# ---- keyboard_fifo_flat ----
**keyboard_fifo_flat: logic cells by family**

The bar under the picture is 20 µm long.
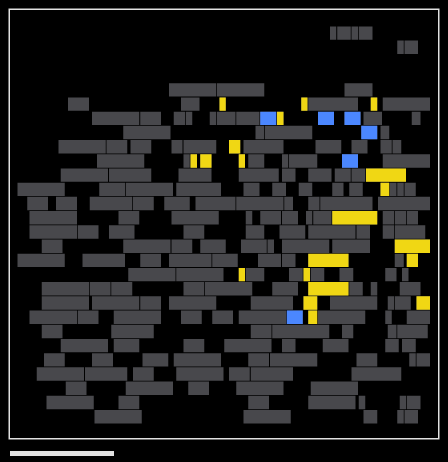
**keyboard_fifo_flat: placement by cell class**

The bar under the picture is 20 µm long. Fill, decap, tap and diode cells in grey.
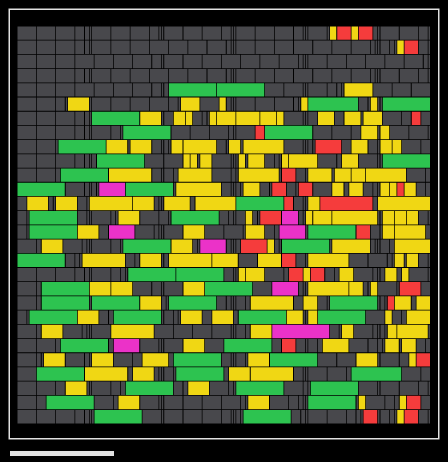
$ cat config.mk
export PLATFORM = sky130hd
export DESIGN_NAME = keyboard_fifo_flat
export DESIGN_NICKNAME = d
export VERILOG_FILES = /design/src/rtl/keyboard_fifo_pkg.sv /design/src/rtl/keyboard_fifo_if.sv /design/src/rtl/keyboard_fifo_sync_edge.sv /design/src/rtl/keyboard_fifo.sv /design/src/flat_wrapper.sv
export SDC_FILE = /design/constraint.sdc
export NUM_CORES = 1
export LEC_CHECK = 0
export CORE_UTILIZATION = 40
export CTS_CLUSTER_SIZE = 16
export DETAILED_ROUTE_END_ITERATION = 10
export DONT_BUFFER_PORTS = 1
export GPL_TIMING_DRIVEN = 0
export SETUP_SLACK_MARGIN = 0.15
export SLEW_MARGIN = 5
export SYNTH_ARGS = -nofsm -noshare
export SYNTH_HDL_FRONTEND = slang
export SYNTH_SLANG_ARGS = --single-unit
$ cat constraint.sdc
create_clock -name clock -period 2.7 [get_ports clock]
set_input_delay 0.54 -clock clock [delete_from_list [all_inputs] [get_ports clock]]
set_output_delay 0.54 -clock clock [all_outputs]
set_load 0.05 [all_outputs]
$ cat src/rtl/keyboard_fifo_pkg.sv
// -----------------------------------------------------------------------------
// keyboard_pkg
// Shared constants for the keypad event FIFO: register addresses, STATUS and
// CONTROL bit positions, the value returned by a DATA read of an empty FIFO,
// and a helper that packs the STATUS word.
// -----------------------------------------------------------------------------
package keyboard_pkg;

  // Register map
  localparam logic [2:0] KBD_DATA   = 3'b000;
  localparam logic [2:0] KBD_STATUS = 3'b010;
  localparam logic [2:0] KBD_CTRL   = 3'b100;

  // STATUS bit positions
  localparam int ST_NOT_EMPTY = 0;
  localparam int ST_FULL      = 1;
  localparam int ST_OVERFLOW  = 2;
  localparam int ST_IRQ_EN    = 3;
  localparam int ST_COUNT_LSB = 4;

  // CONTROL bit positions (write side)
  localparam int CTRL_FLUSH   = 0;
  localparam int CTRL_CLR_OVF = 1;
  localparam int CTRL_IRQ_EN  = 2;

  // DATA read result when nothing is buffered (empty flag in bit 15)
  localparam logic [15:0] EMPTY_READ = 16'h8000;

  // Pack the STATUS register; bit0 keeps the scanner's "key present" meaning.
  function automatic logic [15:0] status_word(
    input logic [3:0] cnt,
    input logic       irq_en,
    input logic       overflow,
    input logic       full,
    input logic       not_empty
  );
    status_word = {8'h00, cnt, irq_en, overflow, full, not_empty};
  endfunction

endpackage

$ cat src/rtl/keyboard_fifo_if.sv
// -----------------------------------------------------------------------------
// keyboard_fifo_if
// Bundles the scanner inputs and the CPU register bus of the keypad FIFO.
//   key_valid        scanner key-present level (asynchronous)
//   key_code         decoded key, stable while key_valid is high
//   read_enable      CPU read strobe, one cycle per access
//   write_enable     CPU write strobe, one cycle per access
//   address          register select
//   write_data       CPU write data
//   read_data_output CPU read data (combinational)
//   interrupt        FIFO non-empty and interrupts enabled
// master: scanner/CPU side, slave: the FIFO.
// -----------------------------------------------------------------------------
interface keyboard_fifo_if;
  logic        key_valid;
  logic [3:0]  key_code;
  logic        read_enable;
  logic        write_enable;
  logic [2:0]  address;
  logic [15:0] write_data;
  logic [15:0] read_data_output;
  logic        interrupt;

  modport master (
    output key_valid, key_code, read_enable, write_enable, address, write_data,
    input  read_data_output, interrupt
  );

  modport slave (
    input  key_valid, key_code, read_enable, write_enable, address, write_data,
    output read_data_output, interrupt
  );
endinterface

$ cat src/rtl/keyboard_fifo_sync_edge.sv
// -----------------------------------------------------------------------------
// sync_edge
// Two-flop synchronizer for an asynchronous level followed by a rising-edge
// detector. pulse_o is high for exactly one clock per low-to-high transition
// of the synchronized level.
//   clock_i   clock
//   reset_ni  asynchronous active-low reset
//   async_i   asynchronous level input
//   pulse_o   single-cycle rising-edge pulse
// Clearing the history flop on reset makes a level that is already high when
// reset releases look like a fresh rising edge.
// -----------------------------------------------------------------------------
module sync_edge (
  input  logic clock_i,
  input  logic reset_ni,
  input  logic async_i,
  output logic pulse_o
);

  logic s1_q;
  logic s2_q;
  logic s3_q;

  // Synchronizer chain plus one flop of history for edge detection.
  always_ff @(posedge clock_i or negedge reset_ni) begin
    if (!reset_ni) begin
      s1_q <= 1'b0;
      s2_q <= 1'b0;
      s3_q <= 1'b0;
    end else begin
      s1_q <= async_i;
      s2_q <= s1_q;
      s3_q <= s2_q;
    end
  end

  assign pulse_o = s2_q & ~s3_q;

endmodule

$ cat src/rtl/keyboard_fifo.sv
// -----------------------------------------------------------------------------
// keyboard_fifo
// Buffers key presses from the 4x4 keypad scanner so software can collect
// them through memory-mapped registers instead of polling every press.
//   clock  system clock, rising edge
//   reset  asynchronous active-low reset
//   bus    keyboard_fifo_if.slave: scanner inputs, CPU register bus,
//          read data and interrupt
// Registers: DATA (read pops), STATUS (read only), CONTROL (flush, clear
// overflow, interrupt enable). Unmapped addresses read 0 and ignore writes.
// -----------------------------------------------------------------------------
module keyboard_fifo
  import keyboard_pkg::*;
#(
  parameter int DEPTH = 8,
  parameter int AW    = 3
) (
  input logic           clock,
  input logic           reset,
  keyboard_fifo_if.slave bus
);

  logic             press_s;
  logic [3:0]       mem_q [DEPTH];
  logic [AW-1:0]    wr_ptr_q;
  logic [AW-1:0]    wr_ptr_d;
  logic [AW-1:0]    rd_ptr_q;
  logic [AW-1:0]    rd_ptr_d;
  logic [AW:0]      count_q;
  logic [AW:0]      count_d;
  logic             overflow_q;
  logic             overflow_d;
  logic             irq_en_q;
  logic             irq_en_d;

  logic             empty_s;
  logic             full_s;
  logic             ctrl_wr_s;
  logic             flush_s;
  logic             pop_s;
  logic             push_s;
  logic             drop_s;
  logic [3:0]       count4_s;
  logic [15:0]      rdata_s;
  logic             unused_wdata_s;

  sync_edge u_sync_edge (
    .clock_i  (clock),
    .reset_ni (reset),
    .async_i  (bus.key_valid),
    .pulse_o  (press_s)
  );

  assign empty_s   = (count_q == {(AW+1){1'b0}});
  assign full_s    = (count_q == (AW+1)'(DEPTH));
  assign ctrl_wr_s = bus.write_enable & (bus.address == KBD_CTRL);
  assign flush_s   = ctrl_wr_s & bus.write_data[CTRL_FLUSH];

  // A simultaneous write wins the bus, so a read only pops without one.
  assign pop_s  = bus.read_enable & ~bus.write_enable
                & (bus.address == KBD_DATA) & ~empty_s;
  // A pop in the same cycle frees the slot a full FIFO needs.
  assign push_s = press_s & ~flush_s & (~full_s | pop_s);
  assign drop_s = press_s & ~flush_s & full_s & ~pop_s;

  assign count4_s       = 4'(count_q);
  assign unused_wdata_s = ^bus.write_data[15:3];

  // Next-state for pointers, occupancy, overflow flag and interrupt enable.
  always_comb begin
    wr_ptr_d   = wr_ptr_q;
    rd_ptr_d   = rd_ptr_q;
    count_d    = count_q;
    overflow_d = overflow_q;
    irq_en_d   = irq_en_q;

    if (flush_s) begin
      wr_ptr_d = {AW{1'b0}};
      rd_ptr_d = {AW{1'b0}};
      count_d  = {(AW+1){1'b0}};
    end else begin
      if (push_s) begin
        wr_ptr_d = wr_ptr_q + AW'(1);
      end else begin
        wr_ptr_d = wr_ptr_q;
      end
      if (pop_s) begin
        rd_ptr_d = rd_ptr_q + AW'(1);
      end else begin
        rd_ptr_d = rd_ptr_q;
      end
      case ({push_s, pop_s})
        2'b10:   count_d = count_q + (AW+1)'(1);
        2'b01:   count_d = count_q - (AW+1)'(1);
        default: count_d = count_q;
      endcase
    end

    // A dropped key in the same cycle as a clear still leaves the flag set.
    if (drop_s) begin
      overflow_d = 1'b1;
    end else if (ctrl_wr_s && bus.write_data[CTRL_CLR_OVF]) begin
      overflow_d = 1'b0;
    end else begin
      overflow_d = overflow_q;
    end

    if (ctrl_wr_s) begin
      irq_en_d = bus.write_data[CTRL_IRQ_EN];
    end else begin
      irq_en_d = irq_en_q;
    end
  end

  // Control state registers.
  always_ff @(posedge clock or negedge reset) begin
    if (!reset) begin
      wr_ptr_q   <= {AW{1'b0}};
      rd_ptr_q   <= {AW{1'b0}};
      count_q    <= {(AW+1){1'b0}};
      overflow_q <= 1'b0;
      irq_en_q   <= 1'b1;
    end else begin
      wr_ptr_q   <= wr_ptr_d;
      rd_ptr_q   <= rd_ptr_d;
      count_q    <= count_d;
      overflow_q <= overflow_d;
      irq_en_q   <= irq_en_d;
    end
  end

  // Key storage; written only when a push is accepted.
  always_ff @(posedge clock or negedge reset) begin
    if (!reset) begin
      for (int i = 0; i < DEPTH; i++) begin
        mem_q[i] <= 4'h0;
      end
    end else if (push_s) begin
      mem_q[wr_ptr_q] <= bus.key_code;
    end
  end

  // Register read mux; the bus is quiet whenever no read is in progress.
  always_comb begin
    rdata_s = 16'h0000;
    if (bus.read_enable) begin
      case (bus.address)
        KBD_DATA: begin
          if (empty_s) begin
            rdata_s = EMPTY_READ;
          end else begin
            rdata_s = {1'b0, 11'h000, mem_q[rd_ptr_q]};
          end
        end
        KBD_STATUS: rdata_s = status_word(count4_s, irq_en_q, overflow_q,
                                          full_s, ~empty_s);
        KBD_CTRL:   rdata_s = {13'h0000, irq_en_q, 2'b00};
        default:    rdata_s = 16'h0000;
      endcase
    end else begin
      rdata_s = 16'h0000;
    end
  end

  assign bus.read_data_output = rdata_s;
  assign bus.interrupt        = ~empty_s & irq_en_q;

endmodule

$ cat src/flat_wrapper.sv
// flat-port wrapper written by rule: the top's interface ports become plain ports
module keyboard_fifo_flat import keyboard_pkg::*;
#(
  parameter int DEPTH = 8,
  parameter int AW    = 3
)
  (clock, reset, bus_key_valid, bus_key_code, bus_read_enable, bus_write_enable, bus_address, bus_write_data, bus_read_data_output, bus_interrupt);
  keyboard_fifo_if bus_i ();
  input logic clock;
  input logic reset;
  input wire logic [$bits(bus_i.key_valid)-1:0] bus_key_valid;
  input wire logic [$bits(bus_i.key_code)-1:0] bus_key_code;
  input wire logic [$bits(bus_i.read_enable)-1:0] bus_read_enable;
  input wire logic [$bits(bus_i.write_enable)-1:0] bus_write_enable;
  input wire logic [$bits(bus_i.address)-1:0] bus_address;
  input wire logic [$bits(bus_i.write_data)-1:0] bus_write_data;
  output wire logic [$bits(bus_i.read_data_output)-1:0] bus_read_data_output;
  output wire logic [$bits(bus_i.interrupt)-1:0] bus_interrupt;
  assign bus_i.key_valid = bus_key_valid;
  assign bus_i.key_code = bus_key_code;
  assign bus_i.read_enable = bus_read_enable;
  assign bus_i.write_enable = bus_write_enable;
  assign bus_i.address = bus_address;
  assign bus_i.write_data = bus_write_data;
  assign bus_read_data_output = bus_i.read_data_output;
  assign bus_interrupt = bus_i.interrupt;
  keyboard_fifo #(.DEPTH(DEPTH), .AW(AW)) u_core (.clock(clock), .reset(reset), .bus(bus_i));
endmodule
==> run notes <==
Implementation results.

The summed standard-cell area reported by yosys is 2560 µm². The slack of the worst reg-to-reg path is 0.11 ns. The final timing report derives a shortest allowable period of 2.59 ns. The post-synthesis cell count is 197. The largest driver fanout on the critical path is 6.

TritonCTS built the clock tree. Combinational logic is responsible for 38.6% of the overall power. Yosys reported a register bit count of 47. The maximum number of pins on one net before global-route repair is 47.

The highest achievable clock rate is 386 MHz. The global routing report lists combined usage of all routing layers as 16.6%. The post-cts resize count is 17. The switching power of the nets is 1.00 mW. The initial antenna violation count was 0. The number of optimization iterations in the first detailed-route pass is 4. The area taken by multi-input combinational cells is reported as 1430 µm². The area after detailed placement is 2710 µm². The clock network consumes a total of 0.548 mW. The share of the clock period used by the worst path is 95.8%. Across all stage logs, warnings added up to 43. The core utilization before placement is 42.4%. The leading cell category by total area is combinational gates.

The number of global-route vias before repair is 1590. The number of distinct library cell variants in the gate-level netlist after synthesis is 42. The final layout net count is 250. The reg-to-reg critical path startpoint is u_core.u_sync_edge.s3_q. The critical path startpoint is u_core.u_sync_edge.s3_q. The share of the synthesized area in the top cell type is 45.0%.

The script logs the ratio of routed vias to standard cells as 5.43. Once placement completed, the tool counted placed cells totaling 278. The total stage count of the critical path is 12.

The leakage dissipation is 1.31 nW. In this run the count of I/O pins placed on the die edge is 45. The detail route stage leaves a number of antenna-violating nets equal to 0. The number of H-tree branching levels is 2. The maximum vdd ir drop is 0.000454 V. Per the timing report, the most critical flop-to-flop path finishes at u_core.count4_s[2]. After synthesis, the mean cell area works out to 13.0 µm².

In the global route stage, met1 resource usage came out at 22.2%. The cell area that synthesis handed to floorplanning was 2560 µm². More flip-flops sit in one register than any other, and that register is u_core.mem_q. STA shows the worst reg2reg path with a cell count of 12.

The CTS report gives the tree buffer count as 5. The flow ran to the end, and the final reports show no timing, DRC or antenna violations. The total number of clock tree sinks is 47. The number of cells reported by Yosys stat comes to 197. Broken down by cell family, the worst path's largest delay share belongs to simple AND/OR/NAND/NOR gates. The area added between synthesis and finish is 18.9%.
About 'logic cells by family' of keyboard_fifo_flat:
colour	family	cells	most used
yellow	NOR gates	20	nor2_1
blue	XOR/XNOR gates	6	xor2_1
final cell count without fillers: 293
fraction of area in multi-input gates: 47.2%
top logic cell by instance count in the layout: dfrtp_1

About 'placement by cell class' of keyboard_fifo_flat:
colour	class	cells
yellow	all other logic	138
green	flip-flops	47
red	other buffers and delay cells	25
magenta	clock drivers and dummy loads	8
post-route standard cell area excluding fillers: 3040 µm²
register share of the cell area: 38.8%
number of standard-cell rows in the floorplan: 28
core area: 6030 µm²

==> cell families after synthesis <==
logic type               after synthesis  synth area share (%)
AND/OR/NAND/NOR                       58                  16.9
multiplexers                          50                  25.1
flip-flops                            47                  46.1
buffers and inverters                 18                  4.11
AND-OR/OR-AND                         12                  3.13
XOR/XNOR                               6                  2.06
adder cells (fa/ha/maj)                5                  2.45
other                                  1                 0.147
==> through the flow <==
stage	hold slack, ns	util, %
CTS	0.0669	49.1
finish	0.0653	50.5
global placement	0.246	45.0
detailed placement	0.246	45.0
floorplan	0.244	-
global route	0.0590	50.5

# ---- spi_fsm_controller ----
`src/rtl/spi_fsm_controller.sv`:
```
// SPI slave sequencer: address frame (7-bit addr + R/W LSB) then one data frame; strobes decode registered state, 1 clk after the causing edge, no backpressure.
// Optional SPI_FSM_ABORT_FLAG_EN adds a sticky abortFlag that records a CS-abort of the current transaction.
module spi_fsm_controller #(
  parameter int WIDTH = 8
) (
  input  logic       clk,
  input  logic       reset,
  input  logic       chipSelect,
  input  logic       peripheralClkEdge,
  input  logic       readWriteBit,
  output logic       addrLatchEnable,
  output logic       shiftRegParallelLoad,
  output logic       dataMemWriteEnable,
  output logic       misoBufferEnable,
  output logic       busy,
`ifdef SPI_FSM_ABORT_FLAG_EN
  output logic       abortFlag,
`endif
  output logic [2:0] state
);

  localparam int CW = $clog2(WIDTH + 1);
  localparam logic [CW-1:0] LAST_BIT = CW'(WIDTH - 1);

  typedef enum logic [2:0] {
    IDLE         = 3'd0,
    GET_ADDR     = 3'd1,
    LATCH_ADDR   = 3'd2,
    READ_LOAD    = 3'd3,
    READ_SHIFT   = 3'd4,
    WRITE_SHIFT  = 3'd5,
    WRITE_COMMIT = 3'd6,
    DONE         = 3'd7
  } state_t;

  state_t        r_state;
  state_t        w_next_state;
  logic [CW-1:0] r_bit_cnt;
  logic          w_counting;
  logic          w_last_edge;
  logic          w_abort;

  assign w_counting  = (r_state == GET_ADDR) || (r_state == READ_SHIFT) || (r_state == WRITE_SHIFT);
  assign w_last_edge = peripheralClkEdge && (r_bit_cnt == LAST_BIT);
  // WRITE_COMMIT and DONE are deliberately absent: a completed frame cannot be aborted.
  assign w_abort     = chipSelect && (r_state inside {GET_ADDR, LATCH_ADDR, READ_LOAD,
                                                      READ_SHIFT, WRITE_SHIFT});

  always_comb begin
    w_next_state = r_state;
    if (w_abort) begin
      w_next_state = IDLE;
    end else begin
      case (r_state)
        IDLE:         if (!chipSelect) w_next_state = GET_ADDR;
        GET_ADDR:     if (w_last_edge) w_next_state = LATCH_ADDR;
        LATCH_ADDR:   w_next_state = readWriteBit ? READ_LOAD : WRITE_SHIFT;
        READ_LOAD:    w_next_state = READ_SHIFT;
        READ_SHIFT:   if (w_last_edge) w_next_state = DONE;
        WRITE_SHIFT:  if (w_last_edge) w_next_state = WRITE_COMMIT;
        WRITE_COMMIT: w_next_state = chipSelect ? IDLE : DONE;
        DONE:         if (chipSelect) w_next_state = IDLE;
        default:      w_next_state = IDLE;
      endcase
    end
  end

  always_ff @(posedge clk) begin
    if (reset) begin
      r_state   <= IDLE;
      r_bit_cnt <= '0;
    end else begin
      r_state <= w_next_state;
      // Any state change clears the counter, which covers entry to every counting state.
      if (w_next_state != r_state) begin
        r_bit_cnt <= '0;
      end else if (w_counting && peripheralClkEdge) begin
        r_bit_cnt <= r_bit_cnt + CW'(1);
      end
    end
  end

  assign addrLatchEnable      = (r_state == LATCH_ADDR);
  assign shiftRegParallelLoad = (r_state == READ_LOAD);
  assign dataMemWriteEnable   = (r_state == WRITE_COMMIT);
  assign misoBufferEnable     = (r_state == READ_SHIFT);
  assign busy                 = (r_state != IDLE);
  assign state                = r_state;

`ifdef SPI_FSM_ABORT_FLAG_EN
  logic r_abort_flag;

  always_ff @(posedge clk) begin
    if (reset) begin
      r_abort_flag <= 1'b0;
    end else if (w_abort) begin
      r_abort_flag <= 1'b1;
    end else if ((r_state == IDLE) && !chipSelect) begin
      r_abort_flag <= 1'b0;
    end
  end

  assign abortFlag = r_abort_flag;
`endif

endmodule

```
`config.mk`:
```
export PLATFORM = sky130hd
export DESIGN_NAME = spi_fsm_controller
export DESIGN_NICKNAME = d
export VERILOG_FILES = /design/src/rtl/spi_fsm_controller.sv
export SDC_FILE = /design/constraint.sdc
export NUM_CORES = 1
export LEC_CHECK = 0
export CORE_AREA = 2 2 39 41
export CTS_CLUSTER_SIZE = 14
export DETAILED_ROUTE_END_ITERATION = 8
export DIE_AREA = 0 0 41 43
export PLACE_DENSITY_LB_ADDON = 0.15
export SETUP_SLACK_MARGIN = 0.1
export SLEW_MARGIN = 20
export SYNTH_ARGS = -nofsm -noshare
export SYNTH_HDL_FRONTEND = slang
export SYNTH_SLANG_ARGS = --single-unit
```
`constraint.sdc`:
```
create_clock -name clk -period 3.83 [get_ports clk]
set_input_delay 0.766 -clock clk [delete_from_list [all_inputs] [get_ports clk]]
set_output_delay 0.766 -clock clk [all_outputs]
set_load 0.02 [all_outputs]
```
==> run notes <==
Implementation results.

In this run, the synthesized area fraction spent on and/or/nand/nor cells is recorded as 41.4%. The final antenna diode count is 0. After synthesis, the share of cell area in mux cells is 4.73%. In this run the register-to-register setup slack is 2.41 ns.

The wire length after detailed routing is 902 µm. The total stage count of the critical path is 3. The number of buffers and inverters on the critical path is 1. The post-synthesis cell count is 48. Across all hold checks on the routed design, the worst slack comes to 0.516 ns.

The count of placed standard cells including taps is 74. Of all the cell area in the finished design, non-clock buffers hold 20.7%. In this run the tool buffered the top-level ports with 12 buffer cells.

The flow measured a signed area growth from synthesis to layout of 37.0%. The critical path startpoint is state[0]. Yosys shows that the main logic family after synthesis is simple AND/OR/NAND/NOR gates. TritonCTS built the clock tree.

The run finished with clean final reports. The family with the most delay on the worst path is buffers and inverters. The largest driver fanout on the critical path is 10. The initial antenna violation count is 0.

Per report_power, the sequential group accounts for 46.9% of the total. The maximum number of pins on one net before global-route repair is 15. The maximum vdd ir drop is 0.000147 V. Per the OpenROAD power report, leakage power amounts to 0.206 nW. Ranked by total area, the top cell class in this layout is combinational gates.

Power attributed to sequential cells is 0.0753 mW. In the final timing run, aggregate negative setup slack is 0 ns. The reg-to-reg critical path startpoint is r_bit_cnt[0]. On the worst setup and hold paths after CTS, the clock-pin slew comes to 0.05 ns. The detailed router's first-iteration violation count is 4. For this run, combinational gates with multiple inputs come to 38. The pin closest to its max-slew limit shows a slew of 0.423 ns. The kind of capture point of the worst setup path is a primary output. Across all layers, the routed design uses 375 vias.
## synth_stat cells (all sizes together), types with 2 or more instances
cell	count	area share, %
nor2	7	6.2
dfxtp	7	33
nor4b	2	5.6
buf	2	2.4
nor2b	2	3.0
o21ai	3	3.5
xnor2	3	6.2
nor3b	2	4.7
mux2i	2	4.7
## sequential cells by signal (all words and copies together), names as in the netlist
signal,cells
r_bit_cnt,4
state,3
## per-layer routing
layer / vias up / part of all wire [%] / global-route usage (%)
met2: 9 / 41 / 15.0
met3: 0 / 5.9 / 7.85
met4: 0 / 0 / 6.00
met5: - / 0 / 0
met1: 165 / 53 / 17.9
li1: 201 / - / -
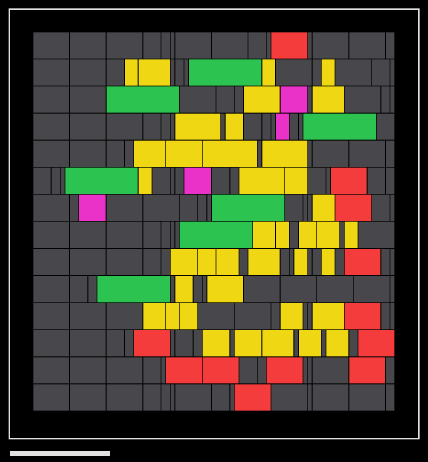
**Above:** spi_fsm_controller (placement by cell class).
The bar under the picture is 10 µm long. Fill, decap, tap and diode cells in grey.
colour	class	cells
magenta	clock drivers and dummy loads	4
yellow	all other logic	39
green	flip-flops	7
red	other buffers and delay cells	12
core area: 1380 µm²
final core occ: 41.9%
number of standard-cell rows in the floorplan: 14
register share of the cell area: 24.2%

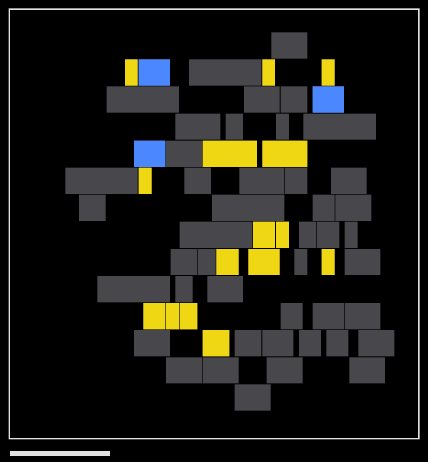
**Above:** spi_fsm_controller (logic cells by family).
The bar under the picture is 10 µm long.
colour	family	cells	most used
yellow	NOR gates	15	nor2_1
blue	XOR/XNOR gates	3	xnor2_1
top logic cell by instance count in the layout: clkdlybuf4s50_1
final cell count without fillers: 78


# ---- piso_serializer ----
**piso_serializer: routed metal, one colour a layer**

The bar under the picture is 20 µm long.
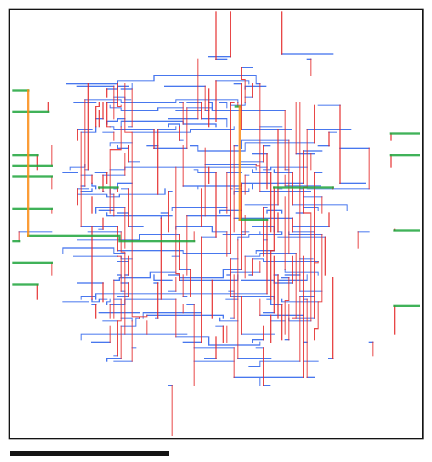
**piso_serializer: sequential cells coloured by netlist name**

The bar under the picture is 20 µm long. Other sequential cells in the stronger grey, the rest of the logic in the fainter grey.
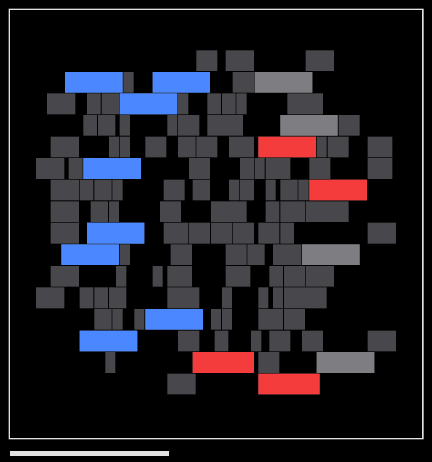
==> src/rtl/piso_serializer.sv <==
// Parallel-in, serial-out transmitter: accepts a WIDTH-bit word on a valid/ready
// handshake and shifts it out LSB first with framing strobes. Define SER_PARITY_EN
// to append an even-parity bit to every frame.
module piso_serializer #(
   parameter int WIDTH = 8
) (
   input  logic             clk,
   input  logic             reset,
   input  logic [WIDTH-1:0] load_data,
   input  logic             load_valid,
   output logic             load_ready,
   output logic             ser_out,
   output logic             ser_frame,
   output logic             ser_first,
   output logic             ser_last,
   output logic             busy
);

`ifdef SER_PARITY_EN
   localparam int F = WIDTH + 1;
`else
   localparam int F = WIDTH;
`endif
   localparam int             CW   = $clog2(WIDTH + 2);
   localparam logic [CW-1:0] LAST = CW'(F - 1);

   typedef enum logic {IDLE, SHIFT} state_t;

   state_t           state_q, state_d;
   logic [WIDTH-1:0] shreg_q, shreg_d;
   logic [CW-1:0]    cnt_q, cnt_d;
   logic             last_bit, accept;
   logic             frame_d, ser_out_d, first_d, last_d;
`ifdef SER_PARITY_EN
   logic             par_q, par_d;
`endif

   always_comb begin
      last_bit   = (state_q == SHIFT) && (cnt_q == LAST);
      load_ready = !reset && ((state_q == IDLE) || last_bit);
      accept     = load_valid && load_ready;
   end

   always_comb begin
      // NOTE: every variable gets a default first, so no path can infer a latch.
      state_d = state_q;
      shreg_d = shreg_q;
      cnt_d   = cnt_q;
`ifdef SER_PARITY_EN
      par_d   = par_q;
`endif
      case (state_q)
         IDLE: begin
            if (accept) begin
               state_d = SHIFT;
               shreg_d = load_data;
               cnt_d   = '0;
`ifdef SER_PARITY_EN
               par_d   = ^load_data;
`endif
            end
         end
         SHIFT: begin
            if (accept) begin
               // Back-to-back: the next frame starts right after this final bit.
               shreg_d = load_data;
               cnt_d   = '0;
`ifdef SER_PARITY_EN
               par_d   = ^load_data;
`endif
            end else if (last_bit) begin
               state_d = IDLE;
               shreg_d = '0;
               cnt_d   = '0;
            end else begin
               shreg_d = shreg_q >> 1;
               cnt_d   = cnt_q + CW'(1);
            end
         end
      endcase

      // Outputs are precomputed from next-state values so they leave flops.
      frame_d   = (state_d == SHIFT);
`ifdef SER_PARITY_EN
      ser_out_d = frame_d && ((cnt_d == CW'(WIDTH)) ? par_d : shreg_d[0]);
`else
      ser_out_d = frame_d && shreg_d[0];
`endif
      first_d   = frame_d && (cnt_d == '0);
      last_d    = frame_d && (cnt_d == LAST);
   end

   always_ff @(posedge clk) begin
      // NOTE: non-blocking assignments keep every flop sampling pre-edge values.
      if (reset) begin
         // NOTE: the shift register is datapath, but it is cleared so an aborted
         // frame leaves no stale bits behind.
         state_q   <= IDLE;
         shreg_q   <= '0;
         cnt_q     <= '0;
         ser_out   <= 1'b0;
         ser_frame <= 1'b0;
         ser_first <= 1'b0;
         ser_last  <= 1'b0;
         busy      <= 1'b0;
`ifdef SER_PARITY_EN
         par_q     <= 1'b0;
`endif
      end else begin
         state_q   <= state_d;
         shreg_q   <= shreg_d;
         cnt_q     <= cnt_d;
         ser_out   <= ser_out_d;
         ser_frame <= frame_d;
         ser_first <= first_d;
         ser_last  <= last_d;
         busy      <= frame_d;
`ifdef SER_PARITY_EN
         par_q     <= par_d;
`endif
      end
   end

endmodule

==> config.mk <==
export PLATFORM = sky130hd
export DESIGN_NAME = piso_serializer
export DESIGN_NICKNAME = d
export VERILOG_FILES = /design/src/rtl/piso_serializer.sv
export SDC_FILE = /design/constraint.sdc
export NUM_CORES = 1
export LEC_CHECK = 0
export CAP_MARGIN = 20
export CORE_AREA = 3 3 49 51
export DETAILED_ROUTE_END_ITERATION = 10
export DIE_AREA = 0 0 52 54
export SYNTH_ARGS = -nofsm -noshare
export SYNTH_HDL_FRONTEND = slang
export SYNTH_SLANG_ARGS = --single-unit
==> constraint.sdc <==
create_clock -name clk -period 1.75 [get_ports clk]
set_input_delay 0.35 -clock clk [delete_from_list [all_inputs] [get_ports clk]]
set_output_delay 0.35 -clock clk [all_outputs]
set_load 0.02 [all_outputs]
==> run notes <==
Implementation results.

The top logic cell by instance count in the layout is nand2_1. The clock-pin transition on the worst setup and hold timing paths is 0.10 ns. The final count of negative-setup-slack endpoints is 0.

After synthesis, the share of flip-flops with an asynchronous set or reset is 0%. Leaving out fill and tap cells, the most frequent cells in the layout are 20 x nand2_1, 15 x buf_4, 14 x dfxtp_1. Yosys reports the multiplexer fraction of the synthesized area as 3.27%. The number of tapcells is 27. The flow ran to the end, and the final reports show no timing, DRC or antenna violations. The power report attributes to the combinational group a share of 23.4%.

The total number of warnings across the stage logs is 26. After Yosys synthesis, and, or, nand and nor cells account for 25.9% of the synthesized area. The launch point of the critical path was reported as cnt_q[0]. The synthesized-area fraction occupied by ao, oa, aoi and oai cells is 19.8%. The report lists the number of cells resized after CTS as 6. The core utilization before placement is 40.5%. The layout report lists the clock-cell share of area as 2.11%. When the netlist entered floorplanning its net count stood at 104. The sequential element share of the synthesized area is 39.9%. In the final routing, the length of wire on met1 measures 815 µm. The layout has 3 inverters outside the clock class. The maximum number of pins on one net before global-route repair is 12. In this design, the largest share of critical-path delay is due to flip-flops. The switching power as a share of total power is 28.5%. Sorting the synthesized cells by how often they occur yields 20 x nand2_1, 16 x dfxtp_1, 9 x nand3_1. For this run the top cell type by instance count after synthesis was nand2_1. The register with the most flip-flops in the layout has 8 of them. The global routing report lists met1 layer usage as 17.7%. The slack of the worst reg-to-reg path is 0.21 ns. The end of the worst register-to-register path is ser_first. The timing report notes that buffer and inverter cells on the critical path total 1.

The final critical path time including I/O delays and setup is 1.66 ns. Across the run, the number of max-cap violations was 0. The met2 track utilization from global routing is 27.0%. In this run, the synthesized area fraction spent on xor and xnor cells is recorded as 1.09%. The kind of capture point of the worst setup path is a primary output.

The sequential cell count is 16. The internal power is 0.555 mW. According to the cell report, the number of logic gates is 67. The maximum vdd ir drop is 0.000440 V. In this run the power density over the cells is 728 nW/µm².

The count of antenna-violating nets left after detailed routing is 0. The final-layout clock buffer total is 3. 17 I/O pins were placed. In this run the worst setup path terminates at load_ready. The leading register cell type out of synthesis is dfxtp_1. The area of the core is 1980 µm². The critical path required time is 1.40 ns.

Pins over their slew limit in the final report were tallied at 0. In the detailed route, the total length drawn on met2 is 850 µm. The largest area contributor in the synthesized netlist is dfxtp_1. Synthesis produced a netlist whose cell count is 92. The number of global-route vias before repair is 737. In this run the clock root is driven by a clkbuf_4. The area after detailed placement is 1040 µm². The initial antenna violation count is 0.

The reg-to-reg critical path startpoint is cnt_q[0]. The first global-routing pass estimated 3210 µm of wire.
About 'routed metal, one colour a layer' of piso_serializer:
colour	layer	wire length
orange	met4	32.6 µm
red	met2	850 µm
blue	met1	815 µm
green	met3	80.3 µm
total number of vias: 758
average wire per standard cell: 12.2 µm
total detailed-routing wirelength: 1780 µm
total track usage: 15.4%

About 'sequential cells coloured by netlist name' of piso_serializer:
colour	name in the netlist	flops
red	cnt_q	4
blue	shreg_q	8
not coloured	4
register share of the cell area: 30.2%
power in sequential cells: 0.399 mW
final core occ: 53.9%
area taken by flip-flops and latches: 323 µm²

-- power groups by stage --
stage               Clock [mW]  Sequential [mW]  Combinational, mW
floorplan                    0            0.417              0.103
global placement             0            0.406              0.185
detailed placement           0            0.406              0.186
CTS                      0.198            0.397              0.182
global route             0.208            0.401              0.203
finish                   0.197            0.399              0.182
-- stage by stage --
| stage | std cells | power (mW) |
|---|---|---|
| final | 146 | 0.777 |
| after global routing | 146 | 0.813 |
| after CTS | 146 | 0.778 |
| after detailed placement | 143 | 0.592 |
| after global placement | 143 | 0.591 |
| after floorplan | 92 | 0.519 |

# ---- seg7_scan_driver ----
File: src/rtl/seg7_scan_driver.sv
// Multiplexed N-digit 7-segment scan driver with double-buffered glyph codes,
// frame-aligned commit, anti-ghost blanking, per-digit blink and pin polarity.
module seg7_scan_driver #(
    parameter int DIGITS       = 4,
    parameter int SCAN_DIV     = 1000,
    parameter int BLANK        = 2,
    parameter int BLINK_FRAMES = 64,
    parameter int ACTIVE_LOW   = 0
) (
    input  logic                      clk,
    input  logic                      rst,
    input  logic                      wr_en,
    input  logic [$clog2(DIGITS)-1:0] wr_addr,
    input  logic [7:0]                wr_code,
    input  logic                      wr_dp,
    input  logic                      commit,
    input  logic [DIGITS-1:0]         blink_mask,
    output logic                      busy,
    output logic                      commit_done,
    output logic                      frame_tick,
    output logic [7:0]                seg,
    output logic [DIGITS-1:0]         dig_sel
);

    localparam int AW = $clog2(DIGITS);
    localparam int PW = $clog2(SCAN_DIV);
    localparam int FW = (BLINK_FRAMES > 1) ? $clog2(BLINK_FRAMES) : 1;
    localparam logic [7:0] CODE_BLANK = 8'd34;
    localparam logic INV = (ACTIVE_LOW != 0);

    logic [PW-1:0]     pre;
    logic [AW-1:0]     idx;
    logic [7:0]        sh_code [DIGITS];
    logic [7:0]        ac_code [DIGITS];
    logic [DIGITS-1:0] sh_dp;
    logic [DIGITS-1:0] ac_dp;
    logic [FW-1:0]     fcnt;
    logic              phase;
    logic              busy_q;
    logic              done_q;
    logic              tick_q;
    logic [7:0]        seg_q;
    logic [DIGITS-1:0] dig_q;

    logic              pre_end;
    logic              idx_end;
    logic              wrap;
    logic              copy;
    logic [7:0]        seg_n;
    logic [DIGITS-1:0] dig_n;

    function automatic logic [7:0] glyph(input logic [7:0] c);
        case (c)
            8'd0:  glyph = 8'hFC;
            8'd1:  glyph = 8'h60;
            8'd2:  glyph = 8'hDA;
            8'd3:  glyph = 8'hF2;
            8'd4:  glyph = 8'h66;
            8'd5:  glyph = 8'hB6;
            8'd6:  glyph = 8'hBE;
            8'd7:  glyph = 8'hE4;
            8'd8:  glyph = 8'hFE;
            8'd9:  glyph = 8'hF6;
            8'd10: glyph = 8'hEE;
            8'd11: glyph = 8'h3E;
            8'd12: glyph = 8'h34;
            8'd13: glyph = 8'h7A;
            8'd14: glyph = 8'h9E;
            8'd15: glyph = 8'h8E;
            8'd16: glyph = 8'hBC;
            8'd17: glyph = 8'h6E;
            8'd18: glyph = 8'h0C;
            8'd19: glyph = 8'h70;
            8'd20: glyph = 8'h0E;
            8'd21: glyph = 8'h1C;
            8'd22: glyph = 8'h2A;
            8'd23: glyph = 8'h3A;
            8'd24: glyph = 8'hCE;
            8'd25: glyph = 8'hE6;
            8'd26: glyph = 8'h0A;
            8'd27: glyph = 8'hB6;
            8'd28: glyph = 8'h1E;
            8'd29: glyph = 8'h38;
            8'd30: glyph = 8'h38;
            8'd31: glyph = 8'h66;
            8'd32: glyph = 8'hDA;
            8'd33: glyph = 8'h6C;
            8'd34: glyph = 8'h00;
            8'd35: glyph = 8'hFF;
            8'd36: glyph = 8'h02;
            default: glyph = 8'hFF;
        endcase
    endfunction

    assign pre_end = (pre == PW'(SCAN_DIV - 1));
    assign idx_end = (idx == AW'(DIGITS - 1));
    assign wrap    = pre_end && idx_end;
    assign copy    = wrap && busy_q;

    always_comb begin
        seg_n = glyph(ac_code[idx]) | {7'b0, ac_dp[idx]};
        if (phase && blink_mask[idx]) seg_n = 8'h00;
        dig_n = DIGITS'(1) << idx;
        // Anti-ghost: all digits off while the segment bus settles
        if (32'(pre) < BLANK) dig_n = '0;
    end

    always_ff @(posedge clk) begin
        if (rst) begin
            pre    <= '0;
            idx    <= '0;
            fcnt   <= '0;
            phase  <= 1'b0;
            busy_q <= 1'b0;
            done_q <= 1'b0;
            tick_q <= 1'b0;
            sh_dp  <= '0;
            ac_dp  <= '0;
            seg_q  <= INV ? 8'hFF : 8'h00;
            dig_q  <= {DIGITS{INV}};
            for (int i = 0; i < DIGITS; i++) begin
                sh_code[i] <= CODE_BLANK;
                ac_code[i] <= CODE_BLANK;
            end
        end else begin
            pre    <= pre_end ? '0 : pre + 1'b1;
            tick_q <= wrap;
            done_q <= copy;
            if (pre_end) idx <= idx_end ? '0 : idx + 1'b1;
            if (wrap) begin
                if (fcnt == FW'(BLINK_FRAMES - 1)) begin
                    fcnt  <= '0;
                    phase <= ~phase;
                end else begin
                    fcnt <= fcnt + 1'b1;
                end
            end
            // A commit landing on the copy cycle re-arms for the next frame
            if (copy) begin
                busy_q <= commit;
                ac_dp  <= sh_dp;
                for (int i = 0; i < DIGITS; i++)
                    ac_code[i] <= sh_code[i];
            end else if (commit) begin
                busy_q <= 1'b1;
            end
            if (wr_en && (32'(wr_addr) < DIGITS)) begin
                sh_code[wr_addr] <= wr_code;
                sh_dp[wr_addr]   <= wr_dp;
            end
            seg_q <= INV ? ~seg_n : seg_n;
            dig_q <= INV ? ~dig_n : dig_n;
        end
    end

    assign busy        = busy_q;
    assign commit_done = done_q;
    assign frame_tick  = tick_q;
    assign seg         = seg_q;
    assign dig_sel     = dig_q;

endmodule

File: config.mk
export PLATFORM = sky130hd
export DESIGN_NAME = seg7_scan_driver
export DESIGN_NICKNAME = d
export VERILOG_FILES = /design/src/rtl/seg7_scan_driver.sv
export SDC_FILE = /design/constraint.sdc
export NUM_CORES = 1
export LEC_CHECK = 0
export CORE_MARGIN = 2
export CORE_UTILIZATION = 53
export CTS_CLUSTER_DIAMETER = 120
export DETAILED_ROUTE_END_ITERATION = 10
export GPL_ROUTABILITY_DRIVEN = 1
export PLACE_DENSITY = 0.76
export SLEW_MARGIN = 10
export SYNTH_ARGS = -nofsm -noshare
export SYNTH_HDL_FRONTEND = slang
export SYNTH_SLANG_ARGS = --single-unit
File: constraint.sdc
create_clock -name clk -period 2.7 [get_ports clk]
set_input_delay 0.81 -clock clk [delete_from_list [all_inputs] [get_ports clk]]
set_output_delay 0.81 -clock clk [all_outputs]
set_load 0.01 [all_outputs]
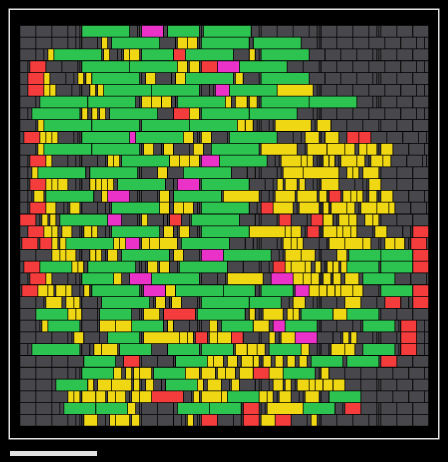
**Above:** seg7_scan_driver (placement by cell class).
The bar under the picture is 20 µm long. Fill, decap, tap and diode cells in grey.
colour	class	cells
magenta	clock drivers and dummy loads	16
yellow	all other logic	291
red	other buffers and delay cells	48
green	flip-flops	108
post-route standard cell area excluding fillers: 5440 µm²
number of standard-cell rows in the floorplan: 34

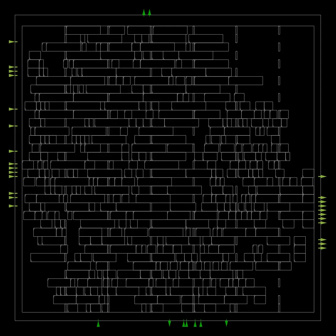
**Above:** seg7_scan_driver (cell placement).
tap cell count: 108
core area: 8720 µm²
final sequential cell count: 108
number of fill cells in the layout: 652
register share of the cell area: 51.5%

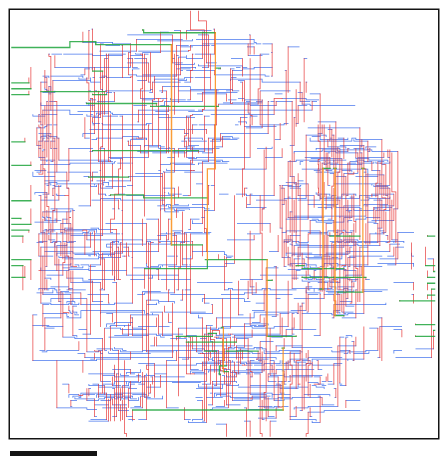
**Above:** seg7_scan_driver (routed metal, one colour a layer).
The bar under the picture is 20 µm long.
colour	layer	wire length
orange	met4	233 µm
red	met2	4100 µm
blue	met1	4020 µm
green	met3	400 µm
average wire per standard cell: 15.3 µm
total detailed-routing wirelength: 8760 µm
total track usage: 19.1%
total number of vias: 3155

==> run notes <==
Implementation results.

The flow ran to the end, and the final reports show no timing, DRC or antenna violations. After detailed routing, the met3 layer carries 400 µm of wire. The count of antenna-violating nets left after detailed routing is 0. The met3 usage in global routing is 3.97%. The family with the most delay on the worst path is AND-OR/OR-AND gates.

The total number of clock tree sinks is 108. The number of port buffers is 33. The deepest clock path buffer count is 2. Per the cell usage report, the commonest logic cells after layout are 64 x edfxtp_1, 49 x nor2_1, 44 x dfxtp_1. TritonRoute reported its final design rule violation total as 0.

Of the cells placed in the final design, the portion with a size suffix greater than 1 is 11.7%. Per the timing report, the most critical flop-to-flop path finishes at seg[2]. The clock H-tree reported by CTS has 3 levels. The post-synthesis cell count is 421. The share of the clock period used by the worst path is 89.7%. STA puts the critical path data required time at 2.96 ns. The biggest combinational cell group after synthesis is simple AND/OR/NAND/NOR gates. Relative to the synthesized area, the layout overhead comes to 14.4%.

The final layout reports a setup TNS of 0 ns. The maximum vdd ir drop is 0.000294 V. The most repeated library cell on the critical path is inv_1. The largest registers in the layout are ac_code: 32 flops, sh_code: 32 flops, pre: 10 flops. The arrival time of data at the worst endpoint is listed as 2.68 ns.
Yosys cell counts (10+ instances only):
cell	n	share of area, %
inv_1	20	1.6
nand2b_1	18	2.4
o21ai_0	13	1.4
nand2_1	34	2.7
dfxtp_1	44	19
clkbuf_1	12	0.95
and3_1	27	3.5
nand3_1	11	1.2
ha_1	10	2.6
a21oi_1	17	1.8
edfxtp_1	64	40
xor2_1	10	1.8
nor2_1	49	3.9
where the power goes:
part / total, mW / internal [mW] / switching (mW)
registers: 1.85 / 1.82 / 0.0256
logic: 0.269 / 0.122 / 0.147
clock network: 0.907 / 0.351 / 0.556

# ---- instr_fetch_unit_flat ----
==> src/rtl/instr_fetch_unit_if.sv <==
// Bus bundle between the fetch unit, instruction memory and the decoder.
// master = fetch unit side, slave = memory/decoder/control side.
interface instr_fetch_unit_if;
    logic        imem_req;
    logic [31:0] imem_addr;
    logic        imem_ack;
    logic [31:0] imem_rdata;
    logic        instr_valid;
    logic        instr_ready;
    logic [31:0] instruction;
    logic [31:0] instr_pc;
    logic        redirect;
    logic [31:0] redirect_pc;
    logic [31:0] fetch_cnt;
    logic [31:0] stall_cnt;

    modport master (
        output imem_req, imem_addr, instr_valid, instruction, instr_pc,
               fetch_cnt, stall_cnt,
        input  imem_ack, imem_rdata, instr_ready, redirect, redirect_pc
    );

    modport slave (
        input  imem_req, imem_addr, instr_valid, instruction, instr_pc,
               fetch_cnt, stall_cnt,
        output imem_ack, imem_rdata, instr_ready, redirect, redirect_pc
    );
endinterface

==> src/rtl/instr_fetch_unit.sv <==
// Instruction fetch: PC + single-outstanding imem request, prefetch FIFO to decode, redirect flush.
// Optional performance counters enabled by defining IFU_PERF_CNT_EN.
module instr_fetch_unit #(
    parameter logic [31:0] RESET_PC = 32'h0000_0000,
    parameter logic [31:0] PC_STEP  = 32'd4,
    parameter int          DEPTH    = 4
) (
    input  logic               clk,
    input  logic               rst,
    instr_fetch_unit_if.master ifu
);

    localparam int            AW   = (DEPTH > 2) ? $clog2(DEPTH) : 1;
    localparam logic [AW:0]   FULL = (AW + 1)'(DEPTH);

    typedef enum logic [1:0] {
        IDLE  = 2'd0,
        REQ   = 2'd1,
        FLUSH = 2'd2
    } state_t;

    state_t        r_state;
    state_t        w_state_next;
    logic [31:0]   r_fetch_pc;
    logic [31:0]   w_fetch_pc_next;
    logic          r_req;
    logic          w_req_next;
    logic [31:0]   r_addr;
    logic [31:0]   w_addr_next;
    logic [31:0]   w_pc_inc;

    logic [31:0]   r_mem_word [DEPTH];
    logic [31:0]   r_mem_pc   [DEPTH];
    logic [AW-1:0] r_wr_ptr;
    logic [AW-1:0] r_rd_ptr;
    logic [AW-1:0] w_rd_ptr_next;
    logic [AW:0]   r_count;
    logic [AW:0]   w_count_after_pop;
    logic [AW:0]   w_count_next;
    logic          r_instr_valid;
    logic [31:0]   r_instruction;
    logic [31:0]   r_instr_pc;

    logic          w_pop;
    logic          w_ack;
    logic          w_push;

    assign w_pop    = r_instr_valid & ifu.instr_ready;
    assign w_ack    = r_req & ifu.imem_ack;
    // Returned data only enters the FIFO for a live (non-flushed) request.
    assign w_push   = (r_state == REQ) & w_ack & ~ifu.redirect;
    assign w_pc_inc = r_fetch_pc + PC_STEP;

    always_comb begin
        w_count_after_pop = w_pop  ? (r_count - 1'b1) : r_count;
        w_count_next      = w_push ? (w_count_after_pop + 1'b1) : w_count_after_pop;
        w_rd_ptr_next     = w_pop  ? (r_rd_ptr + 1'b1) : r_rd_ptr;
    end

    always_ff @(posedge clk or posedge rst) begin
        if (rst) begin
            r_state    <= IDLE;
            r_fetch_pc <= RESET_PC;
            r_req      <= 1'b0;
            r_addr     <= RESET_PC;
        end else begin
            r_state    <= w_state_next;
            r_fetch_pc <= w_fetch_pc_next;
            r_req      <= w_req_next;
            r_addr     <= w_addr_next;
        end
    end

    always_comb begin
        w_state_next    = r_state;
        w_fetch_pc_next = r_fetch_pc;
        w_req_next      = r_req;
        w_addr_next     = r_addr;
        case (r_state)
            IDLE: begin
                if (ifu.redirect) begin
                    w_fetch_pc_next = ifu.redirect_pc;
                end else if (r_count < FULL) begin
                    w_state_next = REQ;
                    w_req_next   = 1'b1;
                    w_addr_next  = r_fetch_pc;
                end
            end
            REQ: begin
                if (ifu.redirect) begin
                    w_fetch_pc_next = ifu.redirect_pc;
                    if (w_ack) begin
                        w_state_next = IDLE;
                        w_req_next   = 1'b0;
                    end else begin
                        // A request cannot be withdrawn; wait out its ack.
                        w_state_next = FLUSH;
                    end
                end else if (w_ack) begin
                    w_fetch_pc_next = w_pc_inc;
                    if (w_count_next < FULL) begin
                        w_addr_next = w_pc_inc;
                    end else begin
                        w_state_next = IDLE;
                        w_req_next   = 1'b0;
                    end
                end
            end
            FLUSH: begin
                if (ifu.redirect) begin
                    w_fetch_pc_next = ifu.redirect_pc;
                end
                if (w_ack) begin
                    w_state_next = IDLE;
                    w_req_next   = 1'b0;
                end
            end
            default: begin
                w_state_next = IDLE;
                w_req_next   = 1'b0;
            end
        endcase
    end

    always_ff @(posedge clk) begin
        if (w_push) begin
            r_mem_word[r_wr_ptr] <= ifu.imem_rdata;
            r_mem_pc[r_wr_ptr]   <= r_fetch_pc;
        end
    end

    // Head registers are loaded from the next read pointer, or straight from the
    // incoming word when the FIFO would otherwise be empty.
    always_ff @(posedge clk or posedge rst) begin
        if (rst) begin
            r_wr_ptr      <= '0;
            r_rd_ptr      <= '0;
            r_count       <= '0;
            r_instr_valid <= 1'b0;
            r_instruction <= '0;
            r_instr_pc    <= '0;
        end else if (ifu.redirect) begin
            r_wr_ptr      <= '0;
            r_rd_ptr      <= '0;
            r_count       <= '0;
            r_instr_valid <= 1'b0;
        end else begin
            if (w_push) begin
                r_wr_ptr <= r_wr_ptr + 1'b1;
            end
            r_rd_ptr      <= w_rd_ptr_next;
            r_count       <= w_count_next;
            r_instr_valid <= (w_count_next != '0);
            if (w_count_next != '0) begin
                if (w_count_after_pop == '0) begin
                    r_instruction <= ifu.imem_rdata;
                    r_instr_pc    <= r_fetch_pc;
                end else begin
                    r_instruction <= r_mem_word[w_rd_ptr_next];
                    r_instr_pc    <= r_mem_pc[w_rd_ptr_next];
                end
            end
        end
    end

`ifdef IFU_PERF_CNT_EN
    logic [31:0] r_fetch_cnt;
    logic [31:0] r_stall_cnt;

    always_ff @(posedge clk or posedge rst) begin
        if (rst) begin
            r_fetch_cnt <= '0;
            r_stall_cnt <= '0;
        end else begin
            if (w_push) begin
                r_fetch_cnt <= r_fetch_cnt + 1'b1;
            end
            if (r_instr_valid && !ifu.instr_ready) begin
                r_stall_cnt <= r_stall_cnt + 1'b1;
            end
        end
    end

    assign ifu.fetch_cnt = r_fetch_cnt;
    assign ifu.stall_cnt = r_stall_cnt;
`else
    assign ifu.fetch_cnt = '0;
    assign ifu.stall_cnt = '0;
`endif

    assign ifu.imem_req    = r_req;
    assign ifu.imem_addr   = r_addr;
    assign ifu.instr_valid = r_instr_valid;
    assign ifu.instruction = r_instruction;
    assign ifu.instr_pc    = r_instr_pc;

endmodule

==> src/flat_wrapper.sv <==
// flat-port wrapper written by rule: the top's interface ports become plain ports
module instr_fetch_unit_flat 
#(
    parameter logic [31:0] RESET_PC = 32'h0000_0000,
    parameter logic [31:0] PC_STEP  = 32'd4,
    parameter int          DEPTH    = 4
)
  (clk, rst, ifu_imem_req, ifu_imem_addr, ifu_instr_valid, ifu_instruction, ifu_instr_pc, ifu_fetch_cnt, ifu_stall_cnt, ifu_imem_ack, ifu_imem_rdata, ifu_instr_ready, ifu_redirect, ifu_redirect_pc);
  instr_fetch_unit_if ifu_i ();
  input  logic clk;
  input  logic rst;
  output wire logic [$bits(ifu_i.imem_req)-1:0] ifu_imem_req;
  output wire logic [$bits(ifu_i.imem_addr)-1:0] ifu_imem_addr;
  output wire logic [$bits(ifu_i.instr_valid)-1:0] ifu_instr_valid;
  output wire logic [$bits(ifu_i.instruction)-1:0] ifu_instruction;
  output wire logic [$bits(ifu_i.instr_pc)-1:0] ifu_instr_pc;
  output wire logic [$bits(ifu_i.fetch_cnt)-1:0] ifu_fetch_cnt;
  output wire logic [$bits(ifu_i.stall_cnt)-1:0] ifu_stall_cnt;
  input wire logic [$bits(ifu_i.imem_ack)-1:0] ifu_imem_ack;
  input wire logic [$bits(ifu_i.imem_rdata)-1:0] ifu_imem_rdata;
  input wire logic [$bits(ifu_i.instr_ready)-1:0] ifu_instr_ready;
  input wire logic [$bits(ifu_i.redirect)-1:0] ifu_redirect;
  input wire logic [$bits(ifu_i.redirect_pc)-1:0] ifu_redirect_pc;
  assign ifu_imem_req = ifu_i.imem_req;
  assign ifu_imem_addr = ifu_i.imem_addr;
  assign ifu_instr_valid = ifu_i.instr_valid;
  assign ifu_instruction = ifu_i.instruction;
  assign ifu_instr_pc = ifu_i.instr_pc;
  assign ifu_fetch_cnt = ifu_i.fetch_cnt;
  assign ifu_stall_cnt = ifu_i.stall_cnt;
  assign ifu_i.imem_ack = ifu_imem_ack;
  assign ifu_i.imem_rdata = ifu_imem_rdata;
  assign ifu_i.instr_ready = ifu_instr_ready;
  assign ifu_i.redirect = ifu_redirect;
  assign ifu_i.redirect_pc = ifu_redirect_pc;
  instr_fetch_unit #(.RESET_PC(RESET_PC), .PC_STEP(PC_STEP), .DEPTH(DEPTH)) u_core (.clk(clk), .rst(rst), .ifu(ifu_i));
endmodule
==> config.mk <==
export PLATFORM = sky130hd
export DESIGN_NAME = instr_fetch_unit_flat
export DESIGN_NICKNAME = d
export VERILOG_FILES = /design/src/rtl/instr_fetch_unit_if.sv /design/src/rtl/instr_fetch_unit.sv /design/src/flat_wrapper.sv
export SDC_FILE = /design/constraint.sdc
export NUM_CORES = 1
export LEC_CHECK = 0
export ABC_AREA = 1
export CAP_MARGIN = 30
export CORE_MARGIN = 5
export CORE_UTILIZATION = 52
export CTS_BUF_LIST = sky130_fd_sc_hd__clkbuf_8
export DETAILED_ROUTE_END_ITERATION = 8
export PLACE_DENSITY = 0.79
export RECOVER_POWER = 100
export SLEW_MARGIN = 20
export SYNTH_ARGS = -nofsm -noshare
export SYNTH_HDL_FRONTEND = slang
export SYNTH_SLANG_ARGS = --single-unit
==> constraint.sdc <==
create_clock -name clk -period 4.2 [get_ports clk]
set_input_delay 0.84 -clock clk [delete_from_list [all_inputs] [get_ports clk]]
set_output_delay 0.84 -clock clk [all_outputs]
set_load 0.05 [all_outputs]
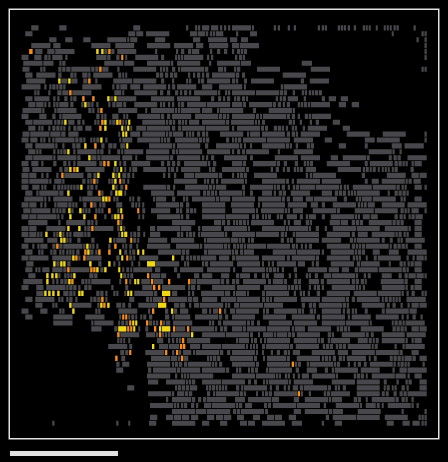
**Above:** instr_fetch_unit_flat (logic cells by family).
The bar under the picture is 50 µm long.
colour	family	cells	most used
orange	inverters	76	inv_1
yellow	NOR gates	102	nor2_1
fraction of area in multi-input gates: 28.3%
final cell count without fillers: 2605
top logic cell by instance count in the layout: nand2_1

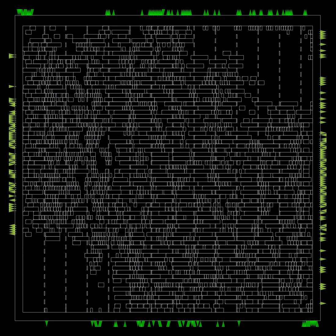
**Above:** instr_fetch_unit_flat (cell placement).
number of fill cells in the layout: 2813
core area: 34600 µm²
number of standard-cell rows in the floorplan: 68
register share of the cell area: 52.6%
final sequential cell count: 395

power groups by stage:
| stage | Sequential [mW] | Combinational (mW) | Clock, mW |
|---|---|---|---|
| after CTS | 5.86 | 7.93 | 3.19 |
| after detailed placement | 5.92 | 7.88 | 0 |
| after floorplan | 7.18 | 4.15 | 0 |
| after global placement | 5.88 | 7.71 | 0 |
| final | 5.85 | 7.74 | 3.14 |
| after global routing | 5.96 | 8.48 | 3.37 |
critical path, delay by kind of cell:
| kind | cells | cell delay [ns] |
|---|---|---|
| AOI/OAI and AO/OA | 3 | 0.78 |
| buffers and inverters | 4 | 1.84 |
| and+or+nand+nor | 2 | 0.33 |
==> run notes <==
Implementation results.

The mapped cell area is 18200 µm². The final antenna diode count is 0. The portion of netlist area occupied by mux cells is 0.110%.

Yosys mapped a number of flops with a built-in enable equal to 256. For this run the detailed placement stage logged an HPWL of 28800 µm. The stage delay of the slowest cell on the critical path is 0.58 ns. Hold analysis lists the worst path endpoint as u_core.ifu.imem_addr[15]. STA classifies the critical path endpoint as a flip-flop.

The floorplan report gives the top-level pin count as 231. The total number of warnings across the stage logs is 31. Final hold analysis gives a worst-case slack of 0.480 ns. The total number of clock tree sinks is 395.

The global-route wire length before repair is 75500 µm. The launch point of the worst register-to-register path is recorded as u_core.r_state[0]. On the critical path the data arrives at 3.79 ns.

The count of antenna-violating nets left after detailed routing is 0. In this run the tool buffered the top-level ports with 166 buffer cells. The count of placed standard cells including taps is 2487.

In this run the worst path has a maximum fanout of 18. After the first detailed-routing iteration, the DRC count stood at 1358. The flow ran to the end, and the final reports show no timing, DRC or antenna violations.

# ---- toy_bpu_l0btb_conf_flat ----
**toy_bpu_l0btb_conf_flat: placement by cell class**

The bar under the picture is 50 µm long. Fill, decap, tap and diode cells in grey.
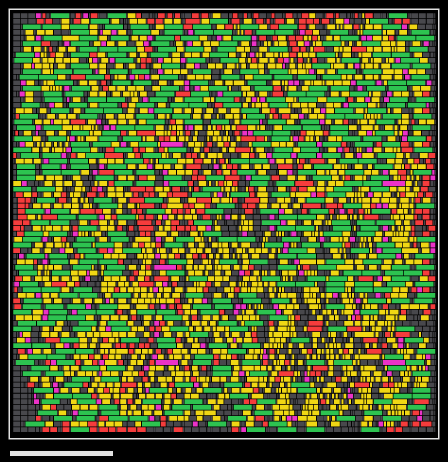
**toy_bpu_l0btb_conf_flat: M4 wires**

The bar under the picture is 50 µm long.
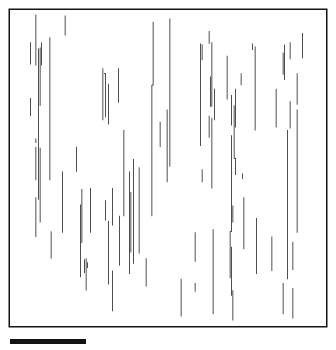
===== config.mk =====
export PLATFORM = sky130hd
export DESIGN_NAME = toy_bpu_l0btb_conf_flat
export DESIGN_NICKNAME = d
export VERILOG_FILES = /design/src/rtl/toy_bpu_l0btb_conf_pkg.sv /design/src/rtl/toy_bpu_l0btb_conf_if.sv /design/src/rtl/toy_bpu_l0btb_conf_entry.sv /design/src/rtl/toy_bpu_l0btb_conf.sv /design/src/flat_wrapper.sv
export SDC_FILE = /design/constraint.sdc
export NUM_CORES = 1
export LEC_CHECK = 0
export CORE_UTILIZATION = 62
export CTS_BUF_LIST = sky130_fd_sc_hd__clkbuf_4
export DETAILED_ROUTE_END_ITERATION = 8
export PLACE_DENSITY_LB_ADDON = 0.08
export SKIP_CTS_REPAIR_TIMING = 1
export SYNTH_ARGS = -nofsm -noshare
export SYNTH_HDL_FRONTEND = slang
export SYNTH_SLANG_ARGS = --single-unit

===== constraint.sdc =====
create_clock -name clk -period 4.75 [get_ports clk]
set_input_delay 0.95 -clock clk [delete_from_list [all_inputs] [get_ports clk]]
set_output_delay 0.95 -clock clk [all_outputs]
set_load 0.02 [all_outputs]

===== src/rtl/toy_bpu_l0btb_conf_pkg.sv =====
// Shared L0 BTB definitions: entry payload struct, BP0 width/confidence constants,
// and the fall-through (not-taken) next-fetch helpers.
package toy_pack;

    localparam int BP0_ADDR_W    = 32;
    localparam int BP0_TAG_W     = 12;
    localparam int BP0_OFFSET_W  = 4;
    localparam int BP0_ALIGN_W   = 5;
    localparam int BP0_CONF_W    = 2;
    localparam int BP0_CONF_INIT = 2;

    typedef struct packed {
        logic [BP0_TAG_W-1:0]    tag;
        logic [BP0_ADDR_W-1:0]   tgt_pc;
        logic [BP0_OFFSET_W-1:0] offset;
        logic                    is_cext;
        logic                    carry;
        logic [BP0_CONF_W-1:0]   conf;
    } l0btb_conf_entry_pkg;

    function automatic logic [BP0_TAG_W-1:0] bp0_tag(input logic [BP0_ADDR_W-1:0] pc);
        return pc[BP0_TAG_W:1];
    endfunction

    function automatic logic [BP0_ADDR_W-1:0] bp0_ft_tgt(input logic [BP0_ADDR_W-1:0] pc);
        return {pc[BP0_ADDR_W-1:BP0_ALIGN_W], {BP0_ALIGN_W{1'b0}}} + BP0_ADDR_W'(1 << BP0_ALIGN_W);
    endfunction

    // Last slot of the block counted back from the lookup position.
    function automatic logic [BP0_OFFSET_W-1:0] bp0_ft_offset(input logic [BP0_ADDR_W-1:0] pc);
        return {BP0_OFFSET_W{1'b1}} - BP0_OFFSET_W'(pc[BP0_ALIGN_W-1:2]);
    endfunction

endpackage


===== src/rtl/toy_bpu_l0btb_conf_if.sv =====
// Lookup/prediction and training-update bundle between PC-gen/FE controller and the L0 BTB.
interface toy_bpu_l0btb_conf_if;
    import toy_pack::*;

    logic                    pcgen_vld;
    logic [BP0_ADDR_W-1:0]   pcgen_pc;
    logic                    pred_vld;
    logic                    pred_taken;
    logic [BP0_ADDR_W-1:0]   pred_tgt_pc;
    logic [BP0_OFFSET_W-1:0] pred_offset;
    logic                    pred_is_cext;
    logic                    pred_carry;
    logic                    upd_vld;
    logic [BP0_ADDR_W-1:0]   upd_pc;
    logic                    upd_taken;
    logic [BP0_ADDR_W-1:0]   upd_tgt_pc;
    logic [BP0_OFFSET_W-1:0] upd_offset;
    logic                    upd_is_cext;
    logic                    upd_carry;

    modport master (
        output pcgen_vld, pcgen_pc,
        output upd_vld, upd_pc, upd_taken, upd_tgt_pc, upd_offset, upd_is_cext, upd_carry,
        input  pred_vld, pred_taken, pred_tgt_pc, pred_offset, pred_is_cext, pred_carry
    );

    modport slave (
        input  pcgen_vld, pcgen_pc,
        input  upd_vld, upd_pc, upd_taken, upd_tgt_pc, upd_offset, upd_is_cext, upd_carry,
        output pred_vld, pred_taken, pred_tgt_pc, pred_offset, pred_is_cext, pred_carry
    );

endinterface


===== src/rtl/toy_bpu_l0btb_conf_entry.sv =====
// One L0 BTB entry: valid bit, payload and saturating confidence counter.
// write loads the payload (and conf on allocation); inc/dec move the counter.
module toy_bpu_l0btb_conf_entry
    import toy_pack::*;
(
    input  logic                clk,
    input  logic                rst_n,
    input  logic                write,
    input  logic                inc,
    input  logic                dec,
    input  logic                flush,
    input  l0btb_conf_entry_pkg wdata,
    output logic                valid,
    output l0btb_conf_entry_pkg payload
);

    logic                valid_q, valid_d;
    l0btb_conf_entry_pkg ent_q, ent_d;

    always_comb begin
        valid_d = valid_q;
        ent_d   = ent_q;
        if (flush) begin
            valid_d = 1'b0;
        end else begin
            if (write) begin
                ent_d   = wdata;
                valid_d = 1'b1;
            end
            // A taken retrain keeps the trained counter instead of wdata.conf.
            if (inc) begin
                ent_d.conf = (ent_q.conf == '1) ? ent_q.conf : ent_q.conf + BP0_CONF_W'(1);
            end
            if (dec) begin
                ent_d.conf = (ent_q.conf == '0) ? ent_q.conf : ent_q.conf - BP0_CONF_W'(1);
                if (ent_q.conf <= BP0_CONF_W'(1)) begin
                    valid_d = 1'b0;
                end
            end
        end
    end

    always_ff @(posedge clk or negedge rst_n) begin
        if (!rst_n) begin
            valid_q <= 1'b0;
            ent_q   <= '0;
        end else begin
            valid_q <= valid_d;
            ent_q   <= ent_d;
        end
    end

    assign valid   = valid_q;
    assign payload = ent_q;

endmodule


===== src/rtl/toy_bpu_l0btb_conf.sv =====
// Fully associative zero-bubble BTB with per-entry confidence hysteresis and a one-cycle
// update buffer that bypasses to lookup. Define TOY_BPU_L0BTB_PLRU_EN for tree-PLRU replacement.
module toy_bpu_l0btb_conf
    import toy_pack::*;
#(
    parameter int ENTRY_NUM    = 8,
    parameter int ADDR_WIDTH   = BP0_ADDR_W,
    parameter int TAG_WIDTH    = BP0_TAG_W,
    parameter int OFFSET_WIDTH = BP0_OFFSET_W,
    parameter int ALIGN_WIDTH  = BP0_ALIGN_W,
    parameter int CONF_WIDTH   = BP0_CONF_W,
    parameter int CONF_INIT    = BP0_CONF_INIT,
    localparam int IDX_W       = $clog2(ENTRY_NUM),
    localparam int OCC_W       = IDX_W + 1
) (
    input  logic                     clk,
    input  logic                     rst_n,
    toy_bpu_l0btb_conf_if.slave      bif,
    input  logic                     flush,
    output logic [OCC_W-1:0]         occupancy
);

    // Payload widths come from toy_pack; the parameters must agree with it.
    if (ADDR_WIDTH != BP0_ADDR_W || TAG_WIDTH != BP0_TAG_W || OFFSET_WIDTH != BP0_OFFSET_W ||
        ALIGN_WIDTH != BP0_ALIGN_W || CONF_WIDTH != BP0_CONF_W || CONF_INIT != BP0_CONF_INIT ||
        ENTRY_NUM < 2 || (ENTRY_NUM & (ENTRY_NUM - 1)) != 0) begin : g_cfg_err
        $error("toy_bpu_l0btb_conf: parameters must match toy_pack, ENTRY_NUM power of two >= 2");
    end

    logic [BP0_TAG_W-1:0]  lk_tag;
    logic [ENTRY_NUM-1:0]  ent_vld, lk_hit, up_hit, ent_wr, ent_inc, ent_dec;
    l0btb_conf_entry_pkg   ent_pay [ENTRY_NUM];
    logic                  buf_hit, lk_any, up_any, inv_any;
    logic                  apply, alloc, alloc_new, invalidate;
    logic [IDX_W-1:0]      lk_idx, up_idx, inv_idx, repl_idx, victim_idx;

    logic                  buf_vld_q, buf_vld_d, buf_taken_q, buf_taken_d;
    l0btb_conf_entry_pkg   buf_ent_q, buf_ent_d;
    logic [OCC_W-1:0]      occ_q, occ_d;
    logic                  unused_upd_pc;

    assign unused_upd_pc = ^{bif.upd_pc[BP0_ADDR_W-1:BP0_TAG_W+1], bif.upd_pc[0]};

    for (genvar g = 0; g < ENTRY_NUM; g++) begin : g_ent
        toy_bpu_l0btb_conf_entry u_ent (
            .clk     (clk),
            .rst_n   (rst_n),
            .write   (ent_wr[g]),
            .inc     (ent_inc[g]),
            .dec     (ent_dec[g]),
            .flush   (flush),
            .wdata   (buf_ent_q),
            .valid   (ent_vld[g]),
            .payload (ent_pay[g])
        );
    end

    always_comb begin
        buf_vld_d   = bif.upd_vld && !flush;
        buf_taken_d = buf_taken_q;
        buf_ent_d   = buf_ent_q;
        if (bif.upd_vld) begin
            buf_taken_d       = bif.upd_taken;
            buf_ent_d.tag     = bp0_tag(bif.upd_pc);
            buf_ent_d.tgt_pc  = bif.upd_tgt_pc;
            buf_ent_d.offset  = bif.upd_offset;
            buf_ent_d.is_cext = bif.upd_is_cext;
            buf_ent_d.carry   = bif.upd_carry;
            buf_ent_d.conf    = BP0_CONF_W'(BP0_CONF_INIT);
        end
    end

    // Reverse scans leave the lowest matching index in each *_idx.
    always_comb begin
        lk_tag  = bp0_tag(bif.pcgen_pc);
        lk_hit  = '0;
        up_hit  = '0;
        lk_idx  = '0;
        up_idx  = '0;
        inv_idx = '0;
        for (int i = ENTRY_NUM - 1; i >= 0; i--) begin
            lk_hit[i] = ent_vld[i] && (ent_pay[i].tag == lk_tag) && ent_pay[i].conf[BP0_CONF_W-1];
            up_hit[i] = ent_vld[i] && (ent_pay[i].tag == buf_ent_q.tag);
            if (lk_hit[i])   lk_idx  = IDX_W'(i);
            if (up_hit[i])   up_idx  = IDX_W'(i);
            if (!ent_vld[i]) inv_idx = IDX_W'(i);
        end
        lk_any  = |lk_hit;
        up_any  = |up_hit;
        inv_any = !(&ent_vld);
        buf_hit = buf_vld_q && buf_taken_q && (buf_ent_q.tag == lk_tag);
    end

    always_comb begin
        bif.pred_vld     = bif.pcgen_vld;
        bif.pred_taken   = buf_hit || lk_any;
        bif.pred_tgt_pc  = bp0_ft_tgt(bif.pcgen_pc);
        bif.pred_offset  = bp0_ft_offset(bif.pcgen_pc);
        bif.pred_is_cext = 1'b0;
        bif.pred_carry   = 1'b0;
        if (buf_hit) begin
            bif.pred_tgt_pc  = buf_ent_q.tgt_pc;
            bif.pred_offset  = buf_ent_q.offset;
            bif.pred_is_cext = buf_ent_q.is_cext;
            bif.pred_carry   = buf_ent_q.carry;
        end else if (lk_any) begin
            bif.pred_tgt_pc  = ent_pay[lk_idx].tgt_pc;
            bif.pred_offset  = ent_pay[lk_idx].offset;
            bif.pred_is_cext = ent_pay[lk_idx].is_cext;
            bif.pred_carry   = ent_pay[lk_idx].carry;
        end
    end

    always_comb begin
        apply      = buf_vld_q && !flush;
        alloc      = apply && buf_taken_q && !up_any;
        alloc_new  = alloc && inv_any;
        invalidate = apply && !buf_taken_q && up_any && (ent_pay[up_idx].conf <= BP0_CONF_W'(1));
        victim_idx = inv_any ? inv_idx : repl_idx;
        ent_wr     = '0;
        ent_inc    = '0;
        ent_dec    = '0;
        for (int i = 0; i < ENTRY_NUM; i++) begin
            ent_wr[i]  = apply && buf_taken_q &&
                         (up_any ? (up_idx == IDX_W'(i)) : (victim_idx == IDX_W'(i)));
            ent_inc[i] = apply && buf_taken_q && up_any && (up_idx == IDX_W'(i));
            ent_dec[i] = apply && !buf_taken_q && up_any && (up_idx == IDX_W'(i));
        end
    end

    always_comb begin
        occ_d = occ_q;
        if (flush)           occ_d = '0;
        else if (alloc_new)  occ_d = occ_q + OCC_W'(1);
        else if (invalidate) occ_d = occ_q - OCC_W'(1);
    end

`ifdef TOY_BPU_L0BTB_PLRU_EN
    // Tree node n has children 2n+1 (bit=0 side) and 2n+2; each bit points toward the victim.
    logic [ENTRY_NUM-2:0] plru_q, plru_d;
    logic                 wr_any;
    logic [IDX_W-1:0]     wr_idx;

    function automatic logic [IDX_W-1:0] plru_victim(input logic [ENTRY_NUM-2:0] t);
        logic [IDX_W-1:0] node, idx;
        logic             b;
        node = '0;
        idx  = '0;
        for (int l = 0; l < IDX_W; l++) begin
            b    = t[node];
            idx  = (idx << 1) | IDX_W'(b);
            node = (node << 1) + IDX_W'(1) + IDX_W'(b);
        end
        return idx;
    endfunction

    function automatic logic [ENTRY_NUM-2:0] plru_touch(input logic [ENTRY_NUM-2:0] t,
                                                        input logic [IDX_W-1:0]     leaf);
        logic [ENTRY_NUM-2:0] r;
        logic [IDX_W-1:0]     node;
        logic                 b;
        r    = t;
        node = '0;
        for (int l = 0; l < IDX_W; l++) begin
            b       = leaf[IDX_W-1-l];
            r[node] = ~b;
            node    = (node << 1) + IDX_W'(1) + IDX_W'(b);
        end
        return r;
    endfunction

    always_comb begin
        repl_idx = plru_victim(plru_q);
        wr_any   = apply && (buf_taken_q || up_any);
        wr_idx   = up_any ? up_idx : victim_idx;
        plru_d   = plru_q;
        if (bif.pcgen_vld && lk_any) plru_d = plru_touch(plru_d, lk_idx);
        if (wr_any)                  plru_d = plru_touch(plru_d, wr_idx);
        if (flush)                   plru_d = '0;
    end

    always_ff @(posedge clk or negedge rst_n) begin
        if (!rst_n) plru_q <= '0;
        else        plru_q <= plru_d;
    end
`else
    // An all-zero pointer (after reset or flush) stands for entry 0.
    logic [ENTRY_NUM-1:0] rr_q, rr_d, rr_oh;

    always_comb begin
        rr_oh    = (rr_q == '0) ? ENTRY_NUM'(1) : rr_q;
        repl_idx = '0;
        for (int i = 0; i < ENTRY_NUM; i++) begin
            if (rr_oh[i]) repl_idx = IDX_W'(i);
        end
        rr_d = rr_q;
        if (flush)                 rr_d = '0;
        else if (alloc && !inv_any) rr_d = {rr_oh[ENTRY_NUM-2:0], rr_oh[ENTRY_NUM-1]};
    end

    always_ff @(posedge clk or negedge rst_n) begin
        if (!rst_n) rr_q <= '0;
        else        rr_q <= rr_d;
    end
`endif

    always_ff @(posedge clk or negedge rst_n) begin
        if (!rst_n) begin
            buf_vld_q   <= 1'b0;
            buf_taken_q <= 1'b0;
            buf_ent_q   <= '0;
            occ_q       <= '0;
        end else begin
            buf_vld_q   <= buf_vld_d;
            buf_taken_q <= buf_taken_d;
            buf_ent_q   <= buf_ent_d;
            occ_q       <= occ_d;
        end
    end

    assign occupancy = occ_q;

    a_lk_onehot: assert property (@(posedge clk) disable iff (!rst_n) $onehot0(lk_hit));
    a_up_onehot: assert property (@(posedge clk) disable iff (!rst_n) $onehot0(up_hit));

endmodule


===== src/flat_wrapper.sv =====
// flat-port wrapper written by rule: the top's interface ports become plain ports
module toy_bpu_l0btb_conf_flat import toy_pack::*;
#(
    parameter int ENTRY_NUM    = 8,
    parameter int ADDR_WIDTH   = BP0_ADDR_W,
    parameter int TAG_WIDTH    = BP0_TAG_W,
    parameter int OFFSET_WIDTH = BP0_OFFSET_W,
    parameter int ALIGN_WIDTH  = BP0_ALIGN_W,
    parameter int CONF_WIDTH   = BP0_CONF_W,
    parameter int CONF_INIT    = BP0_CONF_INIT,
    localparam int IDX_W       = $clog2(ENTRY_NUM),
    localparam int OCC_W       = IDX_W + 1
)
  (clk, rst_n, flush, occupancy, bif_pcgen_vld, bif_pcgen_pc, bif_upd_vld, bif_upd_pc, bif_upd_taken, bif_upd_tgt_pc, bif_upd_offset, bif_upd_is_cext, bif_upd_carry, bif_pred_vld, bif_pred_taken, bif_pred_tgt_pc, bif_pred_offset, bif_pred_is_cext, bif_pred_carry);
  toy_bpu_l0btb_conf_if bif_i ();
  input  logic clk;
  input  logic rst_n;
  input  logic flush;
  output logic [OCC_W-1:0] occupancy;
  input wire logic [$bits(bif_i.pcgen_vld)-1:0] bif_pcgen_vld;
  input wire logic [$bits(bif_i.pcgen_pc)-1:0] bif_pcgen_pc;
  input wire logic [$bits(bif_i.upd_vld)-1:0] bif_upd_vld;
  input wire logic [$bits(bif_i.upd_pc)-1:0] bif_upd_pc;
  input wire logic [$bits(bif_i.upd_taken)-1:0] bif_upd_taken;
  input wire logic [$bits(bif_i.upd_tgt_pc)-1:0] bif_upd_tgt_pc;
  input wire logic [$bits(bif_i.upd_offset)-1:0] bif_upd_offset;
  input wire logic [$bits(bif_i.upd_is_cext)-1:0] bif_upd_is_cext;
  input wire logic [$bits(bif_i.upd_carry)-1:0] bif_upd_carry;
  output wire logic [$bits(bif_i.pred_vld)-1:0] bif_pred_vld;
  output wire logic [$bits(bif_i.pred_taken)-1:0] bif_pred_taken;
  output wire logic [$bits(bif_i.pred_tgt_pc)-1:0] bif_pred_tgt_pc;
  output wire logic [$bits(bif_i.pred_offset)-1:0] bif_pred_offset;
  output wire logic [$bits(bif_i.pred_is_cext)-1:0] bif_pred_is_cext;
  output wire logic [$bits(bif_i.pred_carry)-1:0] bif_pred_carry;
  assign bif_i.pcgen_vld = bif_pcgen_vld;
  assign bif_i.pcgen_pc = bif_pcgen_pc;
  assign bif_i.upd_vld = bif_upd_vld;
  assign bif_i.upd_pc = bif_upd_pc;
  assign bif_i.upd_taken = bif_upd_taken;
  assign bif_i.upd_tgt_pc = bif_upd_tgt_pc;
  assign bif_i.upd_offset = bif_upd_offset;
  assign bif_i.upd_is_cext = bif_upd_is_cext;
  assign bif_i.upd_carry = bif_upd_carry;
  assign bif_pred_vld = bif_i.pred_vld;
  assign bif_pred_taken = bif_i.pred_taken;
  assign bif_pred_tgt_pc = bif_i.pred_tgt_pc;
  assign bif_pred_offset = bif_i.pred_offset;
  assign bif_pred_is_cext = bif_i.pred_is_cext;
  assign bif_pred_carry = bif_i.pred_carry;
  toy_bpu_l0btb_conf #(.ENTRY_NUM(ENTRY_NUM), .ADDR_WIDTH(ADDR_WIDTH), .TAG_WIDTH(TAG_WIDTH), .OFFSET_WIDTH(OFFSET_WIDTH), .ALIGN_WIDTH(ALIGN_WIDTH), .CONF_WIDTH(CONF_WIDTH), .CONF_INIT(CONF_INIT)) u_core (.clk(clk), .rst_n(rst_n), .bif(bif_i), .flush(flush), .occupancy(occupancy));
endmodule

==> run notes <==
Implementation results.

The number of flops mapped to enable cells by yosys is 0. The final reports fail on negative setup slack. In the CTS report, the clock slew at the register clock pins of the worst setup and hold paths is listed as 0.06 ns. The synthesized-area fraction occupied by ao, oa, aoi and oai cells is 6.74%. The area taken by multi-input combinational cells is reported as 13600 µm². For this run, global-route usage on met3 was measured as 8.53%. The total number of clock tree sinks is 489.

Listed in order, past its start point the critical path passes xnor2_2 > nand3_2 > or4_4 > a211o_1 > a21oi_4 > buf_6 > buf_6 > clkbuf_16 > buf_12 > mux2i_1 > mux2i_1 > mux2i_1 > a21oi_2 > clkbuf_2. Measured on the final layout, buffering overhead outside the clock network stands at 12.5%. For this block, wires on met1 add up to 31700 µm. Note that the worst hold path type here is primary input to asynchronous set/reset pin. The multi-input gate count is 1597. The depth of the most critical reg-to-reg path is 10. Ranked by total cell area, the synthesized netlist is headed by dfrtp_1 46%, mux2_2 18%, mux2i_1 6.4%. After detailed placement, the total cell area comes to 29600 µm².

The final layout net count is 2808. TritonCTS built the clock tree. Adding up every negative setup slack in the final design gives -8.85 ns. Entering global routing, the biggest net connects 112 pins.

The number of global-route vias before repair came to 20732. The post-synthesis net count is 2449. The first global-routing pass estimated 114000 µm of wire. Counting the buffers created by CTS gives 135. The timing report notes that buffer and inverter cells on the critical path total 5. The family with the most delay on the worst path is simple AND/OR/NAND/NOR gates. The met1 usage is 45.8%. The final critical-path setup slack is -0.376 ns. The flow ran to the end, but the final reports show violations. Once iteration 0 of detailed routing completed, the report listed 1613 DRC markers. Wire segments on met2 add up to 34900 µm in the final route.

The final count of negative-setup-slack endpoints is 38. The leakage dissipation is 14.8 nW. The die is 208 µm wide.

The summed standard-cell area reported by yosys is 26300 µm². OpenSTA lists the critical path endpoint as bif_pred_offset[2]. The final antenna diode count is 1. The number of H-tree branching levels is 4.
## Picture notes: 'placement by cell class' of toy_bpu_l0btb_conf_flat
colour	class	cells
magenta	clock drivers and dummy loads	222
red	other buffers and delay cells	413
yellow	all other logic	1633
green	flip-flops	489
final core occ: 77.2%
post-route standard cell area excluding fillers: 32400 µm²
register share of the cell area: 37.8%
number of standard-cell rows in the floorplan: 75
core area: 41900 µm²

## Picture notes: 'M4 wires' of toy_bpu_l0btb_conf_flat
main direction	vertical
nets with wire on the layer	60
share of all routed wire	3.5%
wire length on this layer	2630 µm
total number of vias: 20203
total detailed-routing wirelength: 74900 µm

[through the flow]
stage               setup WS, ns  power (mW)  utilization [%]
finish                    -0.376        9.69             77.2
global route              -0.476        10.1             77.2
CTS                        -1.17        9.74             74.6
detailed placement         -1.13        5.84             70.6
global placement           -1.05        5.79             70.6
floorplan                 0.0193        5.36                -
[report_power, final]
part	internal [mW]	switching, mW
sequential	4.39	0.289
combinational	0.596	0.541
clock	2.10	1.77
total	7.09	2.60

# ---- esop_cube_stream_eval ----
**esop_cube_stream_eval: cell placement**

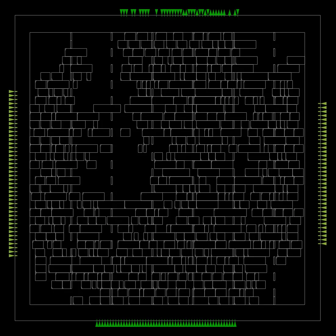
**esop_cube_stream_eval: placement by cell class**

The bar under the picture is 20 µm long. Fill, decap, tap and diode cells in grey.
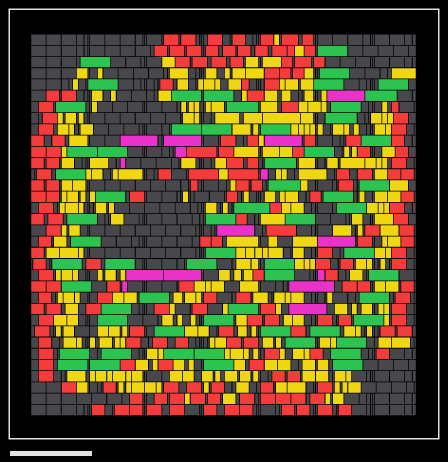
**esop_cube_stream_eval: routed metal, one colour a layer**

The bar under the picture is 20 µm long.
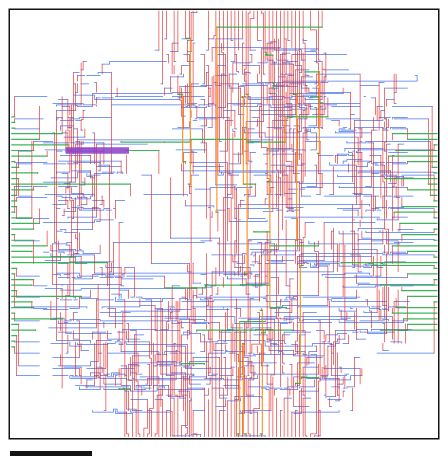
**config.mk**
```make
export PLATFORM = sky130hd
export DESIGN_NAME = esop_cube_stream_eval
export DESIGN_NICKNAME = d
export VERILOG_FILES = /design/src/rtl/esop_cube_stream_eval.sv
export SDC_FILE = /design/constraint.sdc
export NUM_CORES = 1
export LEC_CHECK = 0
export CAP_MARGIN = 10
export CORE_MARGIN = 5
export CORE_UTILIZATION = 35
export CTS_BUF_LIST = sky130_fd_sc_hd__clkbuf_16
export DETAILED_ROUTE_END_ITERATION = 7
export PLACE_DENSITY = 0.83
export SYNTH_ARGS = -nofsm -noshare
export SYNTH_HDL_FRONTEND = slang
export SYNTH_SLANG_ARGS = --single-unit
```
**constraint.sdc**
```tcl
create_clock -name clk -period 1.5 [get_ports clk]
set_input_delay 0.45 -clock clk [delete_from_list [all_inputs] [get_ports clk]]
set_output_delay 0.45 -clock clk [all_outputs]
set_load 0.03 [all_outputs]
```
**src/rtl/esop_cube_stream_eval.sv**
```systemverilog
// esop_cube_stream_eval
// Sequential XOR-of-cubes evaluator. One input vector is latched on start,
// then a stream of cubes (care/polarity masks) is consumed one per cycle over
// a valid/ready handshake. Each cube's AND-term is XOR-accumulated into a parity
// result. The result is published together with a one-cycle done pulse.
//
// Optional feature macro: ESOP_HIT_CNT_EN
//   defined   -> adds output hit_count, the number of cubes that hit in the
//                current/last evaluation (saturating)
//   undefined -> port and logic absent
//
// state | meaning
// ------+------------------------------------------------------------
// IDLE  | waiting for start; cubes are not consumed
// EVAL  | accepting cubes, accumulating parity, counting cubes
// DONE  | single cycle: done pulse, result valid; returns to IDLE
module esop_cube_stream_eval #(
  parameter int NUM_VARS  = 50,
  parameter int MAX_CUBES = 64,
  parameter int CNT_W     = 7
) (
  input  logic                clk,
  input  logic                rst_n,
  input  logic                start,
  input  logic [NUM_VARS-1:0] x,
  input  logic                cube_valid,
  output logic                cube_ready,
  input  logic [NUM_VARS-1:0] cube_care,
  input  logic [NUM_VARS-1:0] cube_pol,
  input  logic                cube_last,
  output logic                busy,
  output logic                done,
  output logic                result,
  output logic [CNT_W-1:0]    cube_count,
`ifdef ESOP_HIT_CNT_EN
  output logic [CNT_W-1:0]    hit_count,
`endif
  output logic                overflow
);

  typedef enum logic [1:0] {
    IDLE = 2'd0,
    EVAL = 2'd1,
    DONE = 2'd2
  } state_t;

  localparam logic [CNT_W-1:0] CNT_SAT   = '1;
  localparam logic [CNT_W-1:0] CNT_LIMIT = CNT_W'(MAX_CUBES);

  state_t              state, state_nxt;
  logic [NUM_VARS-1:0] x_reg;
  logic                acc;
  logic                hit;
  logic                handshake;
  logic                start_acc;

  // Cube term: every cared-for variable must match its polarity; care=0 always hits.
  assign hit = (((x_reg ^ cube_pol) & cube_care) == '0);

  assign handshake = cube_valid && cube_ready;
  assign start_acc = (state == IDLE) && start;

  // State register.
  always_ff @(posedge clk) begin
    if (!rst_n) begin
      state <= IDLE;
    end else begin
      state <= state_nxt;
    end
  end

  // Next-state logic and state-decoded outputs.
  always_comb begin
    state_nxt  = state;
    cube_ready = 1'b0;
    busy       = 1'b0;
    done       = 1'b0;
    unique case (state)
      IDLE: begin
        if (start) state_nxt = EVAL;
      end
      EVAL: begin
        cube_ready = 1'b1;
        busy       = 1'b1;
        if (cube_valid && cube_last) state_nxt = DONE;
      end
      DONE: begin
        done      = 1'b1;
        state_nxt = IDLE;
      end
      default: state_nxt = IDLE;
    endcase
  end

  // Datapath: latch vector, accumulate parity, count cubes, flag overflow.
  // The result is written at the last handshake so that it is already valid
  // in the DONE cycle, which is the cycle after that handshake.
  always_ff @(posedge clk) begin
    if (!rst_n) begin
      x_reg      <= '0;
      acc        <= 1'b0;
      result     <= 1'b0;
      cube_count <= '0;
      overflow   <= 1'b0;
    end else if (start_acc) begin
      x_reg      <= x;
      acc        <= 1'b0;
      cube_count <= '0;
      overflow   <= 1'b0;
    end else if (handshake) begin
      acc <= acc ^ hit;
      if (cube_last) result <= acc ^ hit;
      if (cube_count != CNT_SAT) cube_count <= cube_count + 1'b1;
      if (cube_count == CNT_LIMIT) overflow <= 1'b1;
    end
  end

`ifdef ESOP_HIT_CNT_EN
  // Saturating count of cubes that hit in the current evaluation.
  always_ff @(posedge clk) begin
    if (!rst_n) begin
      hit_count <= '0;
    end else if (start_acc) begin
      hit_count <= '0;
    end else if (handshake && hit && (hit_count != CNT_SAT)) begin
      hit_count <= hit_count + 1'b1;
    end
  end
`endif

endmodule
```
==> run notes <==
Implementation results.

The hold path startpoint is rst_n. The overall power is 4.73 mW. The area occupied by multi-input gates is 1940 µm². The register with the most flip-flops in the layout has 50 of them. The run finished, with violations left. The initial antenna violation count was 2.

The max-slew check reports its worst relative slack as 81.7%. The routed design shows a via density per instance of 4.87. The type of origin of the critical path is a primary input. Once the clock tree was built, the resizer swapped 111 gates to a different size. The total number of clock tree sinks is 62.

The average instance area after synthesis is 8.38 µm². The final critical-path setup slack is -0.167 ns. Before antenna repair, the detailed router went through 4 iterations. Of the available clock period, the critical path in the final layout requires 111%. The worst hold path cell count is 2.

The synthesized-area fraction occupied by ao, oa, aoi and oai cells is 19.9%. The max-slew violation total from the final report is 0. The largest total area in the synthesized netlist belongs to dfxtp_1.

The worst hold slack is 0.424 ns. At the end of routability-driven placement, the weighted congestion stood at 0.803. The total number of warnings across the stage logs is 30. The count of antenna-violating nets left after detailed routing is 0. In this run the horizontal extent of the chip is 104 µm. The slew of the pin with the lowest slew margin is 0.272 ns. The script reports the combined buffer and inverter count of the critical path as 1. The sequential element share of the synthesized area is 40.3%. The final count of negative-setup-slack endpoints is 8. The share of post-route cells with drive strength above 1 is 16.1%. The leading cell category by total area is combinational gates. The final reports fail on negative setup slack.

Per the synth log, the flip-flop and latch total comes to 62. The switching power as a share of total power is 24.9%. In this run the critical path is formed by clkdlybuf4s50_1 > a22oi_2 > nand4_1 > nor4_4 > a211oi_2 > and4b_1. Power attributed to the clock group is 1.96 mW. The combinational gate power is 0.965 mW. The post-synthesis simple-gate area fraction is 20.3%.
## Picture notes: 'cell placement' of esop_cube_stream_eval
final sequential cell count: 62
final core occ: 62.0%
register share of the cell area: 23.4%
final cell count without fillers: 655

## Picture notes: 'placement by cell class' of esop_cube_stream_eval
colour	class	cells
red	other buffers and delay cells	183
green	flip-flops	62
magenta	clock drivers and dummy loads	15
yellow	all other logic	286
number of standard-cell rows in the floorplan: 34
core area: 8640 µm²
post-route standard cell area excluding fillers: 5350 µm²

## Picture notes: 'routed metal, one colour a layer' of esop_cube_stream_eval
colour	layer	wire length
red	met2	5380 µm
blue	met1	4190 µm
orange	met4	371 µm
green	met3	690 µm
purple	met5	13.8 µm
average wire per standard cell: 16.2 µm
total track usage: 19.2%
total detailed-routing wirelength: 10600 µm
total number of vias: 3188

[cell usage after synthesis (all sizes together)]
cell / count
a211oi: 1
xor2: 54
nor4: 2
buf: 2
and2b: 1
a21boi: 52
nand4: 6
mux2i: 1
clkbuf: 17
inv: 2
ha: 2
xnor2: 1
a22oi: 25
and2: 2
and4b: 1
and3: 6
nor3: 1
dfxtp: 62
or2: 1
nand2b: 1
a21oi: 3
nor2b: 1
nor2: 10
nand2: 109
nand3: 4
[metal layers]
layer	track usage, %	vias up	routed length (µm)
li1	-	1575	-
met1	21.3	1452	4190
met2	33.9	128	5380
met3	6.28	31	689
met4	7.22	2	371
met5	0	-	13

# ---- ila_dump_ctrl ----
--- src/rtl/ila_dump_ctrl_pkg.sv ---
// Shared ILA definitions: dump controller state encoding and readout word geometry.
package ila_dump_ctrl_pkg;

    typedef enum logic [2:0] {
        ST_IDLE,
        ST_CLEAR,
        ST_CAPTURE,
        ST_ADDR,
        ST_WAIT,
        ST_SEND,
        ST_DONE
    } ila_state_e;

    localparam int ILA_TIMEOUT_W = 16;

    // Readout words per sample: a sample narrower than the read port still takes one word.
    function automatic int ila_nwords(input int data_w, input int signal_w);
        return (data_w >= signal_w) ? 1 : signal_w / data_w;
    endfunction

    function automatic int ila_sel_w(input int data_w, input int signal_w);
        int n;
        n = ila_nwords(data_w, signal_w);
        return (n <= 1) ? 1 : $clog2(n);
    endfunction

endpackage

--- src/rtl/ila_dump_ctrl.sv ---
// ILA dump sequencer: soft-clears the capture core, waits for samples or timeout, then streams
// count x NWORDS words; 2 cycles index-to-dout per word, dout held stable while dout_ready is low.
module ila_dump_ctrl
    import ila_dump_ctrl_pkg::*;
#(
    parameter int DATA_W     = 32,
    parameter int SIGNAL_W   = 64,
    parameter int BUFFER_W   = 10,
    parameter int SEL_W      = ila_sel_w(DATA_W, SIGNAL_W),
    parameter int CLR_CYCLES = 4
) (
    input  logic                     clk,
    input  logic                     rst_n,
    input  logic                     start,
    input  logic                     abort,
    input  logic [BUFFER_W-1:0]      target,
    input  logic [ILA_TIMEOUT_W-1:0] timeout,
    output logic                     rst_soft,
    output logic [BUFFER_W-1:0]      index,
    output logic [SEL_W-1:0]         value_select,
    input  logic [BUFFER_W-1:0]      samples,
    input  logic [DATA_W-1:0]        value,
    output logic [DATA_W-1:0]        dout,
    output logic                     dout_valid,
    input  logic                     dout_ready,
    output logic                     dout_last,
    output logic                     busy,
    output logic                     done,
    output logic                     timed_out
);

    localparam int                   NWORDS   = ila_nwords(DATA_W, SIGNAL_W);
    localparam int                   CLR_W    = (CLR_CYCLES > 1) ? $clog2(CLR_CYCLES) : 1;
    localparam logic [CLR_W-1:0]     CLR_LAST = CLR_W'(CLR_CYCLES - 1);
    localparam logic [SEL_W-1:0]     LAST_SEL = SEL_W'(NWORDS - 1);
    localparam logic [BUFFER_W-1:0]  ALL_ONES = '1;

    ila_state_e                 state_q;
    logic [BUFFER_W-1:0]        target_q, count_q, index_q;
    logic [SEL_W-1:0]           sel_q;
    logic [ILA_TIMEOUT_W-1:0]   timeout_q, tcnt_q, tcnt_d;
    logic [CLR_W-1:0]           clr_q;
    logic [DATA_W-1:0]          dout_q;
    logic                       rst_soft_q, dout_valid_q, dout_last_q, busy_q, done_q, timed_out_q;
    logic                       hit_d, to_hit_d, last_word_d;
    logic [BUFFER_W-1:0]        count_d;

    always_comb begin
        tcnt_d      = (tcnt_q == '1) ? tcnt_q : tcnt_q + ILA_TIMEOUT_W'(1);
        hit_d       = (samples >= target_q) || (samples == ALL_ONES);
        to_hit_d    = (timeout_q != '0) && (tcnt_d == timeout_q);
        count_d     = (samples < target_q) ? samples : target_q;
        last_word_d = (index_q == count_q - BUFFER_W'(1)) && (sel_q == LAST_SEL);
    end

    always_ff @(posedge clk or negedge rst_n) begin
        if (!rst_n) begin
            state_q      <= ST_IDLE;
            target_q     <= '0;
            count_q      <= '0;
            index_q      <= '0;
            sel_q        <= '0;
            timeout_q    <= '0;
            tcnt_q       <= '0;
            clr_q        <= '0;
            dout_q       <= '0;
            rst_soft_q   <= 1'b0;
            dout_valid_q <= 1'b0;
            dout_last_q  <= 1'b0;
            busy_q       <= 1'b0;
            done_q       <= 1'b0;
            timed_out_q  <= 1'b0;
        end else if (abort) begin
            state_q      <= ST_IDLE;
            rst_soft_q   <= 1'b0;
            dout_valid_q <= 1'b0;
            dout_last_q  <= 1'b0;
            busy_q       <= 1'b0;
            done_q       <= 1'b0;
        end else begin
            case (state_q)
                ST_IDLE: begin
                    if (start) begin
                        state_q     <= ST_CLEAR;
                        target_q    <= (target == '0) ? ALL_ONES : target;
                        timeout_q   <= timeout;
                        timed_out_q <= 1'b0;
                        tcnt_q      <= '0;
                        clr_q       <= '0;
                        rst_soft_q  <= 1'b1;
                        busy_q      <= 1'b1;
                    end
                end
                ST_CLEAR: begin
                    if (clr_q == CLR_LAST) begin
                        state_q    <= ST_CAPTURE;
                        rst_soft_q <= 1'b0;
                    end else begin
                        clr_q <= clr_q + CLR_W'(1);
                    end
                end
                ST_CAPTURE: begin
                    tcnt_q <= tcnt_d;
                    // Reaching the sample target in the same cycle the timer expires is not a timeout.
                    if (hit_d || to_hit_d) begin
                        count_q     <= count_d;
                        timed_out_q <= !hit_d;
                        index_q     <= '0;
                        sel_q       <= '0;
                        if (count_d == '0) begin
                            state_q <= ST_DONE;
                            done_q  <= 1'b1;
                        end else begin
                            state_q <= ST_ADDR;
                        end
                    end
                end
                ST_ADDR: state_q <= ST_WAIT;
                ST_WAIT: begin
                    state_q      <= ST_SEND;
                    dout_q       <= value;
                    dout_last_q  <= last_word_d;
                    dout_valid_q <= 1'b1;
                end
                ST_SEND: begin
                    if (dout_ready) begin
                        dout_valid_q <= 1'b0;
                        dout_last_q  <= 1'b0;
                        if (dout_last_q) begin
                            state_q <= ST_DONE;
                            done_q  <= 1'b1;
                        end else begin
                            state_q <= ST_ADDR;
                            if (sel_q == LAST_SEL) begin
                                sel_q   <= '0;
                                index_q <= index_q + BUFFER_W'(1);
                            end else begin
                                sel_q <= sel_q + SEL_W'(1);
                            end
                        end
                    end
                end
                ST_DONE: begin
                    state_q <= ST_IDLE;
                    done_q  <= 1'b0;
                    busy_q  <= 1'b0;
                end
                default: begin
                    state_q <= ST_IDLE;
                    busy_q  <= 1'b0;
                end
            endcase
        end
    end

    assign rst_soft     = rst_soft_q;
    assign index        = index_q;
    assign value_select = sel_q;
    assign dout         = dout_q;
    assign dout_valid   = dout_valid_q;
    assign dout_last    = dout_last_q;
    assign busy         = busy_q;
    assign done         = done_q;
    assign timed_out    = timed_out_q;

endmodule

--- config.mk ---
export PLATFORM = sky130hd
export DESIGN_NAME = ila_dump_ctrl
export DESIGN_NICKNAME = d
export VERILOG_FILES = /design/src/rtl/ila_dump_ctrl_pkg.sv /design/src/rtl/ila_dump_ctrl.sv
export SDC_FILE = /design/constraint.sdc
export NUM_CORES = 1
export LEC_CHECK = 0
export ABC_CLOCK_PERIOD_IN_PS = 2750
export CORE_UTILIZATION = 30
export DETAILED_ROUTE_END_ITERATION = 12
export PLACE_DENSITY_LB_ADDON = 0.08
export SYNTH_ARGS = -nofsm -noshare
export SYNTH_HDL_FRONTEND = slang
export SYNTH_SLANG_ARGS = --single-unit
--- constraint.sdc ---
create_clock -name clk -period 2.75 [get_ports clk]
set_clock_uncertainty 0.2 [all_clocks]
set_input_delay 0.55 -clock clk [delete_from_list [all_inputs] [get_ports clk]]
set_output_delay 0.55 -clock clk [all_outputs]
set_load 0.05 [all_outputs]
==> run notes <==
Implementation results.

In this run the tightest slew margin relative to its limit is 45.3%. Per the skew report, the later register of the worst-skew pair sees a clock latency of 0.36 ns. The repair_antennas step left the layout with diodes totalling 0. The depth of the most critical reg-to-reg path is 12.

In this run, the number of DRC markers left after iteration 0 of detailed routing was 347. In the routed design, unresolved DRC markers number 0. Per the run summary, max-cap violations total 0. For the finished layout, the period the worst path requires is 2.81 ns. Across all setup checks in the final design, the least slack found is -0.0576 ns.

The part of the total power dissipated in the clock network is 15.3%. The top contributor to total power is combinational cells. The number of distinct library cell variants in the gate-level netlist after synthesis is 57.

The number of global-route vias before repair is 6762. The critical path required time is 2.79 ns. Setup repair after global routing could not meet its margin everywhere. In this run the cell area of the synthesized design comes to 6710 µm². The clock drives 106 sinks.

The H-tree was split into 3 levels. The final count of negative-setup-slack endpoints is 20. The share of post-route cells with drive strength above 1 is 30.6%. The total clock buffers created by CTS is 9. The critical path class is flip-flop to flip-flop. Recorded from the global router log, the overflow total was 0.

Per report_power, the Sequential row totals 2.55 mW. The run finished, with violations left. The area added between synthesis and finish is 49.8%. The met1 layer wirelength in the final routing is 9590 µm. Summed over all failing endpoints, the final setup total negative slack is -0.595 ns. The final reports fail on negative setup slack. The kind of capture point of the worst setup path is a flip-flop. The stage delay of the slowest cell on the critical path is 0.49 ns. The met2 wirelength from detailed routing is 11800 µm. The timing report gives the worst reg2reg path a setup slack of -0.06 ns. The vertical die dimension is 152 µm. The slowest cell on the critical path is or4b_4. In this run, post-CTS hold repair placed 0 buffers. Per Yosys stat, the portion of area used by sequential elements is 39.5%.
[cell families after synthesis]
group / synth area share [%]
buf+inv: 4.64
compound gates: 17.0
xor+xnor: 4.83
simple gates: 21.5
mux: 9.90
flops: 39.5
fa+ha+maj: 2.61
[final cells by class]
class                   count  area [µm²]
clock buffers               9         225
fillers                  2091       11800
inverters                  27         101
repair buffers            270        2480
clock inverters             7        76.3
multi-input cells         552        4170
well taps                 280         350
flip-flops and latches    106        2660
[what timing repair did]
item / in CTS / in global routing
buffers inserted: 14 / 10
gates cloned: 0 / 3
gates resized: 73 / 63
endpoints found under the setup margin: 25 / 25
pin swaps: 22 / 23
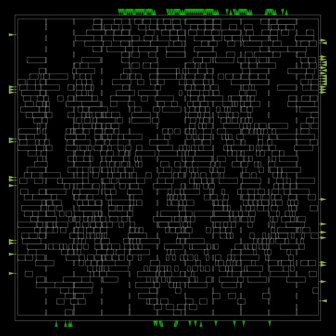
**Above:** ila_dump_ctrl (cell placement).
core area: 21900 µm²
number of standard-cell rows in the floorplan: 54
final cell count without fillers: 1251

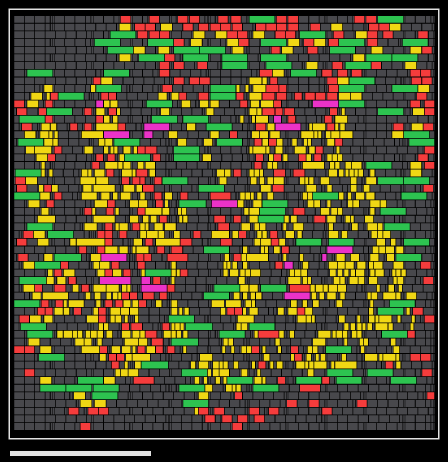
**Above:** ila_dump_ctrl (placement by cell class).
The bar under the picture is 50 µm long. Fill, decap, tap and diode cells in grey.
colour	class	cells
magenta	clock drivers and dummy loads	16
red	other buffers and delay cells	270
yellow	all other logic	579
green	flip-flops	106
register share of the cell area: 26.5%
final core occ: 45.9%
post-route standard cell area excluding fillers: 10100 µm²


# ---- ps2_keyboard_rx_fifo ----
**ps2_keyboard_rx_fifo: placement by cell class**

The bar under the picture is 20 µm long. Fill, decap, tap and diode cells in grey.
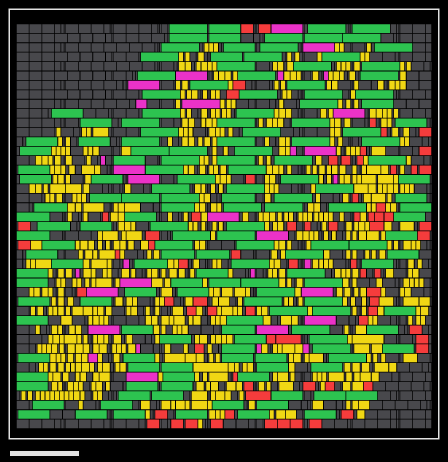
### src/rtl/ps2_pkg.sv
// Shared constants and types for the PS/2 keyboard receiver: special scan
// codes, the queued event layout and the frame receiver state encoding.
package ps2_pkg;

  localparam logic [7:0] KEYUP   = 8'hF0;
  localparam logic [7:0] EXTEND  = 8'hE0;
  localparam logic [7:0] KB_ERR0 = 8'h00;
  localparam logic [7:0] KB_ERR1 = 8'hFF;
  localparam int         EVENT_W = 10;

  typedef struct packed {
    logic       keyup;
    logic       extend;
    logic [7:0] code;
  } ps2_event_t;

  typedef enum logic [1:0] {
    BYTE_CODE,
    BYTE_KEYUP,
    BYTE_EXTEND,
    BYTE_KBERR
  } byte_kind_t;

  typedef enum logic [1:0] {
    RX_START,
    RX_DATA,
    RX_PARITY,
    RX_STOP
  } rx_state_t;

  function automatic byte_kind_t classify(input logic [7:0] b);
    byte_kind_t kind;
    kind = BYTE_CODE;
    if (b == KEYUP)                        kind = BYTE_KEYUP;
    else if (b == EXTEND)                  kind = BYTE_EXTEND;
    else if (b == KB_ERR0 || b == KB_ERR1) kind = BYTE_KBERR;
    return kind;
  endfunction

endpackage

### src/rtl/ps2_frame_rx.sv
// PS/2 frame receiver: pin synchronisers, clock glitch filter, 11-bit frame
// shifter with odd-parity/stop checking and an inter-edge watchdog.
module ps2_frame_rx
  import ps2_pkg::*;
#(
  parameter int FILTER_LEN     = 8,
  parameter int TIMEOUT_CYCLES = 50000
) (
  input  logic       clk,
  input  logic       rst,
  input  logic       ps2_clk,
  input  logic       ps2_data,
  output logic [7:0] rx_byte,
  output logic       byte_valid,
  output logic       parity_err,
  output logic       frame_err,
  output logic       timeout_err,
  output logic       abort
);

  localparam int         WDW       = $clog2(TIMEOUT_CYCLES + 1);
  localparam logic [7:0] FILT_LAST = 8'(FILTER_LEN - 1);
  localparam logic [WDW-1:0] WD_LAST = WDW'(TIMEOUT_CYCLES - 1);

  logic [1:0]     clk_sync;
  logic [1:0]     data_sync;
  logic           filt_clk;
  logic [7:0]     filt_cnt;
  logic           strobe;
  logic           sample;

  rx_state_t      state, state_next;
  logic [2:0]     bit_idx, bit_idx_next;
  logic [7:0]     shift, shift_next;
  logic           par_bit, par_bit_next;
  logic [WDW-1:0] wd_cnt, wd_cnt_next;
  logic           bv_next, perr_next, ferr_next, to_next, abort_next;

  // Idle bus is high, so synchronisers come out of reset at 1 to avoid a fake edge.
  always_ff @(posedge clk or posedge rst) begin
    if (rst) begin
      clk_sync  <= 2'b11;
      data_sync <= 2'b11;
    end else begin
      clk_sync  <= {clk_sync[0], ps2_clk};
      data_sync <= {data_sync[0], ps2_data};
    end
  end

  always_ff @(posedge clk or posedge rst) begin
    if (rst) begin
      filt_clk <= 1'b1;
      filt_cnt <= 8'd0;
    end else if (clk_sync[1] == filt_clk) begin
      filt_cnt <= 8'd0;
    end else if (filt_cnt == FILT_LAST) begin
      filt_clk <= clk_sync[1];
      filt_cnt <= 8'd0;
    end else begin
      filt_cnt <= filt_cnt + 8'd1;
    end
  end

  assign strobe  = filt_clk & ~clk_sync[1] & (filt_cnt == FILT_LAST);
  assign sample  = data_sync[1];
  assign rx_byte = shift;

  always_ff @(posedge clk or posedge rst) begin
    if (rst) begin
      state       <= RX_START;
      bit_idx     <= 3'd0;
      shift       <= 8'd0;
      par_bit     <= 1'b0;
      wd_cnt      <= '0;
      byte_valid  <= 1'b0;
      parity_err  <= 1'b0;
      frame_err   <= 1'b0;
      timeout_err <= 1'b0;
      abort       <= 1'b0;
    end else begin
      state       <= state_next;
      bit_idx     <= bit_idx_next;
      shift       <= shift_next;
      par_bit     <= par_bit_next;
      wd_cnt      <= wd_cnt_next;
      byte_valid  <= bv_next;
      parity_err  <= perr_next;
      frame_err   <= ferr_next;
      timeout_err <= to_next;
      abort       <= abort_next;
    end
  end

  always_comb begin
    state_next   = state;
    bit_idx_next = bit_idx;
    shift_next   = shift;
    par_bit_next = par_bit;
    wd_cnt_next  = wd_cnt;
    bv_next      = 1'b0;
    perr_next    = 1'b0;
    ferr_next    = 1'b0;
    to_next      = 1'b0;
    abort_next   = 1'b0;
    if (strobe) begin
      wd_cnt_next = '0;
      case (state)
        RX_START: begin
          // A high start bit means we are out of step; wait for the next edge.
          if (sample) begin
            ferr_next = 1'b1;
          end else begin
            state_next   = RX_DATA;
            bit_idx_next = 3'd0;
          end
        end
        RX_DATA: begin
          shift_next   = {sample, shift[7:1]};
          bit_idx_next = bit_idx + 3'd1;
          if (bit_idx == 3'd7) state_next = RX_PARITY;
        end
        RX_PARITY: begin
          par_bit_next = sample;
          state_next   = RX_STOP;
        end
        RX_STOP: begin
          state_next = RX_START;
          perr_next  = ~(^{shift, par_bit});
          ferr_next  = ~sample;
          bv_next    = sample & (^{shift, par_bit});
          abort_next = ~bv_next;
        end
        default: state_next = RX_START;
      endcase
    end else if (state != RX_START) begin
      if (wd_cnt == WD_LAST) begin
        state_next  = RX_START;
        wd_cnt_next = '0;
        to_next     = 1'b1;
        abort_next  = 1'b1;
      end else begin
        wd_cnt_next = wd_cnt + 1'b1;
      end
    end
  end

endmodule

### src/rtl/ps2_keyboard_rx_fifo.sv
// PS/2 keyboard receiver top: prefix decoder, optional repeat suppression,
// show-ahead event FIFO with occupancy count, and sticky error flags.
module ps2_keyboard_rx_fifo
  import ps2_pkg::*;
#(
  parameter int FIFO_AW        = 3,
  parameter int FILTER_LEN     = 8,
  parameter int TIMEOUT_CYCLES = 50000,
  parameter int DEDUP          = 1
) (
  input  logic             clk,
  input  logic             rst,
  input  logic             ps2_clk,
  input  logic             ps2_data,
  input  logic             rd_en,
  input  logic             clr_err,
  output logic             valid,
  output logic             keyup,
  output logic             extend,
  output logic [7:0]       scancode,
  output logic [FIFO_AW:0] count,
  output logic             overflow,
  output logic             err_parity,
  output logic             err_frame,
  output logic             err_timeout,
  output logic             kb_overrun
);

  localparam int DEPTH = 1 << FIFO_AW;

  logic [7:0]         rx_byte;
  logic               byte_valid, rx_parity_err, rx_frame_err, rx_timeout, rx_abort;

  logic               keyup_flag, extend_flag;
  ps2_event_t         last_evt, new_evt, head;
  byte_kind_t         kind;
  logic               push_req, kb_set;

  logic [EVENT_W-1:0] mem [DEPTH];
  logic [FIFO_AW-1:0] wr_ptr, rd_ptr, rd_next;
  logic [FIFO_AW:0]   count_reg;
  logic               full, pop, wr_en, ovf_set;

  logic [4:0]         err_set, err_reg;

  ps2_frame_rx #(
    .FILTER_LEN    (FILTER_LEN),
    .TIMEOUT_CYCLES(TIMEOUT_CYCLES)
  ) u_rx (
    .clk        (clk),
    .rst        (rst),
    .ps2_clk    (ps2_clk),
    .ps2_data   (ps2_data),
    .rx_byte    (rx_byte),
    .byte_valid (byte_valid),
    .parity_err (rx_parity_err),
    .frame_err  (rx_frame_err),
    .timeout_err(rx_timeout),
    .abort      (rx_abort)
  );

  always_comb begin
    kind     = classify(rx_byte);
    new_evt  = '{keyup: keyup_flag, extend: extend_flag, code: rx_byte};
    push_req = 1'b0;
    kb_set   = 1'b0;
    if (byte_valid) begin
      if (kind == BYTE_CODE)
        push_req = (DEDUP == 0) || (new_evt != last_evt);
      kb_set = (kind == BYTE_KBERR);
    end
  end

  always_ff @(posedge clk or posedge rst) begin
    if (rst) begin
      keyup_flag  <= 1'b0;
      extend_flag <= 1'b0;
      last_evt    <= '0;
    end else if (rx_abort) begin
      keyup_flag  <= 1'b0;
      extend_flag <= 1'b0;
    end else if (byte_valid) begin
      case (kind)
        BYTE_KEYUP:  keyup_flag  <= 1'b1;
        BYTE_EXTEND: extend_flag <= 1'b1;
        default: begin
          keyup_flag  <= 1'b0;
          extend_flag <= 1'b0;
          if (kind == BYTE_CODE) last_evt <= new_evt;
        end
      endcase
    end
  end

  // Occupancy never exceeds DEPTH, so the count MSB alone flags full.
  assign full    = count_reg[FIFO_AW];
  assign valid   = (count_reg != '0);
  assign pop     = rd_en & valid;
  assign wr_en   = push_req & (~full | pop);
  assign ovf_set = push_req & full & ~pop;
  assign rd_next = pop ? rd_ptr + 1'b1 : rd_ptr;

  always_ff @(posedge clk) begin
    if (wr_en) mem[wr_ptr] <= new_evt;
  end

  always_ff @(posedge clk or posedge rst) begin
    if (rst) begin
      wr_ptr    <= '0;
      rd_ptr    <= '0;
      count_reg <= '0;
    end else begin
      if (wr_en) wr_ptr <= wr_ptr + 1'b1;
      rd_ptr <= rd_next;
      case ({wr_en, pop})
        2'b10:   count_reg <= count_reg + 1'b1;
        2'b01:   count_reg <= count_reg - 1'b1;
        default: count_reg <= count_reg;
      endcase
    end
  end

  // Registered head read; a write landing on the next head slot is forwarded
  // because the array still holds the old word this cycle.
  always_ff @(posedge clk or posedge rst) begin
    if (rst)                          head <= '0;
    else if (wr_en && wr_ptr == rd_next) head <= new_evt;
    else                              head <= mem[rd_next];
  end

  assign keyup    = head.keyup;
  assign extend   = head.extend;
  assign scancode = head.code;
  assign count    = count_reg;

  assign err_set = {kb_set, rx_timeout, rx_frame_err, rx_parity_err, ovf_set};

  always_ff @(posedge clk or posedge rst) begin
    if (rst) err_reg <= '0;
    else     err_reg <= err_set | (err_reg & {5{~clr_err}});
  end

  assign overflow    = err_reg[0];
  assign err_parity  = err_reg[1];
  assign err_frame   = err_reg[2];
  assign err_timeout = err_reg[3];
  assign kb_overrun  = err_reg[4];

endmodule
### config.mk
export PLATFORM = sky130hd
export DESIGN_NAME = ps2_keyboard_rx_fifo
export DESIGN_NICKNAME = d
export VERILOG_FILES = /design/src/rtl/ps2_pkg.sv /design/src/rtl/ps2_frame_rx.sv /design/src/rtl/ps2_keyboard_rx_fifo.sv
export SDC_FILE = /design/constraint.sdc
export NUM_CORES = 1
export LEC_CHECK = 0
export ABC_AREA = 1
export CAP_MARGIN = 30
export CORE_MARGIN = 1.5
export CORE_UTILIZATION = 55
export CTS_CLUSTER_DIAMETER = 200
export CTS_CLUSTER_SIZE = 30
export DETAILED_ROUTE_END_ITERATION = 10
export GPL_TIMING_DRIVEN = 0
export PLACE_DENSITY = 0.75
export SKIP_LAST_GASP = 1
export SLEW_MARGIN = 10
export SYNTH_ARGS = -nofsm -noshare
export SYNTH_HDL_FRONTEND = slang
export SYNTH_SLANG_ARGS = --single-unit
### constraint.sdc
create_clock -name clk -period 2.9 [get_ports clk]
set_clock_uncertainty 0.15 [all_clocks]
set_input_delay 0.725 -clock clk [delete_from_list [all_inputs] [get_ports clk]]
set_output_delay 0.725 -clock clk [all_outputs]
set_load 0.01 [all_outputs]
==> run notes <==
Implementation results.

The run finished, with violations left. The checks that failed: negative setup slack. The data required time reported for the critical path is 2.87 ns.

The share of the synthesized area in the top cell type is 30.0%. The deepest clock path buffer count is 2. Max fanout on the critical path was recorded as 8. The count of placed standard cells including taps is 1099. According to the floorplan report, the total die area is 15300 µm². The mapped cell area is 8010 µm².

The final layout report lists a non-clock inverter count of 145. The biggest slice of the area belongs to flip-flops and latches. The final antenna diode count is 0. Of all the cell area in the finished design, the clock network holds 5.60%. The critical path contains buffers and inverters numbering 2 combined. Post-synth the commonest register cell is edfxtp_1. Per the layout report, the design carries 74 non-clock buffers. The final critical-path setup slack is -0.0596 ns. The final count of negative-setup-slack endpoints is 30. Per STA, the worst path is made up of nand3_1 > nor2_1 > nand4_1 > o32ai_4 > nor2_2 > ha_2 > nand2_2 > inv_2 > nand2_2 > nor2_4 > nand2_1 > nor2_1 > buf_4. The largest registers in the layout are mem: 80 flops, u_rx.wd_cnt: 16 flops, last_evt: 10 flops.

The worst-case max-slew headroom was logged as 58.8%. The critical path class is flip-flop to flip-flop. The met1 layer wirelength in the final routing is 7500 µm.
## Picture notes: 'placement by cell class' of ps2_keyboard_rx_fifo
colour	class	cells
red	other buffers and delay cells	74
yellow	all other logic	697
green	flip-flops	165
magenta	clock drivers and dummy loads	32
register share of the cell area: 48.7%
number of standard-cell rows in the floorplan: 43
post-route standard cell area excluding fillers: 9350 µm²
final core occ: 66.6%

path summary, 6_finish.rpt:
path                                    from                end  slack [ns]
max                          u_rx.rx_byte[5]          mem[2][7]       -0.06
min                        u_rx.data_sync[0]  u_rx.data_sync[1]        0.21
max reg2reg                  u_rx.rx_byte[5]          mem[2][7]       -0.06
min reg2reg                u_rx.data_sync[0]  u_rx.data_sync[1]        0.21
max in group asynchronous                rst      u_rx.filt_clk        1.40
min in group asynchronous                rst        last_evt[4]        0.56
power breakdown:
part           switching (mW)  internal [mW]  leakage, nW
logic                    1.34          0.778         1.99
registers               0.100           2.58         2.02
clock network           0.875           1.16        0.258

# ---- lca_adder16 ----
**lca_adder16: placement by cell class**

The bar under the picture is 20 µm long. Fill, decap, tap and diode cells in grey.
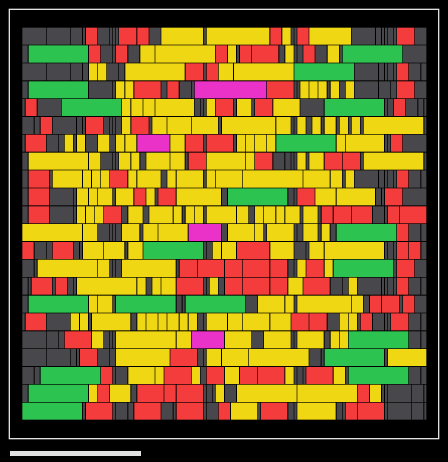
**config.mk**
```make
export PLATFORM = sky130hd
export DESIGN_NAME = lca_adder16
export DESIGN_NICKNAME = d
export VERILOG_FILES = /design/src/rtl/lca_adder16.sv
export SDC_FILE = /design/constraint.sdc
export NUM_CORES = 1
export LEC_CHECK = 0
export ABC_AREA = 1
export CORE_MARGIN = 1.5
export CORE_UTILIZATION = 41
export DETAILED_ROUTE_END_ITERATION = 10
export GPL_TIMING_DRIVEN = 0
export PLACE_DENSITY = 0.75
export SYNTH_ARGS = -nofsm -noshare
export SYNTH_HDL_FRONTEND = slang
export SYNTH_SLANG_ARGS = --single-unit
```
**constraint.sdc**
```tcl
create_clock -name clk -period 0.8 [get_ports clk]
set_input_delay 0.16 -clock clk [delete_from_list [all_inputs] [get_ports clk]]
set_output_delay 0.16 -clock clk [all_outputs]
set_load 0.01 [all_outputs]
```
**src/rtl/lca_adder16.sv**
```systemverilog
// lca_adder16: 16-bit two-level carry-lookahead adder with a registered result.
// Four 4-bit lookahead groups feed a second-level unit that forms the group
// carries directly from cin, so no carry ripples between bits or between groups.
// Block propagate/generate are exported so wider adders can be cascaded.
// Optional build macro LCA_INREG_EN adds an input register stage in front of the
// lookahead logic (latency 2 instead of 1, throughput unchanged).
module lca_adder16 (
    input  logic        clk,
    input  logic        rst_n,
    input  logic        in_valid,
    input  logic [15:0] a,
    input  logic [15:0] b,
    input  logic        cin,
    output logic        out_valid,
    output logic [15:0] sum,
    output logic        cout,
    output logic        p_out,
    output logic        g_out
);

    localparam int unsigned WIDTH = 16;
    localparam int unsigned GRP_W = 4;

    // Group propagate/generate: returns {P, G} for one 4-bit group.
    function automatic logic [1:0] grp_pg(input logic [GRP_W-1:0] p,
                                          input logic [GRP_W-1:0] g);
        logic grp_p;
        logic grp_g;
        grp_p = p[3] & p[2] & p[1] & p[0];
        grp_g = g[3]
              | (p[3] & g[2])
              | (p[3] & p[2] & g[1])
              | (p[3] & p[2] & p[1] & g[0]);
        return {grp_p, grp_g};
    endfunction

    // Bit carries inside one group, fully expanded from the group carry-in.
    // Bit 0 of the result is the group carry-in itself.
    function automatic logic [GRP_W-1:0] grp_carry(input logic [GRP_W-1:0] p,
                                                   input logic [GRP_W-1:0] g,
                                                   input logic             ci);
        logic [GRP_W-1:0] c;
        c[0] = ci;
        c[1] = g[0]
             | (p[0] & ci);
        c[2] = g[1]
             | (p[1] & g[0])
             | (p[1] & p[0] & ci);
        c[3] = g[2]
             | (p[2] & g[1])
             | (p[2] & p[1] & g[0])
             | (p[2] & p[1] & p[0] & ci);
        return c;
    endfunction

    // Operands as seen by the lookahead logic
    logic             op_valid;
    logic [WIDTH-1:0] op_a;
    logic [WIDTH-1:0] op_b;
    logic             op_cin;

`ifdef LCA_INREG_EN
    // Input stage: register operands every cycle, valid travels alongside
    always_ff @(posedge clk or negedge rst_n) begin
        if (!rst_n) begin
            op_valid <= 1'b0;
            op_a     <= '0;
            op_b     <= '0;
            op_cin   <= 1'b0;
        end else begin
            op_valid <= in_valid;
            op_a     <= a;
            op_b     <= b;
            op_cin   <= cin;
        end
    end
`else
    // No input stage: lookahead logic works straight off the ports
    always_comb begin
        op_valid = in_valid;
        op_a     = a;
        op_b     = b;
        op_cin   = cin;
    end
`endif

    // Bit-level propagate and generate
    logic [WIDTH-1:0] bit_p;
    logic [WIDTH-1:0] bit_g;

    // Half-sum and carry-generate per bit
    always_comb begin
        bit_p = op_a ^ op_b;
        bit_g = op_a & op_b;
    end

    // Group-level propagate and generate
    logic [3:0] grp_p;
    logic [3:0] grp_g;

    // Reduce each 4-bit slice to its group P/G
    always_comb begin
        {grp_p[0], grp_g[0]} = grp_pg(bit_p[3:0],   bit_g[3:0]);
        {grp_p[1], grp_g[1]} = grp_pg(bit_p[7:4],   bit_g[7:4]);
        {grp_p[2], grp_g[2]} = grp_pg(bit_p[11:8],  bit_g[11:8]);
        {grp_p[3], grp_g[3]} = grp_pg(bit_p[15:12], bit_g[15:12]);
    end

    // Second-level carries: grp_c[k] is the carry into group k, grp_c[4] is c16
    logic [4:0] grp_c;
    logic       blk_p;
    logic       blk_g;

    // Second-level lookahead, every group carry expanded directly from cin
    always_comb begin
        grp_c[0] = op_cin;
        grp_c[1] = grp_g[0]
                 | (grp_p[0] & op_cin);
        grp_c[2] = grp_g[1]
                 | (grp_p[1] & grp_g[0])
                 | (grp_p[1] & grp_p[0] & op_cin);
        grp_c[3] = grp_g[2]
                 | (grp_p[2] & grp_g[1])
                 | (grp_p[2] & grp_p[1] & grp_g[0])
                 | (grp_p[2] & grp_p[1] & grp_p[0] & op_cin);
        grp_c[4] = grp_g[3]
                 | (grp_p[3] & grp_g[2])
                 | (grp_p[3] & grp_p[2] & grp_g[1])
                 | (grp_p[3] & grp_p[2] & grp_p[1] & grp_g[0])
                 | (grp_p[3] & grp_p[2] & grp_p[1] & grp_p[0] & op_cin);
        blk_g    = grp_g[3]
                 | (grp_p[3] & grp_g[2])
                 | (grp_p[3] & grp_p[2] & grp_g[1])
                 | (grp_p[3] & grp_p[2] & grp_p[1] & grp_g[0]);
        blk_p    = grp_p[3] & grp_p[2] & grp_p[1] & grp_p[0];
    end

    // Bit carries and sum
    logic [WIDTH-1:0] bit_c;
    logic [WIDTH-1:0] sum_c;

    // Expand bit carries inside each group from its group carry-in
    always_comb begin
        bit_c[3:0]   = grp_carry(bit_p[3:0],   bit_g[3:0],   grp_c[0]);
        bit_c[7:4]   = grp_carry(bit_p[7:4],   bit_g[7:4],   grp_c[1]);
        bit_c[11:8]  = grp_carry(bit_p[11:8],  bit_g[11:8],  grp_c[2]);
        bit_c[15:12] = grp_carry(bit_p[15:12], bit_g[15:12], grp_c[3]);
        sum_c        = bit_p ^ bit_c;
    end

    // Output register: capture on valid, hold otherwise; valid follows one cycle later
    always_ff @(posedge clk or negedge rst_n) begin
        if (!rst_n) begin
            out_valid <= 1'b0;
            sum       <= '0;
            cout      <= 1'b0;
            p_out     <= 1'b0;
            g_out     <= 1'b0;
        end else begin
            out_valid <= op_valid;
            if (op_valid) begin
                sum   <= sum_c;
                cout  <= grp_c[4];
                p_out <= blk_p;
                g_out <= blk_g;
            end
        end
    end

endmodule

```
==> run notes <==
Implementation results.

Looking at the power breakdown, combinational cells take 47.9% of the total. The portion of netlist area occupied by mux cells is 0%. The end of the worst register-to-register path is sum[7]. Setup violations remaining at the end of the flow were counted as 39. The synthesis report gives the async set-or-reset register share as 100%. The number of global-route vias before repair was 1776. The total number of warnings across the stage logs is 30. Setup repair after global routing could not meet its margin everywhere. The flow ran to the end, but the final reports show violations. The worst hold slack is -0.148 ns. The internal power is 2.95 mW. The number of vias per cell is 5.03. The cell type that accounts for the most area after synthesis is dfrtp_1.

In the post-synthesis netlist, the cell with the most instances is nand2_1. The remaining max-slew budget at the tightest pin is 63.6%. The insertion delay of the later-clocked pin in the worst-skew pair is 0.27 ns. In the Yosys report, the sequential cells make up 31.6% of the chip area. The biggest combinational cell group after synthesis is simple AND/OR/NAND/NOR gates. The final layout net count is 358. The power report lists the clock group at 1.06 mW. The sequential fraction of design power is 28.3%. The post-CTS hold buffer count recorded in the log is 0. The number of flops mapped to enable cells by yosys is 0. The share of the core filled with cells is 78.5%. The leading register cell type out of synthesis is dfrtp_1. The placer congestion estimate is 0.796. According to the floorplan report, the die width is 65.2 µm. The area after detailed placement is 2420 µm². Along the worst path, the maximum fanout reaches 3. The stage delay of the slowest cell on the critical path is 0.45 ns. The synthesized netlist was found by Yosys to have 201 cells. For reference, compound AND-OR and OR-AND cells occupy 7.66% of the area reported after synthesis. The flip-flop count of the largest register after layout is 16.

By instance count after routing, the leading logic cell types are 46 x nand2_1, 32 x buf_2, 32 x buf_4. VDD sags by at most 0.000923 V. The post-synthesis cell count is 201.

Once detailed placement completed, the half-perimeter wirelength came to 2960 µm. The kind of capture point of the worst setup path is a flip-flop. Dividing the synthesized area by the synthesized cell count gives 7.89 µm².

The slowest cell on the critical path is fa_2. The post-synthesis net count is 257. The final critical-path setup slack is -0.642 ns. The vertical die dimension reported for this design is 65.2 µm. Clock-pin slew was measured on the worst setup and hold paths at 0.09 ns. The switching power as a share of total power is 33.8%.

The post-route non-filler standard cell count is 349. The timing report gives the worst reg2reg path a setup slack of -0.03 ns. Synthesis inferred 20 register bits. On met2, the global router reports a usage of 43.4%. The final tally of hold violations is 20.

The post-synthesis simple-gate area fraction is 32.0%. The deepest clock path buffer count is 2. The area share of fa/ha/maj cells after synthesis is 17.7%. The OpenROAD report gives the critical path a data arrival time of 1.62 ns.

The detailed-route DRC error count is 0. The detailed router reports a met3 wire length of 253 µm. The main area contributors are dfrtp_1 32%, nand2_1 16%, ha_1 13%.

The CTS tree is done. The met2 wirelength from detailed routing is 2850 µm. The stat command in Yosys gives a chip area of 1590 µm². The checks that failed: negative hold slack, negative setup slack. The buffering stage count on the worst path with inverters included is 1.
## Picture notes: 'placement by cell class' of lca_adder16
colour	class	cells
green	flip-flops	20
red	other buffers and delay cells	99
magenta	clock drivers and dummy loads	4
yellow	all other logic	178
post-route standard cell area excluding fillers: 2900 µm²
core area: 3690 µm²

-- area by class of cell --
cell class              count  area [µm²]  share of cell area (%)
flip-flops and latches     20         500                    17.3
well taps                  48        60.1                    2.07
clock inverters             1        30.0                    1.04
inverters                  27         119                    4.10
plain buffers               3        26.3                   0.907
repair buffers             96         728                    25.1
clock buffers               3        41.3                    1.43
multi-input cells         151        1390                    48.0
-- through the flow --
step / total power, mW / setup slack (ns)
floorplan: 2.15 / -0.760
global placement: 2.85 / -1.44
detailed placement: 2.88 / -1.46
CTS: 4.14 / -0.681
global route: 4.68 / -0.703
finish: 4.46 / -0.642


==> layout pictures side by side <==
Cell placement.
shot_01.png
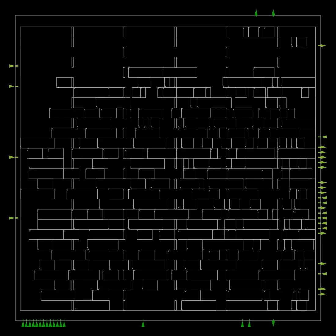
shot_02.png
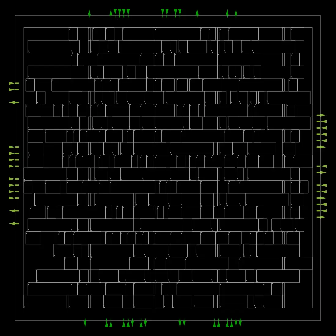
shot_03.png
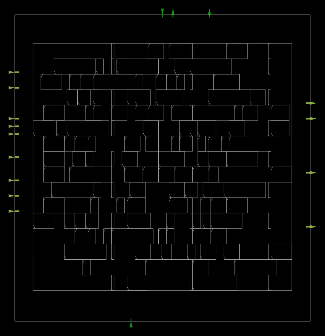
shot_04.png
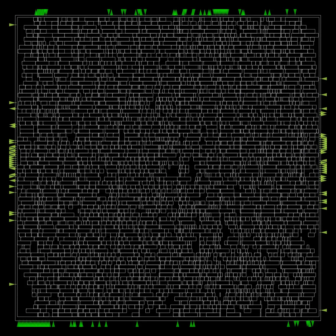
shot_05.png
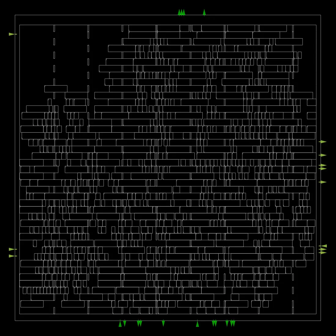
shot_06.png
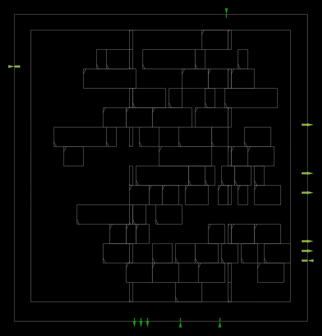
shot_06.png -> spi_fsm_controller
shot_02.png -> lca_adder16
shot_04.png -> toy_bpu_l0btb_conf_flat
shot_01.png -> keyboard_fifo_flat
shot_05.png -> ps2_keyboard_rx_fifo
shot_03.png -> piso_serializer
- fewest cells: shot_06.png
- lowest utilization: shot_06.png


==> gallery <==
M4 wires.
picture 1
The bar under the picture is 20 µm long.
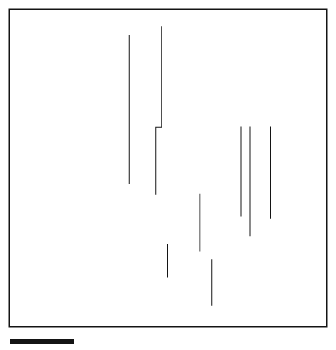
picture 2
The bar under the picture is 50 µm long.
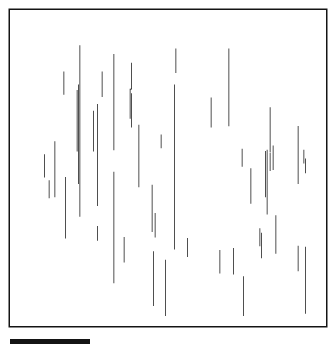
picture 3
The bar under the picture is 20 µm long.
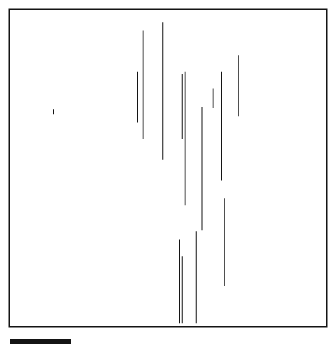
picture 4
The bar under the picture is 20 µm long.
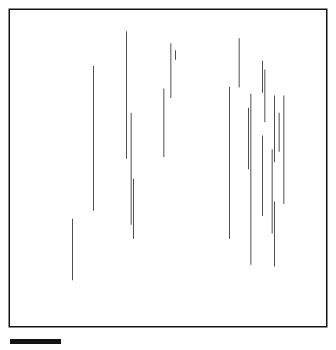
picture 5
The bar under the picture is 50 µm long.
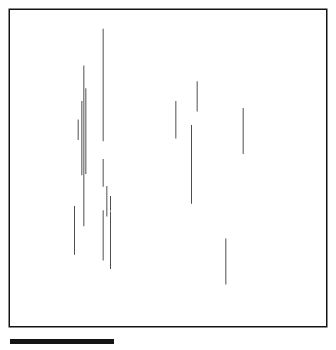
For ila_dump_ctrl, see picture 5.
For seg7_scan_driver, see picture 1.
For instr_fetch_unit_flat, see picture 2.
For ps2_keyboard_rx_fifo, see picture 4.
For esop_cube_stream_eval, see picture 3.

Power and IR drop assume default switching activity.
